# ---- design 1 ----
design_1/placement.png
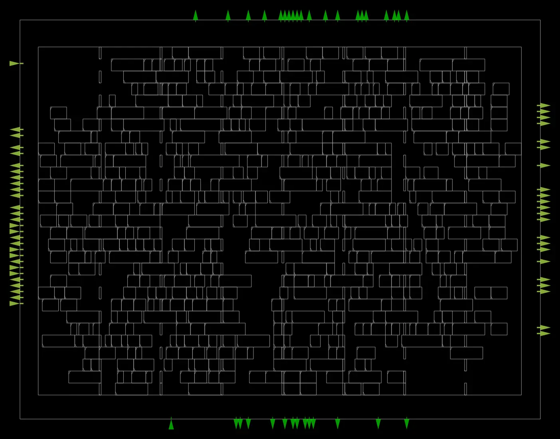

==> config.mk <==
export PLATFORM = sky130hd
export DESIGN_NAME = multicycle_sequencer
export DESIGN_NICKNAME = d
export VERILOG_FILES = /design/src/rtl/multicycle_sequencer.sv
export SDC_FILE = /design/constraint.sdc
export NUM_CORES = 1
export LEC_CHECK = 0
export ABC_CLOCK_PERIOD_IN_PS = 4300
export CAP_MARGIN = 20
export CORE_ASPECT_RATIO = 0.75
export CORE_MARGIN = 4
export CORE_UTILIZATION = 42
export DETAILED_ROUTE_END_ITERATION = 10
export GPL_TIMING_DRIVEN = 1
export PLACE_DENSITY = 0.68
export SLEW_MARGIN = 10
export SYNTH_ARGS = -nofsm -noshare
export SYNTH_HDL_FRONTEND = slang
export SYNTH_SLANG_ARGS = --single-unit
==> constraint.sdc <==
create_clock -name clk -period 4.3 [get_ports clk]
set_clock_uncertainty 0.15 [all_clocks]
set_input_delay 0.86 -clock clk [delete_from_list [all_inputs] [get_ports clk]]
set_output_delay 0.86 -clock clk [all_outputs]
set_load 0.01 [all_outputs]
==> src/rtl/multicycle_sequencer.sv <==
// Single-clock phase sequencer for the multi-cycle core.
// Drives per-phase strobes, handles memory ready waits, timeout fault and counters.
module multicycle_sequencer #(
  parameter int CNT_W   = 32,
  parameter int TIMEOUT = 16
) (
  input  logic             clk,
  input  logic             rst,
  input  logic             run,
  input  logic             step,
  input  logic             imem_ready,
  input  logic             dmem_ready,
  input  logic             dec_load,
  input  logic             dec_store,
  input  logic             dec_regwrite,
  output logic             imem_req,
  output logic             ir_we,
  output logic             dmem_re,
  output logic             dmem_we,
  output logic             reg_we,
  output logic             pc_we,
  output logic [2:0]       phase,
  output logic             busy,
  output logic             fault,
  output logic [CNT_W-1:0] cycle_cnt,
  output logic [CNT_W-1:0] instret_cnt
);

  typedef enum logic [2:0] {
    S_IDLE   = 3'd0,
    S_FETCH  = 3'd1,
    S_DECODE = 3'd2,
    S_EXEC   = 3'd3,
    S_MEM    = 3'd4,
    S_WB     = 3'd5,
    S_HALT   = 3'd7
  } state_e;

  localparam logic [7:0] WAIT_LIM = 8'(TIMEOUT - 1);

  state_e           state_q, state_d;
  logic             step_mode_q, step_mode_d;
  logic [7:0]       wait_q, wait_d;
  logic             fault_q, fault_d;
  logic [CNT_W-1:0] cycle_q, cycle_d;
  logic [CNT_W-1:0] instret_q, instret_d;
  logic             timed_out;

  assign timed_out = (wait_q == WAIT_LIM);

  always_comb begin
    state_d     = state_q;
    step_mode_d = step_mode_q;
    wait_d      = wait_q;
    imem_req    = 1'b0;
    ir_we       = 1'b0;
    dmem_re     = 1'b0;
    dmem_we     = 1'b0;
    reg_we      = 1'b0;
    pc_we       = 1'b0;
    case (state_q)
      S_IDLE: begin
        wait_d = '0;
        if (run) begin
          state_d     = S_FETCH;
          step_mode_d = 1'b0;
        end else if (step) begin
          state_d     = S_FETCH;
          step_mode_d = 1'b1;
        end
      end
      S_FETCH: begin
        imem_req = 1'b1;
        if (imem_ready) begin
          ir_we   = 1'b1;
          state_d = S_DECODE;
          wait_d  = '0;
        end else if (timed_out) begin
          state_d = S_HALT;
        end else begin
          wait_d = wait_q + 8'd1;
        end
      end
      S_DECODE: begin
        state_d = S_EXEC;
      end
      S_EXEC: begin
        wait_d  = '0;
        state_d = (dec_load || dec_store) ? S_MEM : S_WB;
      end
      S_MEM: begin
        // A load wins when both decode flags are set
        dmem_re = dec_load;
        dmem_we = dec_store && !dec_load;
        if (dmem_ready) begin
          state_d = S_WB;
          wait_d  = '0;
        end else if (timed_out) begin
          state_d = S_HALT;
        end else begin
          wait_d = wait_q + 8'd1;
        end
      end
      S_WB: begin
        pc_we   = 1'b1;
        reg_we  = dec_regwrite;
        wait_d  = '0;
        state_d = (run && !step_mode_q) ? S_FETCH : S_IDLE;
      end
      S_HALT: begin
        state_d = S_HALT;
      end
      default: begin
        state_d = S_IDLE;
      end
    endcase
    // Reset abandons any in-flight access in the same cycle
    if (rst) begin
      imem_req = 1'b0;
      ir_we    = 1'b0;
      dmem_re  = 1'b0;
      dmem_we  = 1'b0;
      reg_we   = 1'b0;
      pc_we    = 1'b0;
    end
  end

  assign busy  = (state_q != S_IDLE) && (state_q != S_HALT);
  assign phase = state_q;

  always_comb begin
    fault_d   = fault_q || (state_d == S_HALT);
    cycle_d   = cycle_q + CNT_W'(busy);
    instret_d = instret_q + CNT_W'(state_q == S_WB);
  end

  always_ff @(posedge clk) begin
    if (rst) begin
      state_q     <= S_IDLE;
      step_mode_q <= 1'b0;
      wait_q      <= '0;
      fault_q     <= 1'b0;
      cycle_q     <= '0;
      instret_q   <= '0;
    end else begin
      state_q     <= state_d;
      step_mode_q <= step_mode_d;
      wait_q      <= wait_d;
      fault_q     <= fault_d;
      cycle_q     <= cycle_d;
      instret_q   <= instret_d;
    end
  end

  assign fault       = fault_q;
  assign cycle_cnt   = cycle_q;
  assign instret_cnt = instret_q;

endmodule
# ---- design 2 ----
## config.mk

```make
export PLATFORM = sky130hd
export DESIGN_NAME = regfile_bist
export DESIGN_NICKNAME = d
export VERILOG_FILES = /design/src/rtl/regfile_bist.sv
export SDC_FILE = /design/constraint.sdc
export NUM_CORES = 1
export LEC_CHECK = 0
export CAP_MARGIN = 10
export CORE_MARGIN = 4
export CORE_UTILIZATION = 30
export CTS_CLUSTER_DIAMETER = 60
export DETAILED_ROUTE_END_ITERATION = 12
export PLACE_DENSITY = 0.58
export RECOVER_POWER = 100
export SLEW_MARGIN = 0
export SYNTH_ARGS = -nofsm -noshare
export SYNTH_HDL_FRONTEND = slang
export SYNTH_SLANG_ARGS = --single-unit
```

## constraint.sdc

```tcl
create_clock -name clk -period 4.3 [get_ports clk]
set_clock_uncertainty 0.1 [all_clocks]
set_input_delay 0.645 -clock clk [delete_from_list [all_inputs] [get_ports clk]]
set_output_delay 0.645 -clock clk [all_outputs]
set_load 0.01 [all_outputs]
```

## src/rtl/regfile_bist.sv

```systemverilog
// Power-on / board-level self test for the 32x32 register file: writes seed+addr
// to every register, reads them back two per cycle and reports pass, error count and first failure.
module regfile_bist #(
  parameter bit ZERO_REG_HARDWIRED = 1'b1
) (
  input  logic        clk,
  input  logic        rst,
  input  logic        start,
  input  logic [31:0] seed,
  output logic        busy,
  output logic        done,
  output logic        pass,
  output logic [5:0]  err_count,
  output logic        fail_valid,
  output logic [4:0]  fail_addr,
  output logic        rf_we,
  output logic [4:0]  rf_waddr,
  output logic [31:0] rf_wdata,
  output logic [4:0]  rf_raddr1,
  output logic [4:0]  rf_raddr2,
  input  logic [31:0] rf_rdata1,
  input  logic [31:0] rf_rdata2
);

  typedef enum logic [1:0] {IDLE, WRITE, READ, DONE} state_t;

  state_t      state, state_nx;
  logic [4:0]  cnt, cnt_nx;
  logic [31:0] seed_r, seed_nx;

  logic        busy_nx, done_nx, pass_nx, fv_nx, we_nx;
  logic [5:0]  err_nx;
  logic [4:0]  fa_nx, waddr_nx, ra1_nx, ra2_nx;
  logic [31:0] wdata_nx;

  logic [4:0]  cnt_inc;
  logic [4:0]  addr_hi;
  logic        mis1, mis2;

  function automatic logic [31:0] expval(input logic [31:0] s, input logic [4:0] a);
    if (ZERO_REG_HARDWIRED && a == 5'd0)
      expval = 32'd0;
    else
      expval = s + {27'd0, a};
  endfunction

  // During READ cnt stays in 0..15, so port 2 always addresses the upper half.
  assign cnt_inc = cnt + 5'd1;
  assign addr_hi = {1'b1, cnt[3:0]};
  assign mis1    = (rf_rdata1 != expval(seed_r, cnt));
  assign mis2    = (rf_rdata2 != expval(seed_r, addr_hi));

  always_ff @(posedge clk or negedge rst) begin
    if (!rst) begin
      state      <= IDLE;
      cnt        <= 5'd0;
      seed_r     <= 32'd0;
      busy       <= 1'b0;
      done       <= 1'b0;
      pass       <= 1'b0;
      err_count  <= 6'd0;
      fail_valid <= 1'b0;
      fail_addr  <= 5'd0;
      rf_we      <= 1'b0;
      rf_waddr   <= 5'd0;
      rf_wdata   <= 32'd0;
      rf_raddr1  <= 5'd0;
      rf_raddr2  <= 5'd0;
    end else begin
      state      <= state_nx;
      cnt        <= cnt_nx;
      seed_r     <= seed_nx;
      busy       <= busy_nx;
      done       <= done_nx;
      pass       <= pass_nx;
      err_count  <= err_nx;
      fail_valid <= fv_nx;
      fail_addr  <= fa_nx;
      rf_we      <= we_nx;
      rf_waddr   <= waddr_nx;
      rf_wdata   <= wdata_nx;
      rf_raddr1  <= ra1_nx;
      rf_raddr2  <= ra2_nx;
    end
  end

  // Every output is computed one cycle ahead so that all ports come straight from flops.
  always_comb begin
    state_nx = state;
    cnt_nx   = cnt;
    seed_nx  = seed_r;
    busy_nx  = 1'b0;
    done_nx  = 1'b0;
    pass_nx  = pass;
    err_nx   = err_count;
    fv_nx    = fail_valid;
    fa_nx    = fail_addr;
    we_nx    = 1'b0;
    waddr_nx = 5'd0;
    wdata_nx = 32'd0;
    ra1_nx   = 5'd0;
    ra2_nx   = 5'd0;

    case (state)
      IDLE: begin
        if (start) begin
          state_nx = WRITE;
          seed_nx  = seed;
          cnt_nx   = 5'd0;
          pass_nx  = 1'b0;
          err_nx   = 6'd0;
          fv_nx    = 1'b0;
          fa_nx    = 5'd0;
          busy_nx  = 1'b1;
          we_nx    = 1'b1;
          waddr_nx = 5'd0;
          wdata_nx = seed;
        end
      end

      WRITE: begin
        busy_nx = 1'b1;
        if (cnt == 5'd31) begin
          state_nx = READ;
          cnt_nx   = 5'd0;
          ra1_nx   = 5'd0;
          ra2_nx   = 5'd16;
        end else begin
          cnt_nx   = cnt_inc;
          we_nx    = 1'b1;
          waddr_nx = cnt_inc;
          wdata_nx = seed_r + {27'd0, cnt_inc};
        end
      end

      READ: begin
        err_nx = err_count + {5'd0, mis1} + {5'd0, mis2};
        // Only the first failure is kept; port 1 wins a same-cycle tie.
        if (!fail_valid && (mis1 || mis2)) begin
          fv_nx = 1'b1;
          fa_nx = mis1 ? cnt : addr_hi;
        end
        if (cnt == 5'd15) begin
          state_nx = DONE;
          done_nx  = 1'b1;
          pass_nx  = (err_nx == 6'd0);
        end else begin
          busy_nx = 1'b1;
          cnt_nx  = cnt_inc;
          ra1_nx  = cnt_inc;
          ra2_nx  = cnt + 5'd17;
        end
      end

      DONE: begin
        state_nx = IDLE;
      end

      default: begin
        state_nx = IDLE;
      end
    endcase
  end

endmodule

```

# ---- design 3 ----
--- src/rtl/serial_add_ctrl.sv ---
// Bit-serial adder: one full_adder cell walks the operands LSB first over WIDTH cycles.
// Latency WIDTH+1 cycles from start to done; start is ignored while busy (no queuing).

module full_adder (
  input  logic x,
  input  logic y,
  input  logic ci,
  output logic s,
  output logic co
);
  assign s  = x ^ y ^ ci;
  assign co = (x & y) | (ci & (x ^ y));
endmodule

module serial_add_ctrl #(
  parameter int WIDTH = 8
) (
  input  logic             clk,
  input  logic             rst_n,
  input  logic             start,
  input  logic [WIDTH-1:0] a,
  input  logic [WIDTH-1:0] b,
  input  logic             cin,
  output logic             busy,
  output logic             done,
  output logic [WIDTH-1:0] sum,
  output logic             cout,
  output logic             overflow
);
  localparam int CW = $clog2(WIDTH);

  typedef enum logic [1:0] {IDLE, RUN, DONE} state_t;

  state_t           state, state_nxt;
  logic [WIDTH-1:0] a_sh, b_sh, sum_sh, sum_nxt;
  logic [CW-1:0]    cnt;
  logic             carry;
  logic             bit_s, bit_c;
  logic             accept, last;

  full_adder u_fa (
    .x  (a_sh[0]),
    .y  (b_sh[0]),
    .ci (carry),
    .s  (bit_s),
    .co (bit_c)
  );

  assign last    = (state == RUN) && (cnt == CW'(WIDTH - 1));
  assign sum_nxt = (sum_sh >> 1) | {bit_s, {(WIDTH-1){1'b0}}};

  always_ff @(posedge clk or negedge rst_n) begin
    if (!rst_n) begin
      state <= IDLE;
    end else begin
      state <= state_nxt;
    end
  end

  always_comb begin
    state_nxt = state;
    accept    = 1'b0;
    busy      = 1'b0;
    done      = 1'b0;
    case (state)
      IDLE: begin
        if (start) begin
          accept    = 1'b1;
          state_nxt = RUN;
        end
      end
      RUN: begin
        busy = 1'b1;
        if (last) state_nxt = DONE;
      end
      DONE: begin
        done = 1'b1;
        if (start) begin
          accept    = 1'b1;
          state_nxt = RUN;
        end else begin
          state_nxt = IDLE;
        end
      end
      default: state_nxt = IDLE;
    endcase
  end

  // Result registers load only on the final bit, so RUN keeps showing the previous add.
  always_ff @(posedge clk or negedge rst_n) begin
    if (!rst_n) begin
      a_sh     <= '0;
      b_sh     <= '0;
      sum_sh   <= '0;
      carry    <= 1'b0;
      cnt      <= '0;
      sum      <= '0;
      cout     <= 1'b0;
      overflow <= 1'b0;
    end else if (accept) begin
      a_sh   <= a;
      b_sh   <= b;
      sum_sh <= '0;
      carry  <= cin;
      cnt    <= '0;
    end else if (state == RUN) begin
      a_sh   <= a_sh >> 1;
      b_sh   <= b_sh >> 1;
      sum_sh <= sum_nxt;
      carry  <= bit_c;
      cnt    <= cnt + CW'(1);
      if (last) begin
        sum      <= sum_nxt;
        cout     <= bit_c;
        overflow <= bit_c ^ carry;
      end
    end
  end
endmodule
--- config.mk ---
export PLATFORM = sky130hd
export DESIGN_NAME = serial_add_ctrl
export DESIGN_NICKNAME = d
export VERILOG_FILES = /design/src/rtl/serial_add_ctrl.sv
export SDC_FILE = /design/constraint.sdc
export NUM_CORES = 1
export LEC_CHECK = 0
export ABC_AREA = 1
export CAP_MARGIN = 20
export CORE_AREA = 2 2 70 72
export CTS_BUF_LIST = sky130_fd_sc_hd__clkbuf_8
export DETAILED_ROUTE_END_ITERATION = 16
export DIE_AREA = 0 0 72 74
export PLACE_DENSITY = 0.61
export SETUP_SLACK_MARGIN = 0.5
export SYNTH_ARGS = -nofsm -noshare
export SYNTH_HDL_FRONTEND = slang
export SYNTH_HIERARCHICAL = 1
export SYNTH_SLANG_ARGS = --single-unit
export TNS_END_PERCENT = 10
--- constraint.sdc ---
create_clock -name clk -period 1.2 [get_ports clk]
set_input_delay 0.12 -clock clk [delete_from_list [all_inputs] [get_ports clk]]
set_output_delay 0.12 -clock clk [all_outputs]
set_load 0.03 [all_outputs]

==> gallery <==
Clock network drawn from the DEF.
picture 1
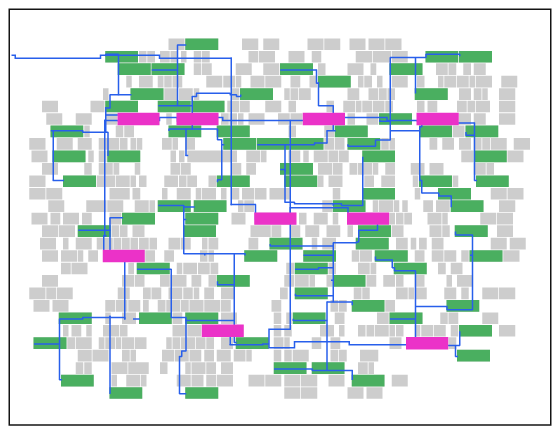
picture 2
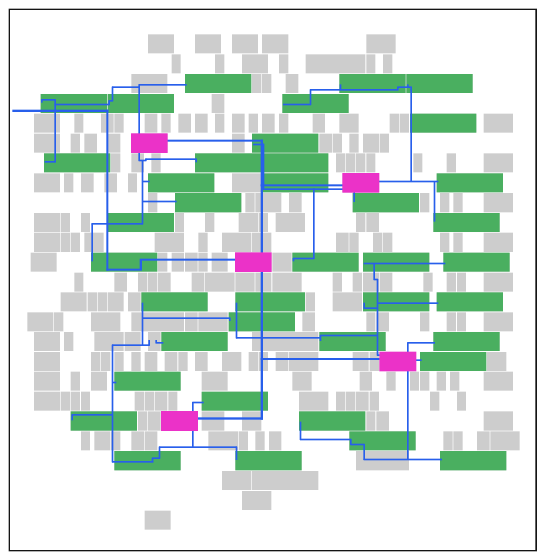
picture 3
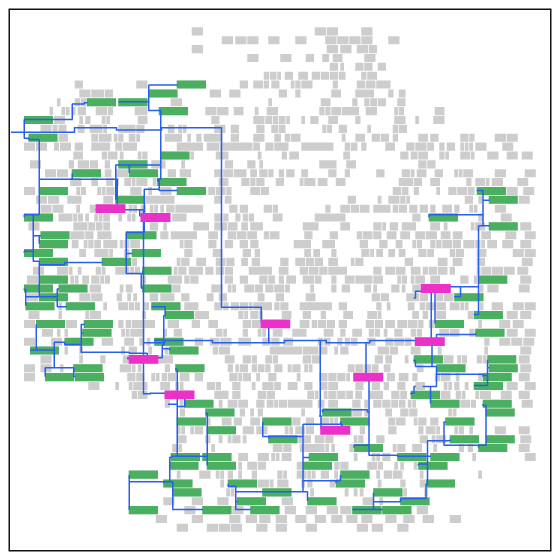
| picture | from |
|---|---|
| picture 1 | design 1 |
| picture 2 | design 3 |
| picture 3 | design 2 |
The one with the most sequential cells is picture 3.
The one with the fewest sequential cells is picture 2.

Key to picture 1:
[clock drivers] magenta | count: 9
[clock wires] blue | length: 1060 um
[flip-flops] green | count: 77
routed clock nets: 10

design_2/layer_met4.png
Bar = 50 um. Supply wires on this layer in grey.
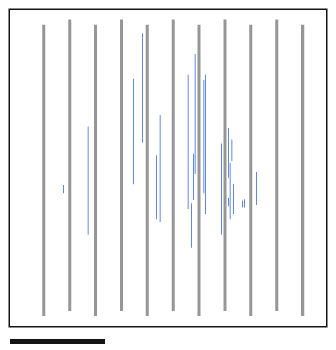
wire length on this layer: 731 um
main direction: vertical
longest straight run: 72.8 um
nets with wire on the layer: 19
Vias: 7560
Post-Route WL: 28.5 mm

design_2/placement.png
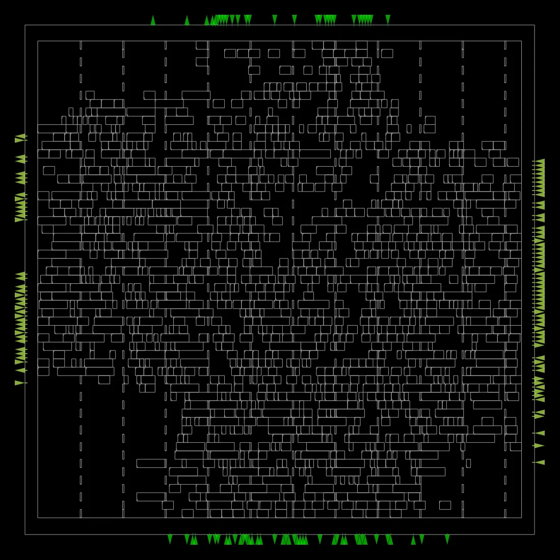
core footprint: 24400 sq um
final cell count without fillers: 1511
Row Count: 57
# fillers: 2479

==> results.sh, design 2 <==
# flow metrics
export IMPL_critPathTopFamily="simple AND/OR/NAND/NOR gates"
export IMPL_synth_async_reset_ratio_pct=100
export IMPL_cts_reportedPaths_clkPinSlew_ps=70
export IMPL_highest_layer="met5"
export IMPL_dominant_cells="logic gates"
export IMPL_slowest_delay_ps=580
export IMPL_fp_nets=1006
export IMPL_slew_viol_final=94
export IMPL_slew_headroom_pct=-107
export IMPL_synth_top_area_share_pct=34.2
export IMPL_setup_tns_ps=-327
export IMPL_first_pass_iters=7
export IMPL_min_from="fail_valid$_DFFE_PN0P_"
export IMPL_place_ws_ps=-420
export IMPL_powerSeq_mw=1.63
export IMPL_regArea_sq_um=2550
export IMPL_place_area_sq_um=10500
export IMPL_setup_slack_ps=-249
export IMPL_setup_viol=3
export IMPL_grt_max_degree=59
export IMPL_seq_share_pct=23.1
export IMPL_synth_seq_share_pct=34.2
export IMPL_comb_power_share_pct=60.5
export IMPL_cts_setup_buffers=5
export IMPL_mi_logic_area_sq_um=4750
export IMPL_grt_pass1_vias=7764
export IMPL_tool_warnings=35
export IMPL_violations="capacitance limit, slew limit, setup timing"
export IMPL_grt_usage_pct=20.4
export IMPL_grt_overflow=0
export IMPL_power_leader="combinational cells"
export IMPL_crit_chain="ha_4, inv_2, fa_2, and2b_2, buf_6, o21ai_4, a2111oi_4, xnor2_1, nor4_2, nand4_1, or4b_4, nor2_4, fa_2, nor2b_2, or3_1, nand2_1, a31oi_1, or4_4, a21oi_2"
export IMPL_ys_flop_type="dfrtp_1"
export IMPL_final_cell_mix="buf_4, nand2_1, dfrtp_1"
export IMPL_area_growth_pct=48.1
export IMPL_cap_violations=2
export IMPL_outcome="finished with violations"
==> design 2: cells by family after synthesis <==
| logic type | synth area share [%] |
|---|---|
| buf+inv | 4.97 |
| compound gates | 15.5 |
| flops | 34.2 |
| mux | 3.17 |
| fa+ha+maj | 4.16 |
| simple gates | 25.5 |
| xor+xnor | 12.6 |
==> design 2: state kept, by name, summed over array words and instances (netlist names) <==
name,flops
busy,1
cnt,5
done,1
err_count,6
fail_addr,5
fail_valid,1
pass,1
rf_raddr1,5
rf_raddr2,5
rf_waddr,5
rf_wdata,32
rf_we,1
seed_r,32
state,2
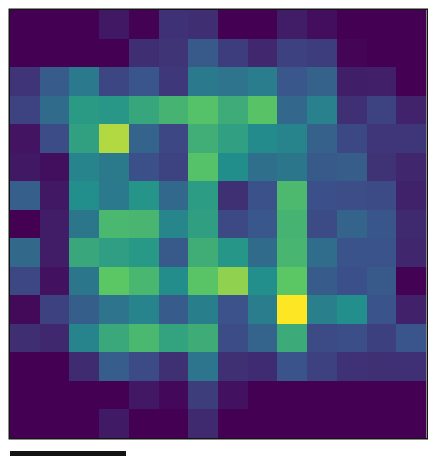
design_3/metal_density.png
Bar = 20 um. 14 x 15 tiles, from dark purple (low) to yellow (high), scaled to the fullest tile. Values are wire area over tile area, all layers added.
nearly empty tiles: 21%
mean over tiles: 0.11
tiles over half the peak: 17%
fullest tile: 0.41
densest ninth of the die: centre
Post-Route WL: 3.58 mm
total track usage: 15.8%

==> results.sh, design 3 <==
# flow metrics
export IMPL_placed_cells=300
export IMPL_critPathTopFamily="flip-flops"
export IMPL_p_leak_nw=1.26
export IMPL_cts_reportedPaths_clkPinSlew_ps=80
export IMPL_slowest_delay_ps=460
export IMPL_adder_share_pct=2.51
export IMPL_diodes=0
export IMPL_reg2reg_to="overflow$_DFFE_PN0P_"
export IMPL_p_sw_share_pct=40.4
export IMPL_inverters_excl_clock=11
export IMPL_taps=54
export IMPL_holdWs_ps=-273
export IMPL_outcome="finished with violations"
export IMPL_setup_viol=2
export IMPL_place_area_sq_um=2210
export IMPL_die_area_sq_um=5330
export IMPL_violations="hold timing, setup timing"
export IMPL_cts_tree="built"
export IMPL_clockPowerShare_pct=13.8
export IMPL_fin_skew_ps=5.62
export IMPL_portBuffers=31
export IMPL_reg_top3="a_sh (8), b_sh (8), sum (8)"
export IMPL_xor_area_share_pct=0
export IMPL_hold_violations=14
export IMPL_finalInstanceArea_sq_um=2450
export IMPL_setup_slack_ps=-40.1
export IMPL_hpwlAfterDp_mm=2.40
export IMPL_dominant_cells="registers"
[design 3: worst max-delay path by stage]
stage                              start                  to  slack (ps)  cells after the start
finish              state[0]$_DFFE_PN0P_                done         -40                      3
detailed placement    cnt[0]$_DFFE_PN0P_  sum[4]$_DFFE_PN0P_        -120                      6
floorplan             cnt[0]$_DFFE_PN0P_    cout$_DFFE_PN0P_          70                      7
global route        state[0]$_DFFE_PN0P_                done         -80                      3
global placement      cnt[1]$_DFFE_PN0P_  sum[4]$_DFFE_PN0P_         -90                      6
CTS                 state[0]$_DFFE_PN0P_                busy         -50                      3
design_1/sizes.png
Bar = 20 um.
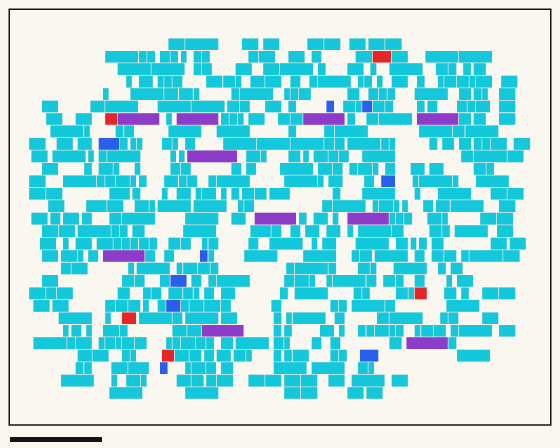
| size | colour | cells | share |
|---|---|---|---|
| _0 and _1 cells | cyan | 507 | 95% |
| _6 and larger | purple | 10 | 1.9% |
| _3 and _4 cells | red | 5 | 0.94% |
| _2 cells | blue | 9 | 1.7% |
area delta synth->final: 30.4%
post-route cell area: 4960 sq um

## Picture notes: design_1/placement.png
Flops: 77
# Taps: 108
final cell count without fillers: 639
core footprint: 8640 sq um

==> results.sh, design 1 <==
# flow metrics
export IMPL_outcome="completed"
export IMPL_irDropWorstVdd_uv=215
export IMPL_use_met2_pct=27.4
export IMPL_setup_viol=0
export IMPL_synthCells=457
export IMPL_worst_setup_path_end_kind="flip-flop"
export IMPL_setup_tns_ps=0
export IMPL_reg2reg_to="cycle_cnt[28]$_SDFF_PP0_"
export IMPL_hpwlAfterDp_mm=6.59
export IMPL_row_count=29
export IMPL_clockPowerShare_pct=43.0
export IMPL_cts_buffers=9
export IMPL_cp_depth=8
export IMPL_cp_buffers_inverters=0
export IMPL_setup_slack_ps=849
export IMPL_min_from="fault$_SDFF_PP0_"
export IMPL_power_mw=1.74
export IMPL_p_sw_uw=452
export IMPL_hold_class="reg -> reg"
export IMPL_hold_violations=0
export IMPL_fp_util_pct=44.1
export IMPL_r2r_start="phase[0]$_SDFF_PP0_"
export IMPL_slew_headroom_pct=47.5
export IMPL_grtUsageMet1_pct=24.7
export IMPL_powerDensity_nw_per_um2=351
export IMPL_regArea_sq_um=1540
export IMPL_cts_setup_buffers=0
export IMPL_wl_per_cell_um=15.0
export IMPL_grt_overflow=0
export IMPL_avgViaCountPerCell=5.66
export IMPL_numSynthFlops=77
export IMPL_min_to="fault$_SDFF_PP0_"
export IMPL_crit_path_end="cycle_cnt[28]$_SDFF_PP0_"
export IMPL_inverters_excl_clock=16
export IMPL_synth_seq_share_pct=40.5
export IMPL_arrival_ps=3560
export IMPL_synth_edff_count=0
export IMPL_finalCriticalPeriod_ps=3450
export IMPL_fin_util_pct=57.5
export IMPL_area_leaders="dfxtp_1, a21oi_1, o31ai_1, or4_1, xnor2_1"
[design 1: logic make-up after synthesis]
| logic type | count (synthesis) | synth area share (%) |
|---|---|---|
| fa+ha+maj | 5 | 1.64 |
| compound gates | 104 | 17.0 |
| flops | 77 | 40.5 |
| simple gates | 200 | 29.8 |
| mux | 3 | 0.822 |
| buf+inv | 42 | 4.27 |
| xor+xnor | 26 | 5.98 |
[design 1: worst register-to-register path, delay by kind of cell, from the launching register on]
kind            cells  cell delay [ps]
fa+ha+maj           2              520
flops               1              760
compound gates      2              370
simple gates        4             1580

# ---- design 4 ----
design_4/clk_routes.png
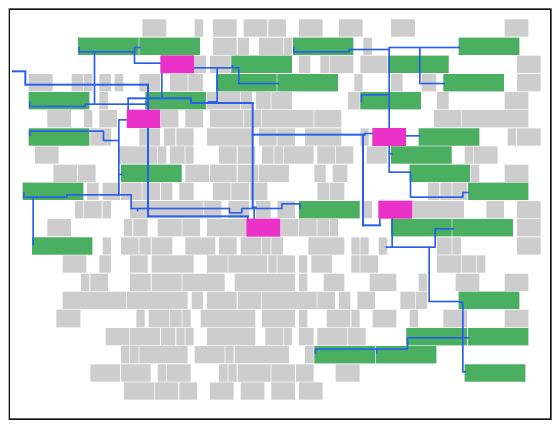

File: config.mk
export PLATFORM = sky130hd
export DESIGN_NAME = frame_byte_tracker
export DESIGN_NICKNAME = d
export VERILOG_FILES = /design/src/rtl/frame_byte_tracker_pkg.sv /design/src/rtl/frame_byte_tracker_keep_popcount.sv /design/src/rtl/frame_byte_tracker.sv
export SDC_FILE = /design/constraint.sdc
export NUM_CORES = 1
export LEC_CHECK = 0
export CAP_MARGIN = 20
export CORE_ASPECT_RATIO = 0.75
export CORE_MARGIN = 1
export CORE_UTILIZATION = 40
export DETAILED_ROUTE_END_ITERATION = 12
export PLACE_DENSITY_LB_ADDON = 0.25
export SLEW_MARGIN = 10
export SYNTH_ARGS = -nofsm -noshare
export SYNTH_HDL_FRONTEND = slang
export SYNTH_SLANG_ARGS = --single-unit
File: constraint.sdc
create_clock -name clk -period 4.7 [get_ports clk]
set_input_delay 0.47 -clock clk [delete_from_list [all_inputs] [get_ports clk]]
set_output_delay 0.47 -clock clk [all_outputs]
set_load 0.05 [all_outputs]
File: src/rtl/frame_byte_tracker_pkg.sv
// Shared parser types: tracker FSM encoding and stream width helpers.
package frame_byte_tracker_pkg;

  typedef enum logic [1:0] {
    IDLE  = 2'd0,
    COUNT = 2'd1,
    HDR   = 2'd2
  } tracker_state_e;

  function automatic int unsigned bytes_per_beat(input int unsigned width);
    return width / 8;
  endfunction

endpackage

File: src/rtl/frame_byte_tracker_keep_popcount.sv
// Combinational popcount of a beat's byte-enable vector.
module keep_popcount #(
  parameter int BYTES_PER_BEAT = 8,
  localparam int PC_W = $clog2(BYTES_PER_BEAT + 1)
) (
  input  logic [BYTES_PER_BEAT-1:0] keep,
  output logic [PC_W-1:0]           count
);

  always_comb begin
    count = '0;
    for (int unsigned i = 0; i < BYTES_PER_BEAT; i++) begin
      count = count + PC_W'(keep[i]);
    end
  end

endmodule

File: src/rtl/frame_byte_tracker.sv
// Per-frame byte tracker: start-of-frame detect, keep-aware byte count,
// header threshold flag and end-of-frame length with runt/oversize flags.
module frame_byte_tracker
  import frame_byte_tracker_pkg::*;
#(
  parameter int DATA_WIDTH      = 64,
  parameter int HEADER_BYTES    = 18,
  parameter int MAX_FRAME_BYTES = 1522,
  localparam int BYTES_PER_BEAT = bytes_per_beat(DATA_WIDTH),
  localparam int CNT_W          = $clog2(MAX_FRAME_BYTES + 1)
) (
  input  logic                      clk,
  input  logic                      rst,
  input  logic                      beat_accept,
  input  logic                      beat_last,
  input  logic [BYTES_PER_BEAT-1:0] beat_keep,
  output logic                      sof,
  output logic [CNT_W-1:0]          beat_offset,
  output logic                      header_done,
  output logic                      header_done_pulse,
  output logic                      frame_len_valid,
  output logic [CNT_W-1:0]          frame_len,
  output logic                      runt_err,
  output logic                      oversize_err
);

  localparam int PC_W = $clog2(BYTES_PER_BEAT + 1);

  if (DATA_WIDTH % 8 != 0) begin : g_bad_width
    $error("frame_byte_tracker: DATA_WIDTH must be a multiple of 8");
  end
  if (HEADER_BYTES > MAX_FRAME_BYTES) begin : g_bad_hdr
    $error("frame_byte_tracker: HEADER_BYTES exceeds MAX_FRAME_BYTES");
  end

  localparam logic [CNT_W:0]   MAX_EXT = (CNT_W + 1)'(MAX_FRAME_BYTES);
  localparam logic [CNT_W:0]   BPB_EXT = (CNT_W + 1)'(BYTES_PER_BEAT);
  localparam logic [CNT_W-1:0] MAX_C   = CNT_W'(MAX_FRAME_BYTES);
  localparam logic [CNT_W-1:0] HDR_C   = CNT_W'(HEADER_BYTES);

  tracker_state_e   state_q, state_d;
  logic [CNT_W-1:0] count_q, count_d;
  logic             ovf_q, ovf_d;
  logic             pulse_q, pulse_d;
  logic             flv_q, flv_d;
  logic [CNT_W-1:0] len_q, len_d;
  logic             runt_q, runt_d;
  logic             over_q, over_d;

  logic [PC_W-1:0]  keep_cnt;
  logic [CNT_W:0]   add;
  logic [CNT_W:0]   sum;
  logic             over_now;
  logic [CNT_W-1:0] sat;

  keep_popcount #(.BYTES_PER_BEAT(BYTES_PER_BEAT)) u_keep_popcount (
    .keep  (beat_keep),
    .count (keep_cnt)
  );

  always_comb begin
    add      = beat_last ? (CNT_W + 1)'(keep_cnt) : BPB_EXT;
    sum      = {1'b0, count_q} + add;
    over_now = (sum > MAX_EXT);
    sat      = over_now ? MAX_C : sum[CNT_W-1:0];

    state_d = state_q;
    count_d = count_q;
    ovf_d   = ovf_q;
    pulse_d = 1'b0;
    flv_d   = 1'b0;
    len_d   = len_q;
    runt_d  = runt_q;
    over_d  = over_q;

    if (beat_accept) begin
      if (beat_last) begin
        // Frame closes here; the threshold is never promoted to HDR on a last beat.
        flv_d   = 1'b1;
        len_d   = sat;
        runt_d  = (sat < HDR_C);
        over_d  = ovf_q | over_now;
        state_d = IDLE;
        count_d = '0;
        ovf_d   = 1'b0;
      end else begin
        count_d = sat;
        ovf_d   = ovf_q | over_now;
        if (state_q != HDR && sat >= HDR_C) begin
          state_d = HDR;
          pulse_d = 1'b1;
        end else if (state_q == IDLE) begin
          state_d = COUNT;
        end
      end
    end
  end

  always_ff @(posedge clk or posedge rst) begin
    if (rst) begin
      state_q <= IDLE;
      count_q <= '0;
      ovf_q   <= 1'b0;
      pulse_q <= 1'b0;
      flv_q   <= 1'b0;
      len_q   <= '0;
      runt_q  <= 1'b0;
      over_q  <= 1'b0;
    end else begin
      state_q <= state_d;
      count_q <= count_d;
      ovf_q   <= ovf_d;
      pulse_q <= pulse_d;
      flv_q   <= flv_d;
      len_q   <= len_d;
      runt_q  <= runt_d;
      over_q  <= over_d;
    end
  end

  assign sof               = beat_accept && (state_q == IDLE);
  assign beat_offset       = count_q;
  assign header_done       = (state_q == HDR);
  assign header_done_pulse = pulse_q;
  assign frame_len_valid   = flv_q;
  assign frame_len         = len_q;
  assign runt_err          = runt_q;
  assign oversize_err      = over_q;

endmodule

# ---- design 5 ----
===== config.mk =====
export PLATFORM = sky130hd
export DESIGN_NAME = pkt_parser_gen
export DESIGN_NICKNAME = d
export VERILOG_FILES = /design/src/rtl/pkt_parser_pkg.sv /design/src/rtl/pkt_preamble_det.sv /design/src/rtl/pkt_parser_gen.sv
export SDC_FILE = /design/constraint.sdc
export NUM_CORES = 1
export LEC_CHECK = 0
export CAP_MARGIN = 15
export CORE_MARGIN = 4
export CORE_UTILIZATION = 49
export DETAILED_ROUTE_END_ITERATION = 7
export PLACE_DENSITY = 0.84
export REMOVE_ABC_BUFFERS = 1
export SETUP_SLACK_MARGIN = 0.02
export SLEW_MARGIN = 20
export SYNTH_ARGS = -nofsm -noshare
export SYNTH_HDL_FRONTEND = slang
export SYNTH_SLANG_ARGS = --single-unit

===== constraint.sdc =====
create_clock -name clk -period 2 [get_ports clk]
set_input_delay 0.6 -clock clk [delete_from_list [all_inputs] [get_ports clk]]
set_output_delay 0.6 -clock clk [all_outputs]
set_load 0.01 [all_outputs]

===== src/rtl/pkt_parser_pkg.sv =====
`default_nettype none
// ============================================================================
// Module   : pkt_parser_pkg
// Brief    : Shared state encodings and default byte values for the
//            parametrised frame parser.
// Revision : 1.0 - initial release
// ============================================================================
package pkt_parser_pkg;

    localparam int c_STATE_W = 3;

    typedef enum logic [c_STATE_W-1:0] {
        S_HEAD = 3'd0,
        S_TYPE = 3'd1,
        S_LEN  = 3'd2,
        S_DATA = 3'd3,
        S_FCS  = 3'd4
    } state_t;

    localparam logic [7:0] c_PRE_BYTE_DEF = 8'h55;
    localparam logic [7:0] c_SFD_BYTE_DEF = 8'hD5;

endpackage
`default_nettype wire


===== src/rtl/pkt_preamble_det.sv =====
`default_nettype none
// ============================================================================
// Module   : pkt_preamble_det
// Brief    : Counts consecutive preamble bytes (saturating) and flags an SFD
//            that follows a long enough preamble run.
// Revision : 1.0 - initial release
// ============================================================================
module pkt_preamble_det
    import pkt_parser_pkg::*;
#(
    parameter int         PRE_NUM  = 7,
    parameter logic [7:0] PRE_BYTE = c_PRE_BYTE_DEF,
    parameter logic [7:0] SFD_BYTE = c_SFD_BYTE_DEF
) (
    input  logic       clk,
    input  logic       rst_n,
    input  logic       i_en,
    input  logic [7:0] i_din,
    output logic       o_sfd_hit
);

    localparam logic [3:0] c_PRE_NUM = 4'(PRE_NUM);

    logic [3:0] r_pre_cnt;
    logic       w_pre_sat;

    assign w_pre_sat = (r_pre_cnt >= c_PRE_NUM);
    assign o_sfd_hit = i_en && (i_din == SFD_BYTE) && w_pre_sat;

    // Run length of preamble bytes; any non-preamble byte (SFD included) restarts it.
    always_ff @(posedge clk or negedge rst_n) begin
        if (!rst_n) begin
            r_pre_cnt <= '0;
        end else if (i_en) begin
            if (i_din == PRE_BYTE) begin
                if (!w_pre_sat) begin
                    r_pre_cnt <= r_pre_cnt + 4'd1;
                end
            end else begin
                r_pre_cnt <= '0;
            end
        end
    end

endmodule
`default_nettype wire


===== src/rtl/pkt_parser_gen.sv =====
`default_nettype none
// ============================================================================
// Module   : pkt_parser_gen
// Brief    : Byte-stream frame parser. Locks on preamble+SFD, walks TYPE, LEN,
//            DATA and FCS fields and forwards TYPE..FCS with sop/eop/err
//            framing. Oversize LEN aborts the frame with err on eop.
// Revision : 1.0 - initial release
// ============================================================================
module pkt_parser_gen
    import pkt_parser_pkg::*;
#(
    parameter int         PRE_NUM      = 7,
    parameter logic [7:0] PRE_BYTE     = c_PRE_BYTE_DEF,
    parameter logic [7:0] SFD_BYTE     = c_SFD_BYTE_DEF,
    parameter int         LEN_BYTES    = 2,
    parameter int         FCS_BYTES    = 4,
    parameter int         CTRL_PKT_LEN = 64,
    parameter int         MAX_LEN      = 1500
) (
    input  logic        clk,
    input  logic        rst_n,
    input  logic [7:0]  din,
    input  logic        din_vld,
    output logic [2:0]  state_c,
    output logic [7:0]  dout,
    output logic        dout_vld,
    output logic        dout_sop,
    output logic        dout_eop,
    output logic        dout_err,
    output logic [15:0] pkt_cnt
);

    localparam int c_LEN_W  = 8 * LEN_BYTES;
    localparam int c_LIDX_W = (LEN_BYTES > 1) ? $clog2(LEN_BYTES) : 1;
    localparam int c_FIDX_W = (FCS_BYTES > 1) ? $clog2(FCS_BYTES) : 1;
    localparam logic [c_LIDX_W-1:0] c_LIDX_LAST = c_LIDX_W'(LEN_BYTES - 1);
    localparam logic [c_FIDX_W-1:0] c_FIDX_LAST = c_FIDX_W'(FCS_BYTES - 1);
    localparam logic [15:0]         c_CTRL_LEN  = 16'(CTRL_PKT_LEN);
    localparam logic [31:0]         c_MAX_LEN   = 32'(MAX_LEN);

    state_t                r_state;
    state_t                w_state_nxt;
    logic [c_LEN_W-1:0]    w_len_val;
    logic [31:0]           w_len_val32;
    logic [c_LIDX_W-1:0]   r_len_idx;
    logic [c_FIDX_W-1:0]   r_fcs_idx;
    logic [15:0]           r_remaining;
    logic                  w_sfd_hit;
    logic                  w_len_last;
    logic                  w_abort;
    logic                  w_fcs_last;

    pkt_preamble_det #(
        .PRE_NUM  (PRE_NUM),
        .PRE_BYTE (PRE_BYTE),
        .SFD_BYTE (SFD_BYTE)
    ) u_pre_det (
        .clk       (clk),
        .rst_n     (rst_n),
        .i_en      (din_vld && (r_state == S_HEAD)),
        .i_din     (din),
        .o_sfd_hit (w_sfd_hit)
    );

    // LEN value as it stands including the current byte (big-endian shift-in).
    generate
        if (LEN_BYTES > 1) begin : g_len_multi
            logic [c_LEN_W-9:0] r_len_hi;

            // Keep the earlier LEN bytes; the newest byte comes straight from din.
            always_ff @(posedge clk or negedge rst_n) begin
                if (!rst_n) begin
                    r_len_hi <= '0;
                end else if (din_vld && (r_state == S_LEN)) begin
                    r_len_hi <= w_len_val[c_LEN_W-9:0];
                end
            end

            assign w_len_val = {r_len_hi, din};
        end else begin : g_len_single
            assign w_len_val = din;
        end
    endgenerate

    assign w_len_val32 = 32'(w_len_val);
    assign w_len_last  = (r_len_idx == c_LIDX_LAST);
    assign state_c     = r_state;

    // Field walk: decide the next state and flag frame end / abort for this byte.
    always_comb begin
        w_state_nxt = r_state;
        w_abort     = 1'b0;
        w_fcs_last  = 1'b0;
        if (din_vld) begin
            case (r_state)
                S_HEAD: begin
                    if (w_sfd_hit) begin
                        w_state_nxt = S_TYPE;
                    end
                end
                S_TYPE: begin
                    w_state_nxt = (din == 8'h00) ? S_DATA : S_LEN;
                end
                S_LEN: begin
                    if (w_len_last) begin
                        if (w_len_val32 > c_MAX_LEN) begin
                            w_state_nxt = S_HEAD;
                            w_abort     = 1'b1;
                        end else if (w_len_val32 == 32'd0) begin
                            w_state_nxt = S_FCS;
                        end else begin
                            w_state_nxt = S_DATA;
                        end
                    end
                end
                S_DATA: begin
                    if (r_remaining == 16'd1) begin
                        w_state_nxt = S_FCS;
                    end
                end
                S_FCS: begin
                    if (r_fcs_idx == c_FIDX_LAST) begin
                        w_state_nxt = S_HEAD;
                        w_fcs_last  = 1'b1;
                    end
                end
                default: begin
                    w_state_nxt = S_HEAD;
                end
            endcase
        end
    end

    // State register.
    always_ff @(posedge clk or negedge rst_n) begin
        if (!rst_n) begin
            r_state <= S_HEAD;
        end else begin
            r_state <= w_state_nxt;
        end
    end

    // Field counters; the FCS index is cleared on every byte that can lead into FCS.
    always_ff @(posedge clk or negedge rst_n) begin
        if (!rst_n) begin
            r_len_idx   <= '0;
            r_fcs_idx   <= '0;
            r_remaining <= '0;
        end else if (din_vld) begin
            case (r_state)
                S_TYPE: begin
                    r_len_idx <= '0;
                    if (din == 8'h00) begin
                        r_remaining <= c_CTRL_LEN;
                    end
                end
                S_LEN: begin
                    r_len_idx <= r_len_idx + c_LIDX_W'(1);
                    r_fcs_idx <= '0;
                    if (w_len_last) begin
                        r_remaining <= 16'(w_len_val);
                    end
                end
                S_DATA: begin
                    r_remaining <= r_remaining - 16'd1;
                    r_fcs_idx   <= '0;
                end
                S_FCS: begin
                    r_fcs_idx <= r_fcs_idx + c_FIDX_W'(1);
                end
                default: begin
                end
            endcase
        end
    end

    // Registered output stage: one cycle behind the sampled byte; pulses drop on stalls.
    always_ff @(posedge clk or negedge rst_n) begin
        if (!rst_n) begin
            dout     <= '0;
            dout_vld <= 1'b0;
            dout_sop <= 1'b0;
            dout_eop <= 1'b0;
            dout_err <= 1'b0;
            pkt_cnt  <= '0;
        end else if (din_vld) begin
            dout     <= din;
            dout_vld <= (r_state != S_HEAD);
            dout_sop <= (r_state == S_TYPE);
            dout_eop <= w_fcs_last || w_abort;
            dout_err <= w_abort;
            if (w_fcs_last) begin
                pkt_cnt <= pkt_cnt + 16'd1;
            end
        end else begin
            dout_vld <= 1'b0;
            dout_sop <= 1'b0;
            dout_eop <= 1'b0;
            dout_err <= 1'b0;
        end
    end

endmodule
`default_nettype wire


# ---- design 6 ----
## src/rtl/reg_scoreboard_if.sv

```systemverilog
// reg_scoreboard_if: ID/WB/flush request side and status returned by the register scoreboard
interface reg_scoreboard_if #(
  parameter int NUM_REGS = 32,
  parameter int CNT_W    = 32
);
  localparam int AW = $clog2(NUM_REGS);
  logic          id_valid;
  logic [AW-1:0] id_rs1_addr;
  logic          id_rs1_re;
  logic [AW-1:0] id_rs2_addr;
  logic          id_rs2_re;
  logic [AW-1:0] id_rd_addr;
  logic          id_rd_we;
  logic          id_long;
  logic          wb_done;
  logic [AW-1:0] wb_rd_addr;
  logic          flush;
  logic          stall;
  logic          busy;
  logic [5:0]    pending_cnt;
  logic [CNT_W-1:0] stall_cycles;
  logic          err_sticky;
  modport master (
    output id_valid, id_rs1_addr, id_rs1_re, id_rs2_addr, id_rs2_re,
           id_rd_addr, id_rd_we, id_long, wb_done, wb_rd_addr, flush,
    input  stall, busy, pending_cnt, stall_cycles, err_sticky
  );
  modport slave (
    input  id_valid, id_rs1_addr, id_rs1_re, id_rs2_addr, id_rs2_re,
           id_rd_addr, id_rd_we, id_long, wb_done, wb_rd_addr, flush,
    output stall, busy, pending_cnt, stall_cycles, err_sticky
  );
endinterface

```

## src/rtl/reg_scoreboard.sv

```systemverilog
// reg_scoreboard: tracks GPRs awaiting long-latency writeback and stalls ID on RAW/WAW hazards
module reg_scoreboard #(
  parameter int NUM_REGS = 32,
  parameter int CNT_W    = 32
) (
  input logic            clk,
  input logic            rst,
  reg_scoreboard_if.slave sb
);
  logic [NUM_REGS-1:0] pending_q, pending_d, eff, wb_oh, rd_oh;
  logic [5:0]          cnt_q, cnt_d;
  logic [CNT_W-1:0]    stall_cycles_q, stall_cycles_d;
  logic                err_q, err_d;
  logic                rs1_haz, rs2_haz, waw_haz, stall, issue, comp, comp_ok;
  assign wb_oh   = {{(NUM_REGS-1){1'b0}}, 1'b1} << sb.wb_rd_addr;
  assign rd_oh   = {{(NUM_REGS-1){1'b0}}, 1'b1} << sb.id_rd_addr;
  // A register completing this cycle is already readable: the register file is write-first.
  assign eff     = pending_q & ~(sb.wb_done ? wb_oh : '0);
  assign rs1_haz = sb.id_rs1_re & |sb.id_rs1_addr & eff[sb.id_rs1_addr];
  assign rs2_haz = sb.id_rs2_re & |sb.id_rs2_addr & eff[sb.id_rs2_addr];
  assign waw_haz = sb.id_rd_we & |sb.id_rd_addr & eff[sb.id_rd_addr];
  assign stall   = ~rst & sb.id_valid & ~sb.flush & (rs1_haz | rs2_haz | waw_haz);
  assign issue   = sb.id_valid & ~stall & ~sb.flush & sb.id_rd_we & sb.id_long & |sb.id_rd_addr;
  assign comp    = sb.wb_done & |sb.wb_rd_addr & ~sb.flush;
  assign comp_ok = comp & pending_q[sb.wb_rd_addr];
  // Next state: flush kills everything in flight; otherwise clear on completion then set on issue so a same-rd issue wins.
  always_comb begin
    pending_d      = sb.flush ? '0 : (pending_q & ~(comp_ok ? wb_oh : '0)) | (issue ? rd_oh : '0);
    pending_d[0]   = 1'b0;
    cnt_d          = sb.flush ? 6'd0 : cnt_q + 6'(issue) - 6'(comp_ok);
    err_d          = err_q | (comp & ~pending_q[sb.wb_rd_addr]);
    stall_cycles_d = (stall & ~&stall_cycles_q) ? stall_cycles_q + 1'b1 : stall_cycles_q;
  end
  // State registers with synchronous reset overriding every other update.
  always_ff @(posedge clk) begin
    if (rst) begin
      pending_q      <= '0;
      cnt_q          <= '0;
      err_q          <= 1'b0;
      stall_cycles_q <= '0;
    end else begin
      pending_q      <= pending_d;
      cnt_q          <= cnt_d;
      err_q          <= err_d;
      stall_cycles_q <= stall_cycles_d;
    end
  end
  assign sb.stall        = stall;
  assign sb.busy         = |pending_q;
  assign sb.pending_cnt  = cnt_q;
  assign sb.stall_cycles = stall_cycles_q;
  assign sb.err_sticky   = err_q;
  a_cnt_matches_popcount: assert property (@(posedge clk) disable iff (rst) cnt_q == 6'($countones(pending_q)));
endmodule

```

## src/flat_wrapper.sv

```systemverilog
// flat-port wrapper written by rule: the top's interface ports become plain ports
module reg_scoreboard_flat 
#(
  parameter int NUM_REGS = 32,
  parameter int CNT_W    = 32
)
  (clk, rst, sb_id_valid, sb_id_rs1_addr, sb_id_rs1_re, sb_id_rs2_addr, sb_id_rs2_re, sb_id_rd_addr, sb_id_rd_we, sb_id_long, sb_wb_done, sb_wb_rd_addr, sb_flush, sb_stall, sb_busy, sb_pending_cnt, sb_stall_cycles, sb_err_sticky);
  reg_scoreboard_if #(.NUM_REGS(NUM_REGS), .CNT_W(CNT_W)) sb_i ();
  input logic clk;
  input logic rst;
  input wire logic [$bits(sb_i.id_valid)-1:0] sb_id_valid;
  input wire logic [$bits(sb_i.id_rs1_addr)-1:0] sb_id_rs1_addr;
  input wire logic [$bits(sb_i.id_rs1_re)-1:0] sb_id_rs1_re;
  input wire logic [$bits(sb_i.id_rs2_addr)-1:0] sb_id_rs2_addr;
  input wire logic [$bits(sb_i.id_rs2_re)-1:0] sb_id_rs2_re;
  input wire logic [$bits(sb_i.id_rd_addr)-1:0] sb_id_rd_addr;
  input wire logic [$bits(sb_i.id_rd_we)-1:0] sb_id_rd_we;
  input wire logic [$bits(sb_i.id_long)-1:0] sb_id_long;
  input wire logic [$bits(sb_i.wb_done)-1:0] sb_wb_done;
  input wire logic [$bits(sb_i.wb_rd_addr)-1:0] sb_wb_rd_addr;
  input wire logic [$bits(sb_i.flush)-1:0] sb_flush;
  output wire logic [$bits(sb_i.stall)-1:0] sb_stall;
  output wire logic [$bits(sb_i.busy)-1:0] sb_busy;
  output wire logic [$bits(sb_i.pending_cnt)-1:0] sb_pending_cnt;
  output wire logic [$bits(sb_i.stall_cycles)-1:0] sb_stall_cycles;
  output wire logic [$bits(sb_i.err_sticky)-1:0] sb_err_sticky;
  assign sb_i.id_valid = sb_id_valid;
  assign sb_i.id_rs1_addr = sb_id_rs1_addr;
  assign sb_i.id_rs1_re = sb_id_rs1_re;
  assign sb_i.id_rs2_addr = sb_id_rs2_addr;
  assign sb_i.id_rs2_re = sb_id_rs2_re;
  assign sb_i.id_rd_addr = sb_id_rd_addr;
  assign sb_i.id_rd_we = sb_id_rd_we;
  assign sb_i.id_long = sb_id_long;
  assign sb_i.wb_done = sb_wb_done;
  assign sb_i.wb_rd_addr = sb_wb_rd_addr;
  assign sb_i.flush = sb_flush;
  assign sb_stall = sb_i.stall;
  assign sb_busy = sb_i.busy;
  assign sb_pending_cnt = sb_i.pending_cnt;
  assign sb_stall_cycles = sb_i.stall_cycles;
  assign sb_err_sticky = sb_i.err_sticky;
  reg_scoreboard #(.NUM_REGS(NUM_REGS), .CNT_W(CNT_W)) u_core (.clk(clk), .rst(rst), .sb(sb_i));
endmodule
```

## config.mk

```make
export PLATFORM = sky130hd
export DESIGN_NAME = reg_scoreboard_flat
export DESIGN_NICKNAME = d
export VERILOG_FILES = /design/src/rtl/reg_scoreboard_if.sv /design/src/rtl/reg_scoreboard.sv /design/src/flat_wrapper.sv
export SDC_FILE = /design/constraint.sdc
export NUM_CORES = 1
export LEC_CHECK = 0
export CORE_ASPECT_RATIO = 1.1
export CORE_MARGIN = 10
export CORE_UTILIZATION = 55
export DETAILED_ROUTE_END_ITERATION = 12
export MAX_ROUTING_LAYER = met4
export PLACE_DENSITY = 0.79
export SETUP_SLACK_MARGIN = 0.02
export SLEW_MARGIN = 10
export SYNTH_ARGS = -nofsm -noshare
export SYNTH_HDL_FRONTEND = slang
export SYNTH_SLANG_ARGS = --single-unit
```

## constraint.sdc

```tcl
create_clock -name clk -period 6.3 [get_ports clk]
set_input_delay 1.89 -clock clk [delete_from_list [all_inputs] [get_ports clk]]
set_output_delay 1.89 -clock clk [all_outputs]
set_load 0.02 [all_outputs]
```

design_6/metal_density.png
Bar = 20 um. 23 x 25 tiles, from dark purple (low) to yellow (high), scaled to the fullest tile. Values are wire area over tile area, all layers added.
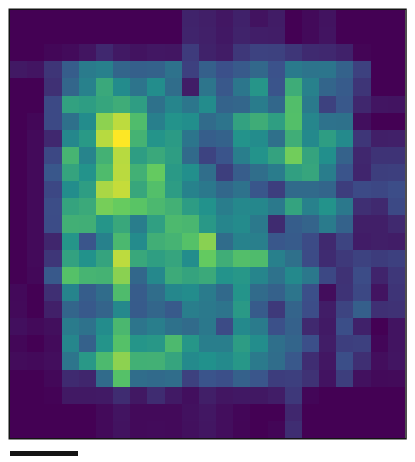
tiles over half the peak: 20%
fullest tile: 0.96
densest ninth of the die: centre
nearly empty tiles: 18%
Routed wire per std cell: 23.9 um
Post-Route WL: 21.9 mm
total track usage: 30.2%
Vias: 6492

design_6/placement.png
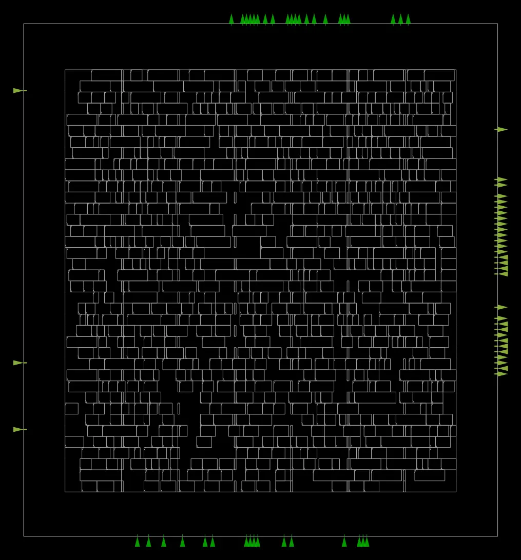
Seq/total area: 19.6%
core footprint: 9890 sq um
# Taps: 120
# fillers: 803
Core Util, Final: 72.4%

==> results.sh, design 6 <==
# flow metrics
export IMPL_power_mw=1.01
export IMPL_holdPathStages=2
export IMPL_gp_congestion=1.02
export IMPL_outcome="completed"
export IMPL_tool_warnings=26
export IMPL_yosysMostFrequentCell="dfxtp_1"
export IMPL_fp_nets=711
export IMPL_setup_tns_ps=0
export IMPL_final_layout_size_suffix_gt1_share_pct=21.1
export IMPL_crit_required_ps=4410
export IMPL_setup_slack_ps=117
export IMPL_portBuffers=69
export IMPL_dominant_cells="logic gates"
export IMPL_syn_area_sq_um=5570
export IMPL_diodes=0
export IMPL_insertion_delay_ps=370
export IMPL_row_count=38
export IMPL_r2r_start="u_core.pending_q[9]$_SDFF_PP0_"
export IMPL_irDropWorstVdd_uv=134
export IMPL_gr_usage_met3_pct=7.03
export IMPL_grtUsageMet1_pct=35.7
export IMPL_nonClkBufAreaFrac_pct=19.5
export IMPL_reg2reg_to="u_core.sb.pending_cnt[4]$_SDFF_PP0_"
export IMPL_yosys_warnings=0
export IMPL_regArea_sq_um=1400
export IMPL_crit_start="sb_id_rs1_addr[0]"
export IMPL_ant_nets=0
export IMPL_comb_area_share_pct=54.7
export IMPL_wl_met2_mm=10.2
export IMPL_highest_layer="met4"
export IMPL_cap_violations=0
export IMPL_cts_buffers=9
export IMPL_rrSetupSlack_ps=2460
export IMPL_ios=70
export IMPL_cts_root_buffer="clkbuf_8"
export IMPL_first_pass_iters=7
export IMPL_cp_buffers_inverters=4
export IMPL_lay_top_count="buf_4"
export IMPL_finalInstanceArea_sq_um=7160
export IMPL_synth_seq_share_pct=25.2
export IMPL_min_to="u_core.sb.stall_cycles[23]$_SDFFE_PP0P_"
export IMPL_min_from="u_core.sb.stall_cycles[23]$_SDFFE_PP0P_"
export IMPL_nClkBuffers=9
export IMPL_die_area_sq_um=14600
export IMPL_largest_reg_flops=32
==> design 6: report_power, final <==
group | leakage, nW | switching (mW) | internal, mW
sequential | 0.564 | 0.00107 | 0.443
combinational | 2.02 | 0.110 | 0.0853
clock | 0.0927 | 0.216 | 0.151
==> design 6: repair_timing <==
| item | in CTS | in global routing |
|---|---|---|
| pin swaps | 4 | 5 |
| resized | 22 | 12 |
| hold endpoints to repair | 0 | 0 |
| setup buffers | 1 | 2 |
| setup endpoints to repair | 1 | 1 |
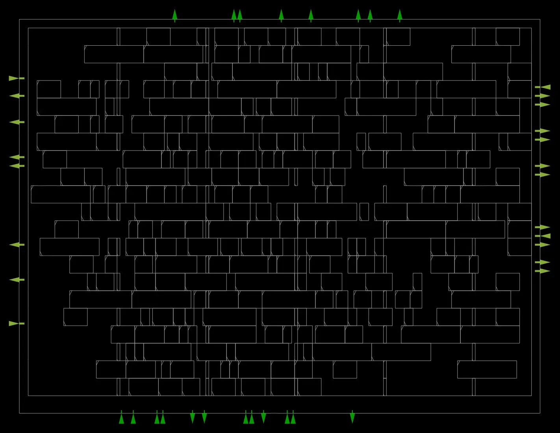
design_4/placement.png
# Taps: 57
core footprint: 4470 sq um
Row Count: 21
Flops: 29
Core Util, Final: 62.9%

About design_4/clk_routes.png:
[flip-flops] green | count: 29
[clock wires] blue | length: 450 um
[clock drivers] magenta | count: 5
flops lie: all over the die
routed clock nets: 6
total clock network power: 273 uW
clock power share: 18.4%
Final Skew: 6.54 ps
worst skew pair latency: 290 ps

==> results.sh, design 4 <==
# flow metrics
export IMPL_area_leaders="dfrtp_1, fa_1, ha_1, inv_1, o21ai_0"
export IMPL_p_sw_uw=641
export IMPL_mux_area_share_pct=0.603
export IMPL_fp_nets=214
export IMPL_cts_buffers=5
export IMPL_numSynthFlops=29
export IMPL_seq_share_pct=25.8
export IMPL_grt_usage_pct=21.9
export IMPL_yosysTopAreaCell="dfrtp_1"
export IMPL_setup_tns_ps=0
export IMPL_power_frac_seq_pct=24.9
export IMPL_arrival_ps=4750
export IMPL_crit_path_end="beat_offset[3]$_DFFE_PP0P_"
export IMPL_hold_class="reg -> reg"
export IMPL_use_met2_pct=31.3
export IMPL_comb_area_share_pct=41.5
export IMPL_nNetsFinal=285
export IMPL_place_ws_ps=-427
export IMPL_fill_cells=374
export IMPL_clk_share_pct=4.14
export IMPL_crit_start="beat_keep[2]"
export IMPL_ys_types=51
export IMPL_power_mw=1.48
export IMPL_cap_violations=0
export IMPL_powerSeq_uw=369
export IMPL_highest_layer="met4"
export IMPL_comb_power_uw=838
export IMPL_num_vias=1729
export IMPL_outcome="completed"
export IMPL_wl_met2_mm=2.36
-- design 4: timing repair --
action | CTS | global route
pin swaps | 3 | 15
gates cloned | 1 | 0
buffers inserted | 1 | 5
gates resized | 14 | 20
endpoints found under the setup margin | 21 | 26
hold buffers | 0 | 0
-- design 4: sequential cells by signal, summed over array words and instances (netlist names) --
register           flops
beat_offset           11
ovf_q                  1
frame_len             11
frame_len_valid        1
state_q                2
runt_err               1
oversize_err           1
header_done_pulse      1
design_5/layer_met4.png
Bar = 20 um. Supply wires on this layer in grey.
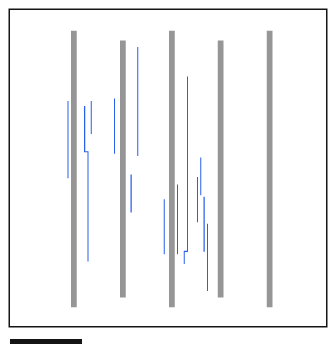
longest straight run: 48.3 um
main direction: vertical
wire length on this layer: 271 um
Post-Route WL: 8.41 mm
Vias: 2956

==> results.sh, design 5 <==
# flow metrics
export IMPL_cts_buffers=9
export IMPL_grtUsageMet1_pct=28.1
export IMPL_use_met2_pct=37.9
export IMPL_avgViaCountPerCell=6.24
export IMPL_die_area_sq_um=7680
export IMPL_setup_slack_ps=2.02
export IMPL_outcome="completed"
export IMPL_post_route_period_util_pct=99.9
export IMPL_topCombFamilyByArea="simple AND/OR/NAND/NOR gates"
export IMPL_place_area_sq_um=3860
export IMPL_comb_power_mw=2.25
export IMPL_p_sw_share_pct=38.9
export IMPL_grt_busiest_layer="met2"
export IMPL_grt_first_pass_wirelength_mm=13.7
export IMPL_drtIter0Drc=304
export IMPL_grt_overflow=0
export IMPL_grt_usage_pct=23.2
export IMPL_gp_congestion=0.885
export IMPL_finalInstanceArea_sq_um=4170
-- design 5: synth_stat cells (3+ instances only) --
library cell,n
clkbuf_1,9
inv_1,9
a32oi_1,4
nor4_1,8
dfrtp_1,62
nand3_1,4
ha_1,5
nor3_1,9
and3_1,3
nor3_2,3
nand2b_1,3
a21oi_1,18
nor2_1,23
nor2b_1,3
xor2_1,3
or2_2,3
xnor2_1,13
nand4_1,8
or4_1,3
a31oi_1,4
nand2_1,21
o21ai_0,37
and2_1,3
a22oi_1,3
mux2_2,17

# ---- design 7 ----
design_7/flops_by_reg.png
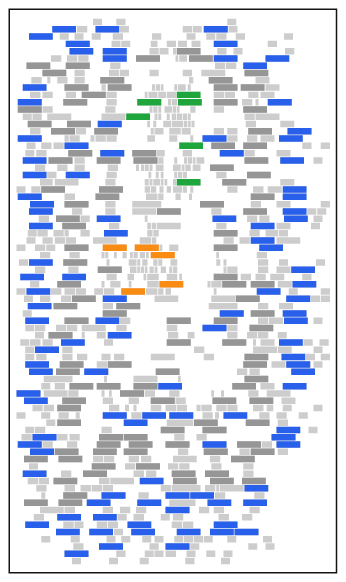

<file path="src/rtl/matrix_cfg_loader.sv">
// matrix_cfg_loader: loads a switch-matrix configuration over a valid/ready
// stream into a shadow buffer. The buffer is committed to cfg_bus only after
// a checksum word matches the running XOR and every word is legal.
//
// Ports:
//   clk, rst         clock, asynchronous active-high reset
//   cfg_start        pulse: begin or restart a load
//   cfg_valid        cfg_data holds a word this cycle
//   cfg_data [CW]    config word {index[5:3], side[2:0]} or checksum word
//   cfg_ready        loader accepts a word this cycle (LOAD/CHK)
//   cfg_busy         load in progress
//   cfg_done         one-cycle pulse on successful commit
//   cfg_err          sticky: last load was rejected
//   cfg_bus [NW*CW]  active configuration, word k at [CW*k +: CW]
module matrix_cfg_loader #(
  parameter int unsigned NTB = 5,
  parameter int unsigned NLR = 4,
  parameter int unsigned CW  = 6
) (
  input  logic                             clk,
  input  logic                             rst,
  input  logic                             cfg_start,
  input  logic                             cfg_valid,
  input  logic [CW-1:0]                    cfg_data,
  output logic                             cfg_ready,
  output logic                             cfg_busy,
  output logic                             cfg_done,
  output logic                             cfg_err,
  output logic [(2*NTB+2*NLR)*CW-1:0]      cfg_bus
);

  localparam int unsigned NW    = 2 * NTB + 2 * NLR;
  localparam int unsigned BUS_W = NW * CW;
  localparam int unsigned CNT_W = 5;
  localparam int unsigned IDX_W = CW - 3;

  typedef enum logic [1:0] {
    IDLE = 2'd0,
    LOAD = 2'd1,
    CHK  = 2'd2
  } state_t;

  state_t                    state_q, state_d;
  logic [CNT_W-1:0]          count_q, count_d;
  logic [CW-1:0]             xor_q, xor_d;
  logic                      lerr_q, lerr_d;
  logic [NW-1:0][CW-1:0]     shadow_q, shadow_d;
  logic [BUS_W-1:0]          bus_q, bus_d;
  logic                      done_q, done_d;
  logic                      err_q, err_d;
  logic                      ready_q, ready_d;
  logic                      busy_q, busy_d;

  logic [2:0]                side_c;
  logic [IDX_W-1:0]          idx_c;
  logic                      legal_c;
  logic                      hs_c;

  // Legality of the incoming word: side selects which index range applies.
  always_comb begin
    side_c  = cfg_data[2:0];
    idx_c   = cfg_data[CW-1:3];
    legal_c = 1'b0;
    case (side_c)
      3'd0:       legal_c = 1'b1;
      3'd1, 3'd3: legal_c = (32'(idx_c) < NTB);
      3'd2, 3'd4: legal_c = (32'(idx_c) < NLR);
      default:    legal_c = 1'b0;
    endcase
  end

  assign hs_c = cfg_valid && (state_q != IDLE);

  // State register and all datapath registers.
  always_ff @(posedge clk or posedge rst) begin
    if (rst) begin
      state_q  <= IDLE;
      count_q  <= '0;
      xor_q    <= '0;
      lerr_q   <= 1'b0;
      shadow_q <= '0;
      bus_q    <= '0;
      done_q   <= 1'b0;
      err_q    <= 1'b0;
      ready_q  <= 1'b0;
      busy_q   <= 1'b0;
    end else begin
      state_q  <= state_d;
      count_q  <= count_d;
      xor_q    <= xor_d;
      lerr_q   <= lerr_d;
      shadow_q <= shadow_d;
      bus_q    <= bus_d;
      done_q   <= done_d;
      err_q    <= err_d;
      ready_q  <= ready_d;
      busy_q   <= busy_d;
    end
  end

  // Next-state and datapath updates; cfg_start in any state (re)starts a load
  // and takes priority over a word handshaked in the same cycle.
  always_comb begin
    state_d  = state_q;
    count_d  = count_q;
    xor_d    = xor_q;
    lerr_d   = lerr_q;
    shadow_d = shadow_q;
    bus_d    = bus_q;
    done_d   = 1'b0;
    err_d    = err_q;

    case (state_q)
      IDLE: begin
        if (cfg_start) begin
          state_d = LOAD;
          count_d = '0;
          xor_d   = '0;
          lerr_d  = 1'b0;
          err_d   = 1'b0;
        end
      end
      LOAD: begin
        if (cfg_start) begin
          count_d = '0;
          xor_d   = '0;
          lerr_d  = 1'b0;
        end else if (hs_c) begin
          shadow_d[count_q] = cfg_data;
          xor_d             = xor_q ^ cfg_data;
          if (!legal_c) lerr_d = 1'b1;
          // Counter holds at the last word index while the checksum is awaited.
          if (count_q == CNT_W'(NW - 1)) begin
            state_d = CHK;
          end else begin
            count_d = count_q + CNT_W'(1);
          end
        end
      end
      CHK: begin
        if (cfg_start) begin
          state_d = LOAD;
          count_d = '0;
          xor_d   = '0;
          lerr_d  = 1'b0;
        end else if (hs_c) begin
          state_d = IDLE;
          if ((cfg_data == xor_q) && !lerr_q) begin
            bus_d  = shadow_q;
            done_d = 1'b1;
          end else begin
            err_d = 1'b1;
          end
        end
      end
      default: state_d = IDLE;
    endcase
  end

  assign ready_d = (state_d != IDLE);
  assign busy_d  = (state_d != IDLE);

  assign cfg_ready = ready_q;
  assign cfg_busy  = busy_q;
  assign cfg_done  = done_q;
  assign cfg_err   = err_q;
  assign cfg_bus   = bus_q;

endmodule

</file>
<file path="config.mk">
export PLATFORM = sky130hd
export DESIGN_NAME = matrix_cfg_loader
export DESIGN_NICKNAME = d
export VERILOG_FILES = /design/src/rtl/matrix_cfg_loader.sv
export SDC_FILE = /design/constraint.sdc
export NUM_CORES = 1
export LEC_CHECK = 0
export CAP_MARGIN = 5
export CORE_ASPECT_RATIO = 1.75
export CORE_MARGIN = 2
export CORE_UTILIZATION = 38
export CTS_CLUSTER_DIAMETER = 80
export DETAILED_ROUTE_END_ITERATION = 10
export GPL_TIMING_DRIVEN = 0
export PLACE_DENSITY = 0.57
export SYNTH_ARGS = -nofsm -noshare
export SYNTH_HDL_FRONTEND = slang
export SYNTH_SLANG_ARGS = --single-unit
export TNS_END_PERCENT = 5
</file>
<file path="constraint.sdc">
create_clock -name clk -period 8.3 [get_ports clk]
set_input_delay 1.66 -clock clk [delete_from_list [all_inputs] [get_ports clk]]
set_output_delay 1.66 -clock clk [all_outputs]
set_load 0.01 [all_outputs]
</file>
# ---- design 8 ----
===== config.mk =====
export PLATFORM = sky130hd
export DESIGN_NAME = ebus_diag_seq_flat
export DESIGN_NICKNAME = d
export VERILOG_FILES = /design/src/rtl/ebus_diag_seq_pkg.sv /design/src/rtl/ebus_diag_seq_if.sv /design/src/rtl/ebus_diag_seq_fifo.sv /design/src/rtl/ebus_diag_seq.sv /design/src/flat_wrapper.sv
export SDC_FILE = /design/constraint.sdc
export NUM_CORES = 1
export LEC_CHECK = 0
export ABC_AREA = 1
export ABC_CLOCK_PERIOD_IN_PS = 3150
export CAP_MARGIN = 0
export CELL_PAD_IN_SITES_DETAIL_PLACEMENT = 0
export CELL_PAD_IN_SITES_GLOBAL_PLACEMENT = 2
export CORE_MARGIN = 8
export CORE_UTILIZATION = 36
export CTS_BUF_LIST = sky130_fd_sc_hd__clkbuf_4 sky130_fd_sc_hd__clkbuf_8
export CTS_CLUSTER_DIAMETER = 80
export CTS_CLUSTER_SIZE = 20
export DETAILED_ROUTE_END_ITERATION = 8
export PLACE_DENSITY = 0.76
export REMOVE_ABC_BUFFERS = 1
export SKIP_LAST_GASP = 1
export SLEW_MARGIN = 5
export SYNTH_ARGS = -nofsm -noshare
export SYNTH_HDL_FRONTEND = slang
export SYNTH_SLANG_ARGS = --single-unit

===== constraint.sdc =====
create_clock -name EBUS_CLK -period 3.15 [get_ports EBUS_CLK]
set_input_delay 0.63 -clock EBUS_CLK [delete_from_list [all_inputs] [get_ports EBUS_CLK]]
set_output_delay 0.63 -clock EBUS_CLK [all_outputs]
set_load 0.02 [all_outputs]

===== src/rtl/ebus_diag_seq_pkg.sv =====
// ebus_diag_seq_pkg: request types, request record and sequencer states for the EBUS diag sequencer
package ebus_diag_seq_pkg;
  typedef enum logic [1:0] {DIAG_FUNC = 2'd0, DIAG_READ = 2'd1, DIAG_WRITE = 2'd2, MISC = 2'd3} fe_req_type_e;
  typedef enum logic [6:0] {CLR_CROBAR = 7'd0} misc_func_e;
  typedef struct packed {
    fe_req_type_e rtype;
    logic [6:0]   func;
    logic [0:35]  data;
  } diag_req_t;
  typedef enum logic [2:0] {S_IDLE, S_SETUP, S_STROBE, S_SETTLE, S_MISC, S_RESP} seq_state_e;
  function automatic int max_int(input int a, input int b);
    return a > b ? a : b;
  endfunction
endpackage


===== src/rtl/ebus_diag_seq_if.sv =====
// ebus_diag_seq_if: request, EBUS diagnostic and response signals of the sequencer
interface ebus_diag_seq_if;
  import ebus_diag_seq_pkg::*;
  logic         req_valid;
  logic         req_ready;
  fe_req_type_e req_type;
  logic [6:0]   req_func;
  logic [0:35]  req_data;
  logic [6:0]   ebus_ds;
  logic         ebus_diag_strobe;
  logic         ebus_drive;
  logic [0:35]  ebus_data_out;
  logic [0:35]  ebus_data_in;
  logic         rsp_valid;
  logic         rsp_ready;
  fe_req_type_e rsp_type;
  logic [6:0]   rsp_func;
  logic [0:35]  rsp_data;
  logic         clr_crobar;
  logic         busy;
  modport slave (
    input  req_valid, req_type, req_func, req_data, ebus_data_in, rsp_ready,
    output req_ready, ebus_ds, ebus_diag_strobe, ebus_drive, ebus_data_out,
           rsp_valid, rsp_type, rsp_func, rsp_data, clr_crobar, busy
  );
  modport master (
    output req_valid, req_type, req_func, req_data, ebus_data_in, rsp_ready,
    input  req_ready, ebus_ds, ebus_diag_strobe, ebus_drive, ebus_data_out,
           rsp_valid, rsp_type, rsp_func, rsp_data, clr_crobar, busy
  );
endinterface


===== src/rtl/ebus_diag_seq_fifo.sv =====
// ebus_diag_seq_fifo: DEPTH-entry request FIFO with sync reset and full/empty/count
module ebus_diag_seq_fifo import ebus_diag_seq_pkg::*; #(
  parameter int DEPTH = 8
) (
  input  logic                   clk,
  input  logic                   rst,
  input  logic                   push_i,
  input  logic                   pop_i,
  input  diag_req_t              din_i,
  output diag_req_t              dout_o,
  output logic                   full_o,
  output logic                   empty_o,
  output logic [$clog2(DEPTH):0] count_o
);
  localparam int AW = $clog2(DEPTH);
  diag_req_t     mem_q [DEPTH];
  logic [AW-1:0] wr_q, rd_q;
  logic [AW:0]   cnt_q;
  logic          do_push, do_pop;
  assign full_o  = cnt_q == (AW+1)'(DEPTH);
  assign empty_o = cnt_q == '0;
  assign do_push = push_i & ~full_o;
  assign do_pop  = pop_i & ~empty_o;
  assign dout_o  = mem_q[rd_q];
  assign count_o = cnt_q;
  // storage: entries are only read behind a non-zero count, so no reset
  always_ff @(posedge clk)
    if (do_push) mem_q[wr_q] <= din_i;
  // pointers wrap naturally at the power-of-two depth
  always_ff @(posedge clk)
    if (rst) begin
      wr_q  <= '0;
      rd_q  <= '0;
      cnt_q <= '0;
    end else begin
      wr_q  <= wr_q + AW'(do_push);
      rd_q  <= rd_q + AW'(do_pop);
      cnt_q <= cnt_q + (AW+1)'(do_push) - (AW+1)'(do_pop);
    end
endmodule


===== src/rtl/ebus_diag_seq.sv =====
// ebus_diag_seq: queues front-end requests and runs each as a timed EBUS diagnostic cycle
module ebus_diag_seq import ebus_diag_seq_pkg::*; #(
  parameter int DEPTH         = 8,
  parameter int STROBE_CYCLES = 2,
  parameter int SETTLE_CYCLES = 3
) (
  input logic           EBUS_CLK,
  input logic           RESET,
  ebus_diag_seq_if.slave bus
);
  localparam int CW = $clog2(max_int(STROBE_CYCLES, SETTLE_CYCLES) + 1);
  seq_state_e            state_q, state_d;
  logic [CW-1:0]         cnt_q, cnt_d;
  diag_req_t             work_q, work_d, head, req_in;
  logic [6:0]            ds_q, ds_d;
  logic [0:35]           rsp_data_q, rsp_data_d;
  logic                  full, empty, pop, bus_phase, drive;
  logic [$clog2(DEPTH):0] count;
  assign req_in = '{rtype: bus.req_type, func: bus.req_func, data: bus.req_data};
  ebus_diag_seq_fifo #(.DEPTH(DEPTH)) u_fifo (
    .clk     (EBUS_CLK),
    .rst     (RESET),
    .push_i  (bus.req_valid & ~full),
    .pop_i   (pop),
    .din_i   (req_in),
    .dout_o  (head),
    .full_o  (full),
    .empty_o (empty),
    .count_o (count)
  );
  // sequencer next state: one diag cycle per popped request, pop only from IDLE
  always_comb begin
    state_d    = state_q;
    cnt_d      = cnt_q;
    work_d     = work_q;
    ds_d       = ds_q;
    rsp_data_d = rsp_data_q;
    pop        = 1'b0;
    case (state_q)
      S_IDLE:
        if (!empty) begin
          pop     = 1'b1;
          work_d  = head;
          state_d = head.rtype == MISC ? S_MISC : S_SETUP;
          ds_d    = head.rtype == MISC ? ds_q : head.func;
        end
      S_SETUP: begin
        state_d = S_STROBE;
        cnt_d   = '0;
      end
      S_STROBE:
        if (cnt_q == CW'(STROBE_CYCLES - 1)) begin
          state_d = S_SETTLE;
          cnt_d   = '0;
        end else cnt_d = cnt_q + CW'(1);
      S_SETTLE:
        if (cnt_q == CW'(SETTLE_CYCLES - 1)) begin
          state_d    = S_RESP;
          rsp_data_d = bus.ebus_data_in;
        end else cnt_d = cnt_q + CW'(1);
      S_MISC: begin
        state_d    = S_RESP;
        rsp_data_d = '0;
      end
      S_RESP: state_d = bus.rsp_ready ? S_IDLE : S_RESP;
      default: state_d = S_IDLE;
    endcase
  end
  // state and working registers; reset drops any in-flight request
  always_ff @(posedge EBUS_CLK)
    if (RESET) begin
      state_q    <= S_IDLE;
      cnt_q      <= '0;
      work_q     <= '0;
      ds_q       <= '0;
      rsp_data_q <= '0;
    end else begin
      state_q    <= state_d;
      cnt_q      <= cnt_d;
      work_q     <= work_d;
      ds_q       <= ds_d;
      rsp_data_q <= rsp_data_d;
    end
  assign bus_phase            = state_q inside {S_SETUP, S_STROBE, S_SETTLE};
  assign drive                = bus_phase && work_q.rtype == DIAG_WRITE;
  assign bus.req_ready        = ~full;
  assign bus.ebus_ds          = ds_q;
  assign bus.ebus_diag_strobe = state_q == S_STROBE;
  assign bus.ebus_drive       = drive;
  assign bus.ebus_data_out    = drive ? work_q.data : '0;
  assign bus.rsp_valid        = state_q == S_RESP;
  assign bus.rsp_type         = work_q.rtype;
  assign bus.rsp_func         = work_q.func;
  assign bus.rsp_data         = rsp_data_q;
  assign bus.clr_crobar       = state_q == S_MISC && work_q.func == CLR_CROBAR;
  assign bus.busy             = state_q != S_IDLE || count != '0;
endmodule


===== src/flat_wrapper.sv =====
// flat-port wrapper written by rule: the top's interface ports become plain ports
module ebus_diag_seq_flat import ebus_diag_seq_pkg::*;
#(
  parameter int DEPTH         = 8,
  parameter int STROBE_CYCLES = 2,
  parameter int SETTLE_CYCLES = 3
)
  (EBUS_CLK, RESET, bus_req_valid, bus_req_type, bus_req_func, bus_req_data, bus_ebus_data_in, bus_rsp_ready, bus_req_ready, bus_ebus_ds, bus_ebus_diag_strobe, bus_ebus_drive, bus_ebus_data_out, bus_rsp_valid, bus_rsp_type, bus_rsp_func, bus_rsp_data, bus_clr_crobar, bus_busy);
  ebus_diag_seq_if bus_i ();
  input logic EBUS_CLK;
  input logic RESET;
  input wire logic [$bits(bus_i.req_valid)-1:0] bus_req_valid;
  input wire logic [$bits(bus_i.req_type)-1:0] bus_req_type;
  input wire logic [$bits(bus_i.req_func)-1:0] bus_req_func;
  input wire logic [$bits(bus_i.req_data)-1:0] bus_req_data;
  input wire logic [$bits(bus_i.ebus_data_in)-1:0] bus_ebus_data_in;
  input wire logic [$bits(bus_i.rsp_ready)-1:0] bus_rsp_ready;
  output wire logic [$bits(bus_i.req_ready)-1:0] bus_req_ready;
  output wire logic [$bits(bus_i.ebus_ds)-1:0] bus_ebus_ds;
  output wire logic [$bits(bus_i.ebus_diag_strobe)-1:0] bus_ebus_diag_strobe;
  output wire logic [$bits(bus_i.ebus_drive)-1:0] bus_ebus_drive;
  output wire logic [$bits(bus_i.ebus_data_out)-1:0] bus_ebus_data_out;
  output wire logic [$bits(bus_i.rsp_valid)-1:0] bus_rsp_valid;
  output wire logic [$bits(bus_i.rsp_type)-1:0] bus_rsp_type;
  output wire logic [$bits(bus_i.rsp_func)-1:0] bus_rsp_func;
  output wire logic [$bits(bus_i.rsp_data)-1:0] bus_rsp_data;
  output wire logic [$bits(bus_i.clr_crobar)-1:0] bus_clr_crobar;
  output wire logic [$bits(bus_i.busy)-1:0] bus_busy;
  assign bus_i.req_valid = bus_req_valid;
  assign bus_i.req_type = bus_req_type;
  assign bus_i.req_func = bus_req_func;
  assign bus_i.req_data = bus_req_data;
  assign bus_i.ebus_data_in = bus_ebus_data_in;
  assign bus_i.rsp_ready = bus_rsp_ready;
  assign bus_req_ready = bus_i.req_ready;
  assign bus_ebus_ds = bus_i.ebus_ds;
  assign bus_ebus_diag_strobe = bus_i.ebus_diag_strobe;
  assign bus_ebus_drive = bus_i.ebus_drive;
  assign bus_ebus_data_out = bus_i.ebus_data_out;
  assign bus_rsp_valid = bus_i.rsp_valid;
  assign bus_rsp_type = bus_i.rsp_type;
  assign bus_rsp_func = bus_i.rsp_func;
  assign bus_rsp_data = bus_i.rsp_data;
  assign bus_clr_crobar = bus_i.clr_crobar;
  assign bus_busy = bus_i.busy;
  ebus_diag_seq #(.DEPTH(DEPTH), .STROBE_CYCLES(STROBE_CYCLES), .SETTLE_CYCLES(SETTLE_CYCLES)) u_core (.EBUS_CLK(EBUS_CLK), .RESET(RESET), .bus(bus_i));
endmodule

# ---- design 9 ----
**src/rtl/vga_sync_decoder.sv**
```systemverilog
// Sink-side 640x480 VGA timing recovery: pixel coordinate/value decode, line/frame checks, lock FSM.
// Optional previous-frame pixel checksum on frame_sum: define VGA_DEC_CHECKSUM_EN.
module vga_sync_decoder #(
  parameter int HPW         = 96,
  parameter int HB          = 48,
  parameter int HD          = 640,
  parameter int HF          = 16,
  parameter int VPW         = 2,
  parameter int VB          = 29,
  parameter int VD          = 480,
  parameter int VF          = 10,
  parameter int LOCK_FRAMES = 2
) (
  input  logic        clk,
  input  logic        reset,
  input  logic        h_sync,
  input  logic        v_sync,
  input  logic [3:0]  r_in,
  input  logic [3:0]  g_in,
  input  logic [3:0]  b_in,
  output logic        pix_valid,
  output logic [9:0]  pix_x,
  output logic [9:0]  pix_y,
  output logic [11:0] pix_rgb,
  output logic        line_start,
  output logic        frame_start,
  output logic        locked,
  output logic        sync_err,
  output logic [10:0] line_len,
  output logic [9:0]  frame_lines,
  output logic [15:0] frame_sum
);

  localparam logic [10:0] L_HTOTAL = 11'(HPW + HB + HD + HF);
  localparam logic [10:0] L_HA0    = 11'(HPW + HB);
  localparam logic [10:0] L_HA1    = 11'(HPW + HB + HD - 1);
  localparam logic [9:0]  L_VTOTAL = 10'(VPW + VB + VD + VF);
  localparam logic [9:0]  L_VA0    = 10'(VPW + VB);
  localparam logic [9:0]  L_VA1    = 10'(VPW + VB + VD - 1);
  localparam logic [3:0]  L_LOCK   = 4'(LOCK_FRAMES);

  localparam logic [1:0] S_SEARCH = 2'd0;
  localparam logic [1:0] S_TRACK  = 2'd1;
  localparam logic [1:0] S_LOCKED = 2'd2;

  logic        r_h_d;
  logic        r_v_d;
  logic [10:0] r_hcnt;
  logic [9:0]  r_vcnt;
  logic        r_pend;
  logic [1:0]  r_state;
  logic [3:0]  r_good;

  logic        w_h_fall;
  logic        w_v_fall;
  logic        w_fs;
  logic [10:0] w_line_len;
  logic [9:0]  w_frame_lines;
  logic [10:0] w_hcnt;
  logic [9:0]  w_vcnt;
  logic        w_err_sat;
  logic        w_err_line;
  logic        w_err_frame;
  logic        w_err;
  logic [1:0]  w_state_nxt;
  logic [3:0]  w_good_nxt;
  logic        w_active;

  // w_hcnt/w_vcnt are the position of the pixel being sampled this cycle.
  always_comb begin
    w_h_fall      = r_h_d & ~h_sync;
    w_v_fall      = r_v_d & ~v_sync;
    w_fs          = w_h_fall & (w_v_fall | r_pend);
    w_line_len    = r_hcnt + 11'd1;
    w_frame_lines = r_vcnt + 10'd1;

    w_hcnt = w_line_len;
    if (w_h_fall)
      w_hcnt = '0;
    else if (r_hcnt == '1)
      w_hcnt = r_hcnt;

    w_vcnt = r_vcnt;
    if (w_fs)
      w_vcnt = '0;
    else if (w_h_fall && (r_vcnt != '1))
      w_vcnt = w_frame_lines;

    w_err_sat   = ~w_h_fall & (r_hcnt == 11'd2046);
    w_err_line  = w_h_fall & (w_line_len != L_HTOTAL) & (r_state != S_SEARCH);
    w_err_frame = w_fs & (w_frame_lines != L_VTOTAL) & (r_state != S_SEARCH);
    w_err       = w_err_sat | w_err_line | w_err_frame;

    // An error always wins over a coincident frame start.
    w_state_nxt = r_state;
    w_good_nxt  = r_good;
    if (w_err) begin
      w_state_nxt = S_SEARCH;
    end else if (w_fs) begin
      case (r_state)
        S_SEARCH: begin
          w_state_nxt = S_TRACK;
          w_good_nxt  = '0;
        end
        S_TRACK: begin
          w_good_nxt = r_good + 4'd1;
          if (w_good_nxt == L_LOCK)
            w_state_nxt = S_LOCKED;
        end
        S_LOCKED: ;
        default: w_state_nxt = S_SEARCH;
      endcase
    end

    w_active = (w_hcnt >= L_HA0) && (w_hcnt <= L_HA1) &&
               (w_vcnt >= L_VA0) && (w_vcnt <= L_VA1);
  end

  always_ff @(posedge clk) begin
    if (reset) begin
      r_h_d       <= 1'b1;
      r_v_d       <= 1'b1;
      r_hcnt      <= '0;
      r_vcnt      <= '0;
      r_pend      <= 1'b0;
      r_state     <= S_SEARCH;
      r_good      <= '0;
      pix_valid   <= 1'b0;
      pix_x       <= '0;
      pix_y       <= '0;
      pix_rgb     <= '0;
      line_start  <= 1'b0;
      frame_start <= 1'b0;
      locked      <= 1'b0;
      sync_err    <= 1'b0;
      line_len    <= '0;
      frame_lines <= '0;
    end else begin
      r_h_d       <= h_sync;
      r_v_d       <= v_sync;
      r_hcnt      <= w_hcnt;
      r_vcnt      <= w_vcnt;
      r_pend      <= ~w_fs & (r_pend | w_v_fall);
      r_state     <= w_state_nxt;
      r_good      <= w_good_nxt;
      pix_valid   <= w_active & (w_state_nxt == S_LOCKED);
      pix_x       <= w_hcnt[9:0] - L_HA0[9:0];
      pix_y       <= w_vcnt - L_VA0;
      pix_rgb     <= {r_in, g_in, b_in};
      line_start  <= w_h_fall;
      frame_start <= w_fs;
      locked      <= (w_state_nxt == S_LOCKED);
      sync_err    <= w_err;
      if (w_h_fall)
        line_len <= w_line_len;
      if (w_fs)
        frame_lines <= w_frame_lines;
    end
  end

`ifdef VGA_DEC_CHECKSUM_EN
  logic [15:0] r_acc;

  // Accumulates the registered pixel stream; the frame-start cycle never carries a valid pixel.
  always_ff @(posedge clk) begin
    if (reset) begin
      r_acc     <= '0;
      frame_sum <= '0;
    end else if (w_fs) begin
      frame_sum <= r_acc;
      r_acc     <= '0;
    end else if (pix_valid) begin
      r_acc <= r_acc + {4'b0000, pix_rgb};
    end
  end
`else
  assign frame_sum = 16'h0000;
`endif

endmodule

```
**config.mk**
```make
export PLATFORM = sky130hd
export DESIGN_NAME = vga_sync_decoder
export DESIGN_NICKNAME = d
export VERILOG_FILES = /design/src/rtl/vga_sync_decoder.sv
export SDC_FILE = /design/constraint.sdc
export NUM_CORES = 1
export LEC_CHECK = 0
export ABC_AREA = 1
export CAP_MARGIN = 25
export CORE_MARGIN = 2
export CORE_UTILIZATION = 42
export DETAILED_ROUTE_END_ITERATION = 8
export PLACE_DENSITY = 0.71
export RECOVER_POWER = 25
export SYNTH_ARGS = -nofsm -noshare
export SYNTH_HDL_FRONTEND = slang
export SYNTH_SLANG_ARGS = --single-unit
```
**constraint.sdc**
```tcl
create_clock -name clk -period 2.05 [get_ports clk]
set_input_delay 0.41 -clock clk [delete_from_list [all_inputs] [get_ports clk]]
set_output_delay 0.41 -clock clk [all_outputs]
set_load 0.02 [all_outputs]
```
# ---- design 10 ----
`src/rtl/immediate_formatter_pkg.sv`:
```
// ---------------------------------------------------------------------------
// assembler_constants
// Shared definitions for the assembler/disassembler character path:
//   QUOTE_CHAR      - ASCII single quote that brackets every immediate
//   NIBBLE_MSB_IDX  - index of the most significant nibble of a 32-bit value
//   fmt_state_e     - immediate formatter state encoding
//   hex_to_ascii()  - nibble to uppercase ASCII hex digit
//   nibble_at()     - select one nibble of a 32-bit value by index
// ---------------------------------------------------------------------------
package assembler_constants;

  localparam logic [7:0] QUOTE_CHAR     = 8'h27;
  localparam logic [2:0] NIBBLE_MSB_IDX = 3'd7;

  typedef enum logic [2:0] {
    IDLE,
    OPEN,
    DIGITS,
    CLOSE,
    DONE
  } fmt_state_e;

  // 0-9 land on '0'..'9' (0x30..), 10-15 land on 'A'..'F' (0x41..)
  function automatic logic [7:0] hex_to_ascii(input logic [3:0] nibble);
    if (nibble < 4'd10) begin
      return 8'h30 + {4'h0, nibble};
    end
    return 8'h37 + {4'h0, nibble};
  endfunction

  function automatic logic [3:0] nibble_at(input logic [31:0] value,
                                           input logic [2:0]  idx);
    return value[{idx, 2'b00} +: 4];
  endfunction

endpackage

```
`src/rtl/leading_nibble_finder.sv`:
```
// ---------------------------------------------------------------------------
// leading_nibble_finder
// Combinational search for the most significant nonzero nibble of a word.
// Used by immediate_formatter only when IMM_FORMATTER_ZERO_SUPPRESS_EN is
// defined.
// Ports:
//   value_i  [31:0]  word to inspect
//   index_o  [2:0]   index of highest nonzero nibble, 0 when value_i is 0
// ---------------------------------------------------------------------------
module leading_nibble_finder (
  input  logic [31:0] value_i,
  output logic [2:0]  index_o
);

  // Ascending scan: the last nonzero nibble seen is the highest one.
  always_comb begin
    index_o = 3'd0;
    for (int i = 0; i < 8; i++) begin
      if (value_i[i*4 +: 4] != 4'h0) begin
        index_o = 3'(i);
      end
    end
  end

endmodule

```
`src/rtl/immediate_formatter.sv`:
```
// ---------------------------------------------------------------------------
// immediate_formatter
// Turns a 32-bit immediate into the quoted-hex character stream accepted by
// the assembler's immediate parser: quote, hex digits MSB first, quote.
// One value per transaction, one character per downstream handshake.
//
// Configuration macro: IMM_FORMATTER_ZERO_SUPPRESS_EN
//   defined   - leading zero digits are skipped (value 0 still emits '0')
//   undefined - exactly 8 digits are always emitted
//
// Ports:
//   clk_in           system clock
//   rst_in           asynchronous active-high reset
//   valid_in         upstream offers immediate_in
//   immediate_in     value to format, sampled on accept
//   ready_out        block can accept (IDLE and not in reset)
//   ascii_out        current character (registered)
//   ascii_valid_out  ascii_out is valid (registered)
//   ascii_ready_in   downstream consumes ascii_out
//   busy_flag        high in any state other than IDLE
//   done_flag        one-cycle pulse after the closing quote is consumed
// ---------------------------------------------------------------------------
module immediate_formatter
  import assembler_constants::*;
(
  input  logic        clk_in,
  input  logic        rst_in,
  input  logic        valid_in,
  input  logic [31:0] immediate_in,
  output logic        ready_out,
  output logic [7:0]  ascii_out,
  output logic        ascii_valid_out,
  input  logic        ascii_ready_in,
  output logic        busy_flag,
  output logic        done_flag
);

  fmt_state_e  state_q;
  logic [31:0] value_q;
  logic [2:0]  idx_q;
  logic [7:0]  ascii_q;
  logic        ascii_valid_q;
  logic        done_q;

  logic [2:0]  start_idx_d;
  logic        handshake;

  assign handshake = ascii_valid_q & ascii_ready_in;

  // First digit index used when leaving OPEN.
`ifdef IMM_FORMATTER_ZERO_SUPPRESS_EN
  leading_nibble_finder u_leading_nibble_finder (
    .value_i (value_q),
    .index_o (start_idx_d)
  );
`else
  assign start_idx_d = NIBBLE_MSB_IDX;
`endif

  // Character is loaded one edge ahead of the state that presents it, so
  // ascii_out/ascii_valid_out stay registered and simply hold while the
  // downstream stalls.
  always_ff @(posedge clk_in or posedge rst_in) begin
    if (rst_in) begin
      state_q       <= IDLE;
      value_q       <= 32'h0;
      idx_q         <= 3'd0;
      ascii_q       <= 8'h00;
      ascii_valid_q <= 1'b0;
      done_q        <= 1'b0;
    end else begin
      done_q <= 1'b0;
      case (state_q)
        IDLE: begin
          // ready_out is implied here: IDLE and reset released
          if (valid_in) begin
            value_q       <= immediate_in;
            idx_q         <= NIBBLE_MSB_IDX;
            ascii_q       <= QUOTE_CHAR;
            ascii_valid_q <= 1'b1;
            state_q       <= OPEN;
          end
        end
        OPEN: begin
          if (handshake) begin
            idx_q   <= start_idx_d;
            ascii_q <= hex_to_ascii(nibble_at(value_q, start_idx_d));
            state_q <= DIGITS;
          end
        end
        DIGITS: begin
          if (handshake) begin
            if (idx_q == 3'd0) begin
              ascii_q <= QUOTE_CHAR;
              state_q <= CLOSE;
            end else begin
              idx_q   <= idx_q - 3'd1;
              ascii_q <= hex_to_ascii(nibble_at(value_q, idx_q - 3'd1));
            end
          end
        end
        CLOSE: begin
          if (handshake) begin
            ascii_q       <= 8'h00;
            ascii_valid_q <= 1'b0;
            done_q        <= 1'b1;
            state_q       <= DONE;
          end
        end
        DONE: begin
          state_q <= IDLE;
        end
        default: begin
          ascii_valid_q <= 1'b0;
          state_q       <= IDLE;
        end
      endcase
    end
  end

  assign ready_out       = (state_q == IDLE) && !rst_in;
  assign busy_flag       = (state_q != IDLE);
  assign ascii_out       = ascii_q;
  assign ascii_valid_out = ascii_valid_q;
  assign done_flag       = done_q;

endmodule
```
`config.mk`:
```
export PLATFORM = sky130hd
export DESIGN_NAME = immediate_formatter
export DESIGN_NICKNAME = d
export VERILOG_FILES = /design/src/rtl/immediate_formatter_pkg.sv /design/src/rtl/leading_nibble_finder.sv /design/src/rtl/immediate_formatter.sv
export SDC_FILE = /design/constraint.sdc
export NUM_CORES = 1
export LEC_CHECK = 0
export ABC_CLOCK_PERIOD_IN_PS = 3600
export CAP_MARGIN = 20
export CORE_MARGIN = 2
export CORE_UTILIZATION = 49
export CTS_BUF_LIST = sky130_fd_sc_hd__clkbuf_2
export CTS_CLUSTER_DIAMETER = 80
export DETAILED_ROUTE_END_ITERATION = 16
export PLACE_DENSITY_LB_ADDON = 0.15
export SLEW_MARGIN = 20
export SYNTH_ARGS = -nofsm -noshare
export SYNTH_HDL_FRONTEND = slang
export SYNTH_SLANG_ARGS = --single-unit
```
`constraint.sdc`:
```
create_clock -name clk_in -period 3.6 [get_ports clk_in]
set_clock_uncertainty 0.15 [all_clocks]
set_input_delay 0.54 -clock clk_in [delete_from_list [all_inputs] [get_ports clk_in]]
set_output_delay 0.54 -clock clk_in [all_outputs]
set_load 0.05 [all_outputs]
```

==> gallery <==
M4 wires.
panel A
Bar = 20 um. Supply wires on this layer in grey.
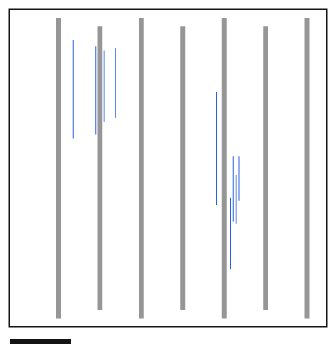
panel B
Bar = 50 um. Supply wires on this layer in grey.
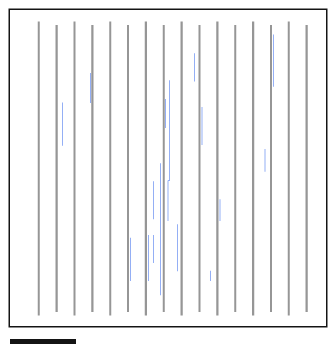
panel C
Bar = 20 um. Supply wires on this layer in grey.
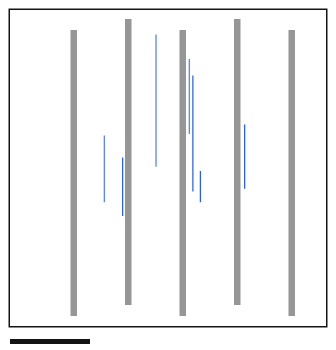
panel D
Bar = 20 um. Supply wires on this layer in grey.
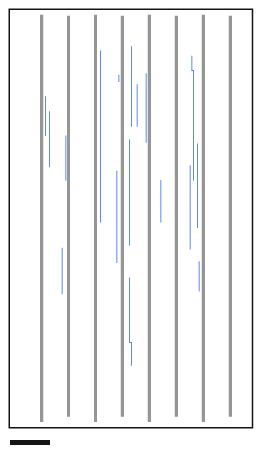
Panel B is design 8.
Panel C is design 10.
Panel D is design 7.
Panel A is design 9.
- largest die: panel B

Key to panel B:
main direction: vertical
nets with wire on the layer: 7
longest straight run: 100 um

design_10/placement.png
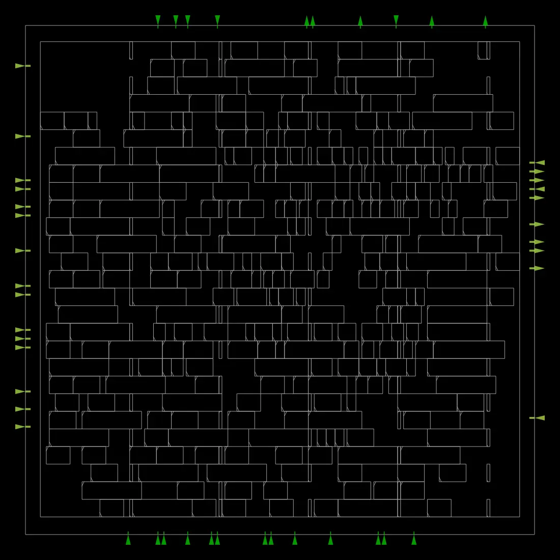
# Taps: 72
# fillers: 479
Core Util, Final: 61.3%
final cell count without fillers: 373

==> results.sh, design 10 <==
# flow metrics
export IMPL_powerSeq_mw=1.04
export IMPL_arrival_ps=3330
export IMPL_row_count=27
export IMPL_seq_share_pct=35.3
export IMPL_grt_first_pass_wirelength_mm=9.92
export IMPL_portBuffers=46
export IMPL_comb_cells=184
export IMPL_ys_flop_type="dfrtp_1"
export IMPL_rr_worst_depth=8
export IMPL_mux_area_share_pct=25.5
export IMPL_diodes=0
export IMPL_hold_class="reg -> reg"
export IMPL_synth_top_area_share_pct=43.1
export IMPL_critPathTopFamily="multiplexers"
export IMPL_dominant_cells="logic gates"
export IMPL_cts_setup_buffers=0
export IMPL_avgViaCountPerCell=5.60
export IMPL_topCombFamilyByArea="multiplexers"
export IMPL_die_w_um=78.7
export IMPL_wl_per_cell_um=15.5
export IMPL_synthCells=255
export IMPL_drtIter0Drc=77
export IMPL_synth_seq_share_pct=43.1
export IMPL_synth_edff_count=0
export IMPL_rrSetupSlack_ps=450
export IMPL_grt_max_degree=48
export IMPL_grt_overflow=0
export IMPL_grt_pass1_vias=2023
export IMPL_finalInstanceArea_sq_um=3330
export IMPL_ios=48
export IMPL_insertion_delay_ps=430
export IMPL_ctsResizeCount=0
export IMPL_yosysTopAreaCell="dfrtp_1"
export IMPL_p_sw_mw=1.53
export IMPL_rsz0062_at_grt="no"
export IMPL_outcome="completed"
export IMPL_irDropWorstVdd_uv=579
export IMPL_place_ws_ps=513
## design 10: state kept, by name (all words and copies together), names as in the netlist
register	cells
done_flag	1
ascii_out	7
value_q	32
idx_q	3
ascii_valid_out	1
state_q	3
## design 10: synthesized netlist by cell type, drive strengths merged (2+ instances only)
cell	number
o21ai	9
inv	8
clkbuf	8
nor2	26
xnor2	2
and2	4
o21bai	2
nor3	3
xor2	3
mux2i	13
dfrtp	47
a211o	2
nand2b	3
nor3b	2
a21oi	13
nand2	22
mux4	6
ha	4
o211ai	2
mux2	38
o22a	2
buf	7
a31oi	3
o22ai	3
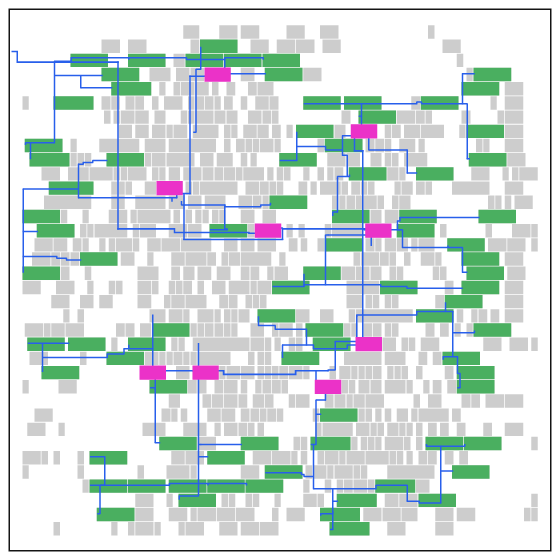
design_9/clk_routes.png
[flip-flops] green | count: 84
[clock wires] blue | length: 1040 um
[clock drivers] magenta | count: 9
routed clock nets: 10
flops lie: all over the die
total clock network power: 1.33 mW
clock power share: 34.2%

design_9/metal_density.png
Bar = 20 um. 21 x 21 tiles, from dark purple (low) to yellow (high), scaled to the fullest tile. Values are wire area over tile area, all layers added.
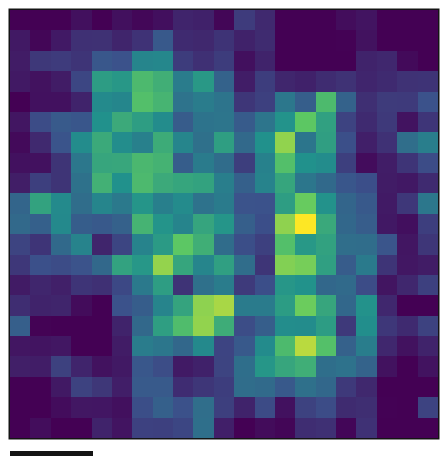
tiles over half the peak: 18%
densest ninth of the die: centre
nearly empty tiles: 12%
emptiest ninth of the die: south-west
fullest tile: 0.58
mean over tiles: 0.16
total track usage: 20.5%
Vias: 3944

==> results.sh, design 9 <==
# flow metrics
export IMPL_wl_met1_mm=4.59
export IMPL_cts_max_level=3
export IMPL_cts_setup_buffers=2
export IMPL_final_layout_size_suffix_gt1_share_pct=24.5
export IMPL_post_route_period_util_pct=100
export IMPL_finalInstanceArea_sq_um=5830
export IMPL_timing_worst_setup_path_type="in -> reg"
export IMPL_slew_viol_final=0
export IMPL_ant_nets=0
export IMPL_setup_slack_ps=-6.54
export IMPL_area_growth_pct=40.3
export IMPL_yosys_warnings=0
export IMPL_lay_top_count="nand2_1"
export IMPL_tool_warnings=33
export IMPL_cts_tree="built"
export IMPL_drtIter0Drc=186
export IMPL_cts_buffers=9
export IMPL_drc_errors=0
export IMPL_reg_top3="pix_rgb (12), line_len (11)"
export IMPL_violations="setup timing"
export IMPL_outcome="finished with violations"
export IMPL_setup_viol=1
export IMPL_hpwlAfterDp_mm=7.64
export IMPL_critPathTopFamily="buffers and inverters"
export IMPL_grt_first_pass_wirelength_mm=17.2
## design 9: final cells by class
cell class | count | area (sq um) | share of cell area, %
Sequential cell | 84 | 1700 | 29.1
Clock buffer | 10 | 138 | 2.36
Tap cell | 133 | 166 | 2.85
Multi-Input combinational cell | 378 | 2180 | 37.3
Inverter | 81 | 307 | 5.26
Timing Repair Buffer | 142 | 1260 | 21.6
Clock inverter | 6 | 87.6 | 1.50
## design 9: power by group
part           leakage (nW)  internal (mW)  switching, mW
Sequential            0.694           1.72         0.0450
Combinational          1.84          0.346          0.444
Clock                 0.116          0.719          0.607
Total                  2.65           2.78           1.10
design_8/metal_density.png
Bar = 50 um. 24 x 24 tiles, from dark purple (low) to yellow (high), scaled to the fullest tile. Values are wire area over tile area, all layers added.
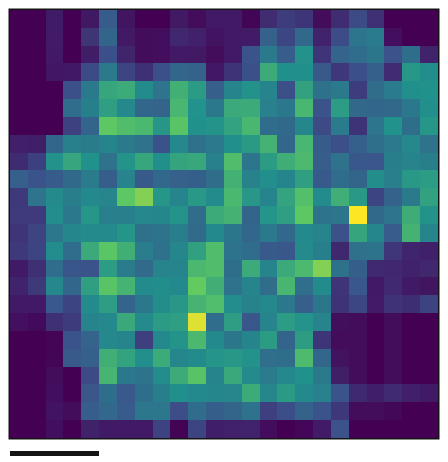
densest ninth of the die: centre
fullest tile: 0.37
emptiest ninth of the die: south-east
nearly empty tiles: 12%
mean over tiles: 0.12
total track usage: 14.7%
Routed wire per std cell: 18.8 um
Post-Route WL: 43.9 mm
Vias: 11500

==> results.sh, design 8 <==
# flow metrics
export IMPL_outcome="completed"
export IMPL_adder_share_pct=0.872
export IMPL_first_pass_iters=5
export IMPL_cp_buffers_inverters=1
export IMPL_ios=179
export IMPL_critPathTopFamily="simple AND/OR/NAND/NOR gates"
export IMPL_highest_layer="met5"
export IMPL_holdWs_ps=468
export IMPL_die_h_um=240
export IMPL_yosys_warnings=0
export IMPL_hold_violations=0
export IMPL_rr_worst_depth=9
export IMPL_postSynthAreaPerCell_sq_um=11.8
export IMPL_clockPowerShare_pct=18.8
export IMPL_dr_wl_met3_mm=1.97
export IMPL_synth_edff_count=360
export IMPL_p_sw_share_pct=36.2
export IMPL_ctsResizeCount=10
export IMPL_synth_top_area_share_pct=59.8
export IMPL_topCombFamilyByArea="AND-OR/OR-AND gates"
export IMPL_insertion_delay_ps=650
export IMPL_powerDensity_nw_per_um2=734
export IMPL_grt_overflow=0
export IMPL_wl_met2_mm=20.5
export IMPL_mux_area_share_pct=0
export IMPL_area_growth_pct=16.6
export IMPL_rsz0062_at_grt="no"
export IMPL_yosysTopAreaCell="edfxtp_1"
export IMPL_slew_headroom_pct=40.0
export IMPL_slowest_delay_ps=640
export IMPL_synth_seq_share_pct=71.2
design 8: final cells by class:
cell class / count / area (sq um)
antenna: 2 / 5.00
clock buffer: 44 / 512
clock inverter: 6 / 47.5
fill: 4737 / 28800
inverter: 84 / 352
multi-input combinational: 873 / 4340
sequential: 463 / 12900
tap: 672 / 841
timing repair buffer: 197 / 2100
design 8: cell families (layout without fill, tap and decap cells):
logic type	count (synthesis)	after routing
flip-flops	463	463
AND/OR/NAND/NOR	424	424
buffers and inverters	190	331
other	0	2
AND-OR/OR-AND	434	434
adder cells (fa/ha/maj)	12	12
XOR/XNOR	3	3
design_7/placement.png
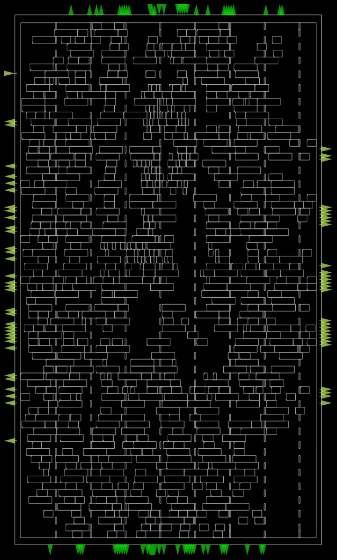
Flops: 233
Row Count: 75

About design_7/flops_by_reg.png:
| name in the netlist | colour | sequential cells | where |
|---|---|---|---|
| count_q | orange | 5 | centre |
| xor_q | green | 6 | north |
| cfg_bus | blue | 108 | all over the die |
Seq/total area: 50.4%
Sequential Area: 5830 sq um
Power Sequential: 1.22 mW
Core Util, Final: 48.4%

==> results.sh, design 7 <==
# flow metrics
export IMPL_final_cells=1068
export IMPL_crit_fanout=10
export IMPL_drc_errors=0
export IMPL_ant_nets=0
export IMPL_lay_top_count="dfrtp_1"
export IMPL_dominant_cells="registers"
export IMPL_yosysChipArea_sq_um=9200
export IMPL_outcome="completed"
export IMPL_crit_chain="clkdlybuf4s50_1, xor2_1, nor4_2, nand4_2, buf_4, buf_6, mux2_4"
export IMPL_ys_flop_type="dfrtp_1"
export IMPL_gr_usage_met3_pct=2.91
export IMPL_holdPathStages=1
export IMPL_synth_edff_count=0
export IMPL_postSynthAreaPerCell_sq_um=15.3
export IMPL_diodes=0
export IMPL_setup_slack_ps=4650
export IMPL_crit_required_ps=8670
export IMPL_area_leaders="dfrtp_1, mux2_2, mux2_4, nand2_1, clkbuf_1"
export IMPL_cts_max_level=1
export IMPL_num_vias=5333
design 7: logic make-up after synthesis:
kind of cell | Yosys count
muxes | 216
DFF | 233
and+or+nand+nor | 73
buffers and inverters | 38
adders and majority gates | 4
AOI/OAI and AO/OA | 31
xor gates and xnor gates | 6
design 7: power breakdown:
part	total [mW]	internal (mW)	switching [mW]	leakage [nW]
registers	1.22	1.19	0.0311	3.20
logic	0.120	0.0550	0.0655	2.11
clock network	1.01	0.609	0.403	0.345
design 7: sequential cells by signal (all words and copies together), names as in the netlist, 2 cells and up:
register / count
cfg_bus: 108
shadow_q: 108
xor_q: 6
count_q: 5
state_q: 2


==> notes/layouts.md <==
Pictures saved along the way, in no particular order.

Sequential cells grouped by signal name.
shot_01.png
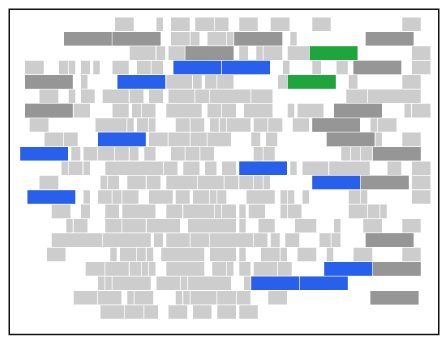
shot_02.png
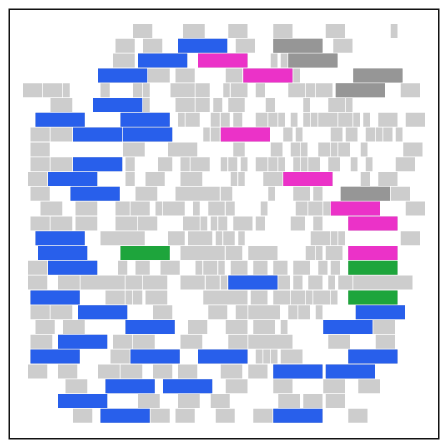
shot_03.png
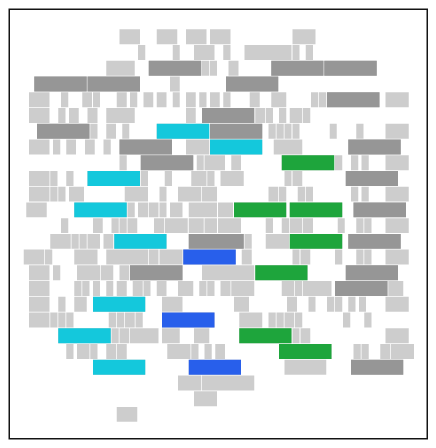
shot_04.png
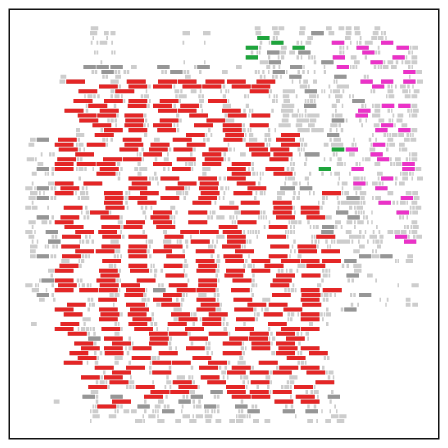
shot_05.png
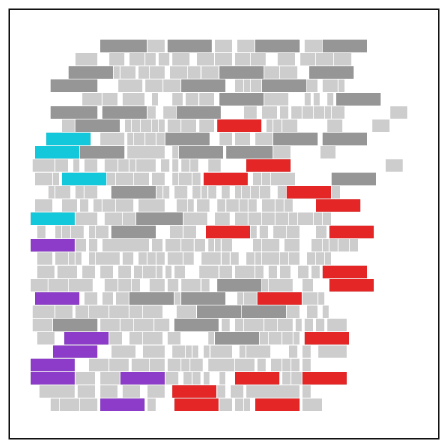
shot_06.png
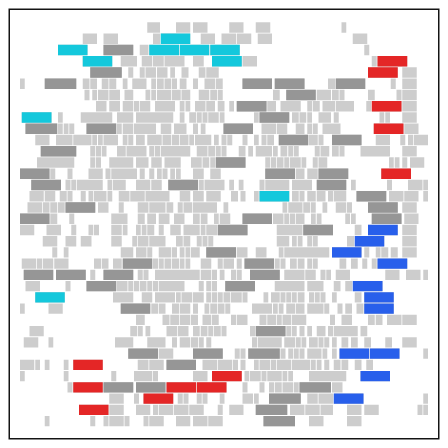
design 9 -> shot_06.png
design 3 -> shot_03.png
design 10 -> shot_02.png
design 8 -> shot_04.png
design 4 -> shot_01.png
design 5 -> shot_05.png
Of these, fewest sequential cells: shot_01.png
Of these, most sequential cells: shot_04.png


==> layout pictures side by side <==
Sequential cells grouped by signal name.
image #1
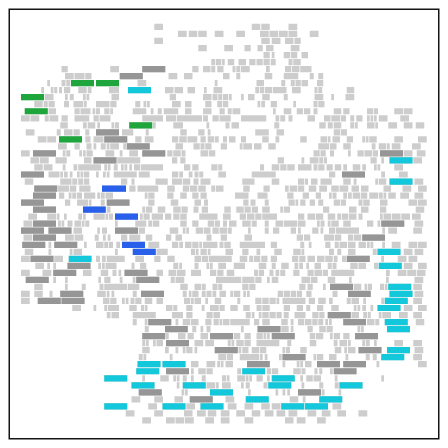
image #2
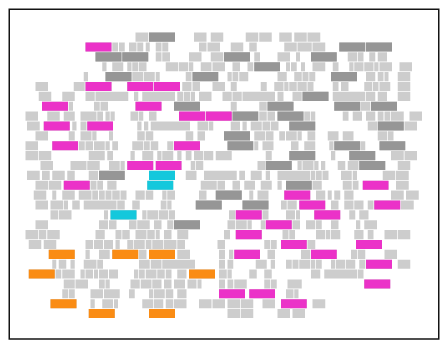
image #3
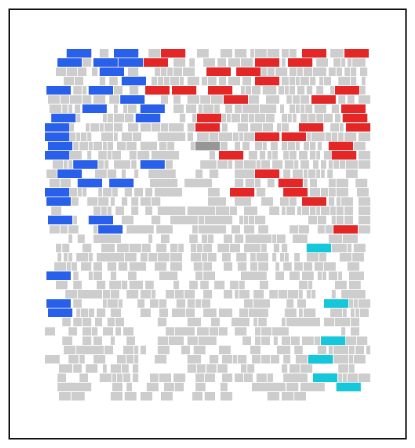
- design 1 = image #2
- design 6 = image #3
- design 2 = image #1
The one with the most sequential cells is image #1.
The one with the fewest cells is image #2.

Power figures rest on the tool's default switching activity, not on a simulated workload.
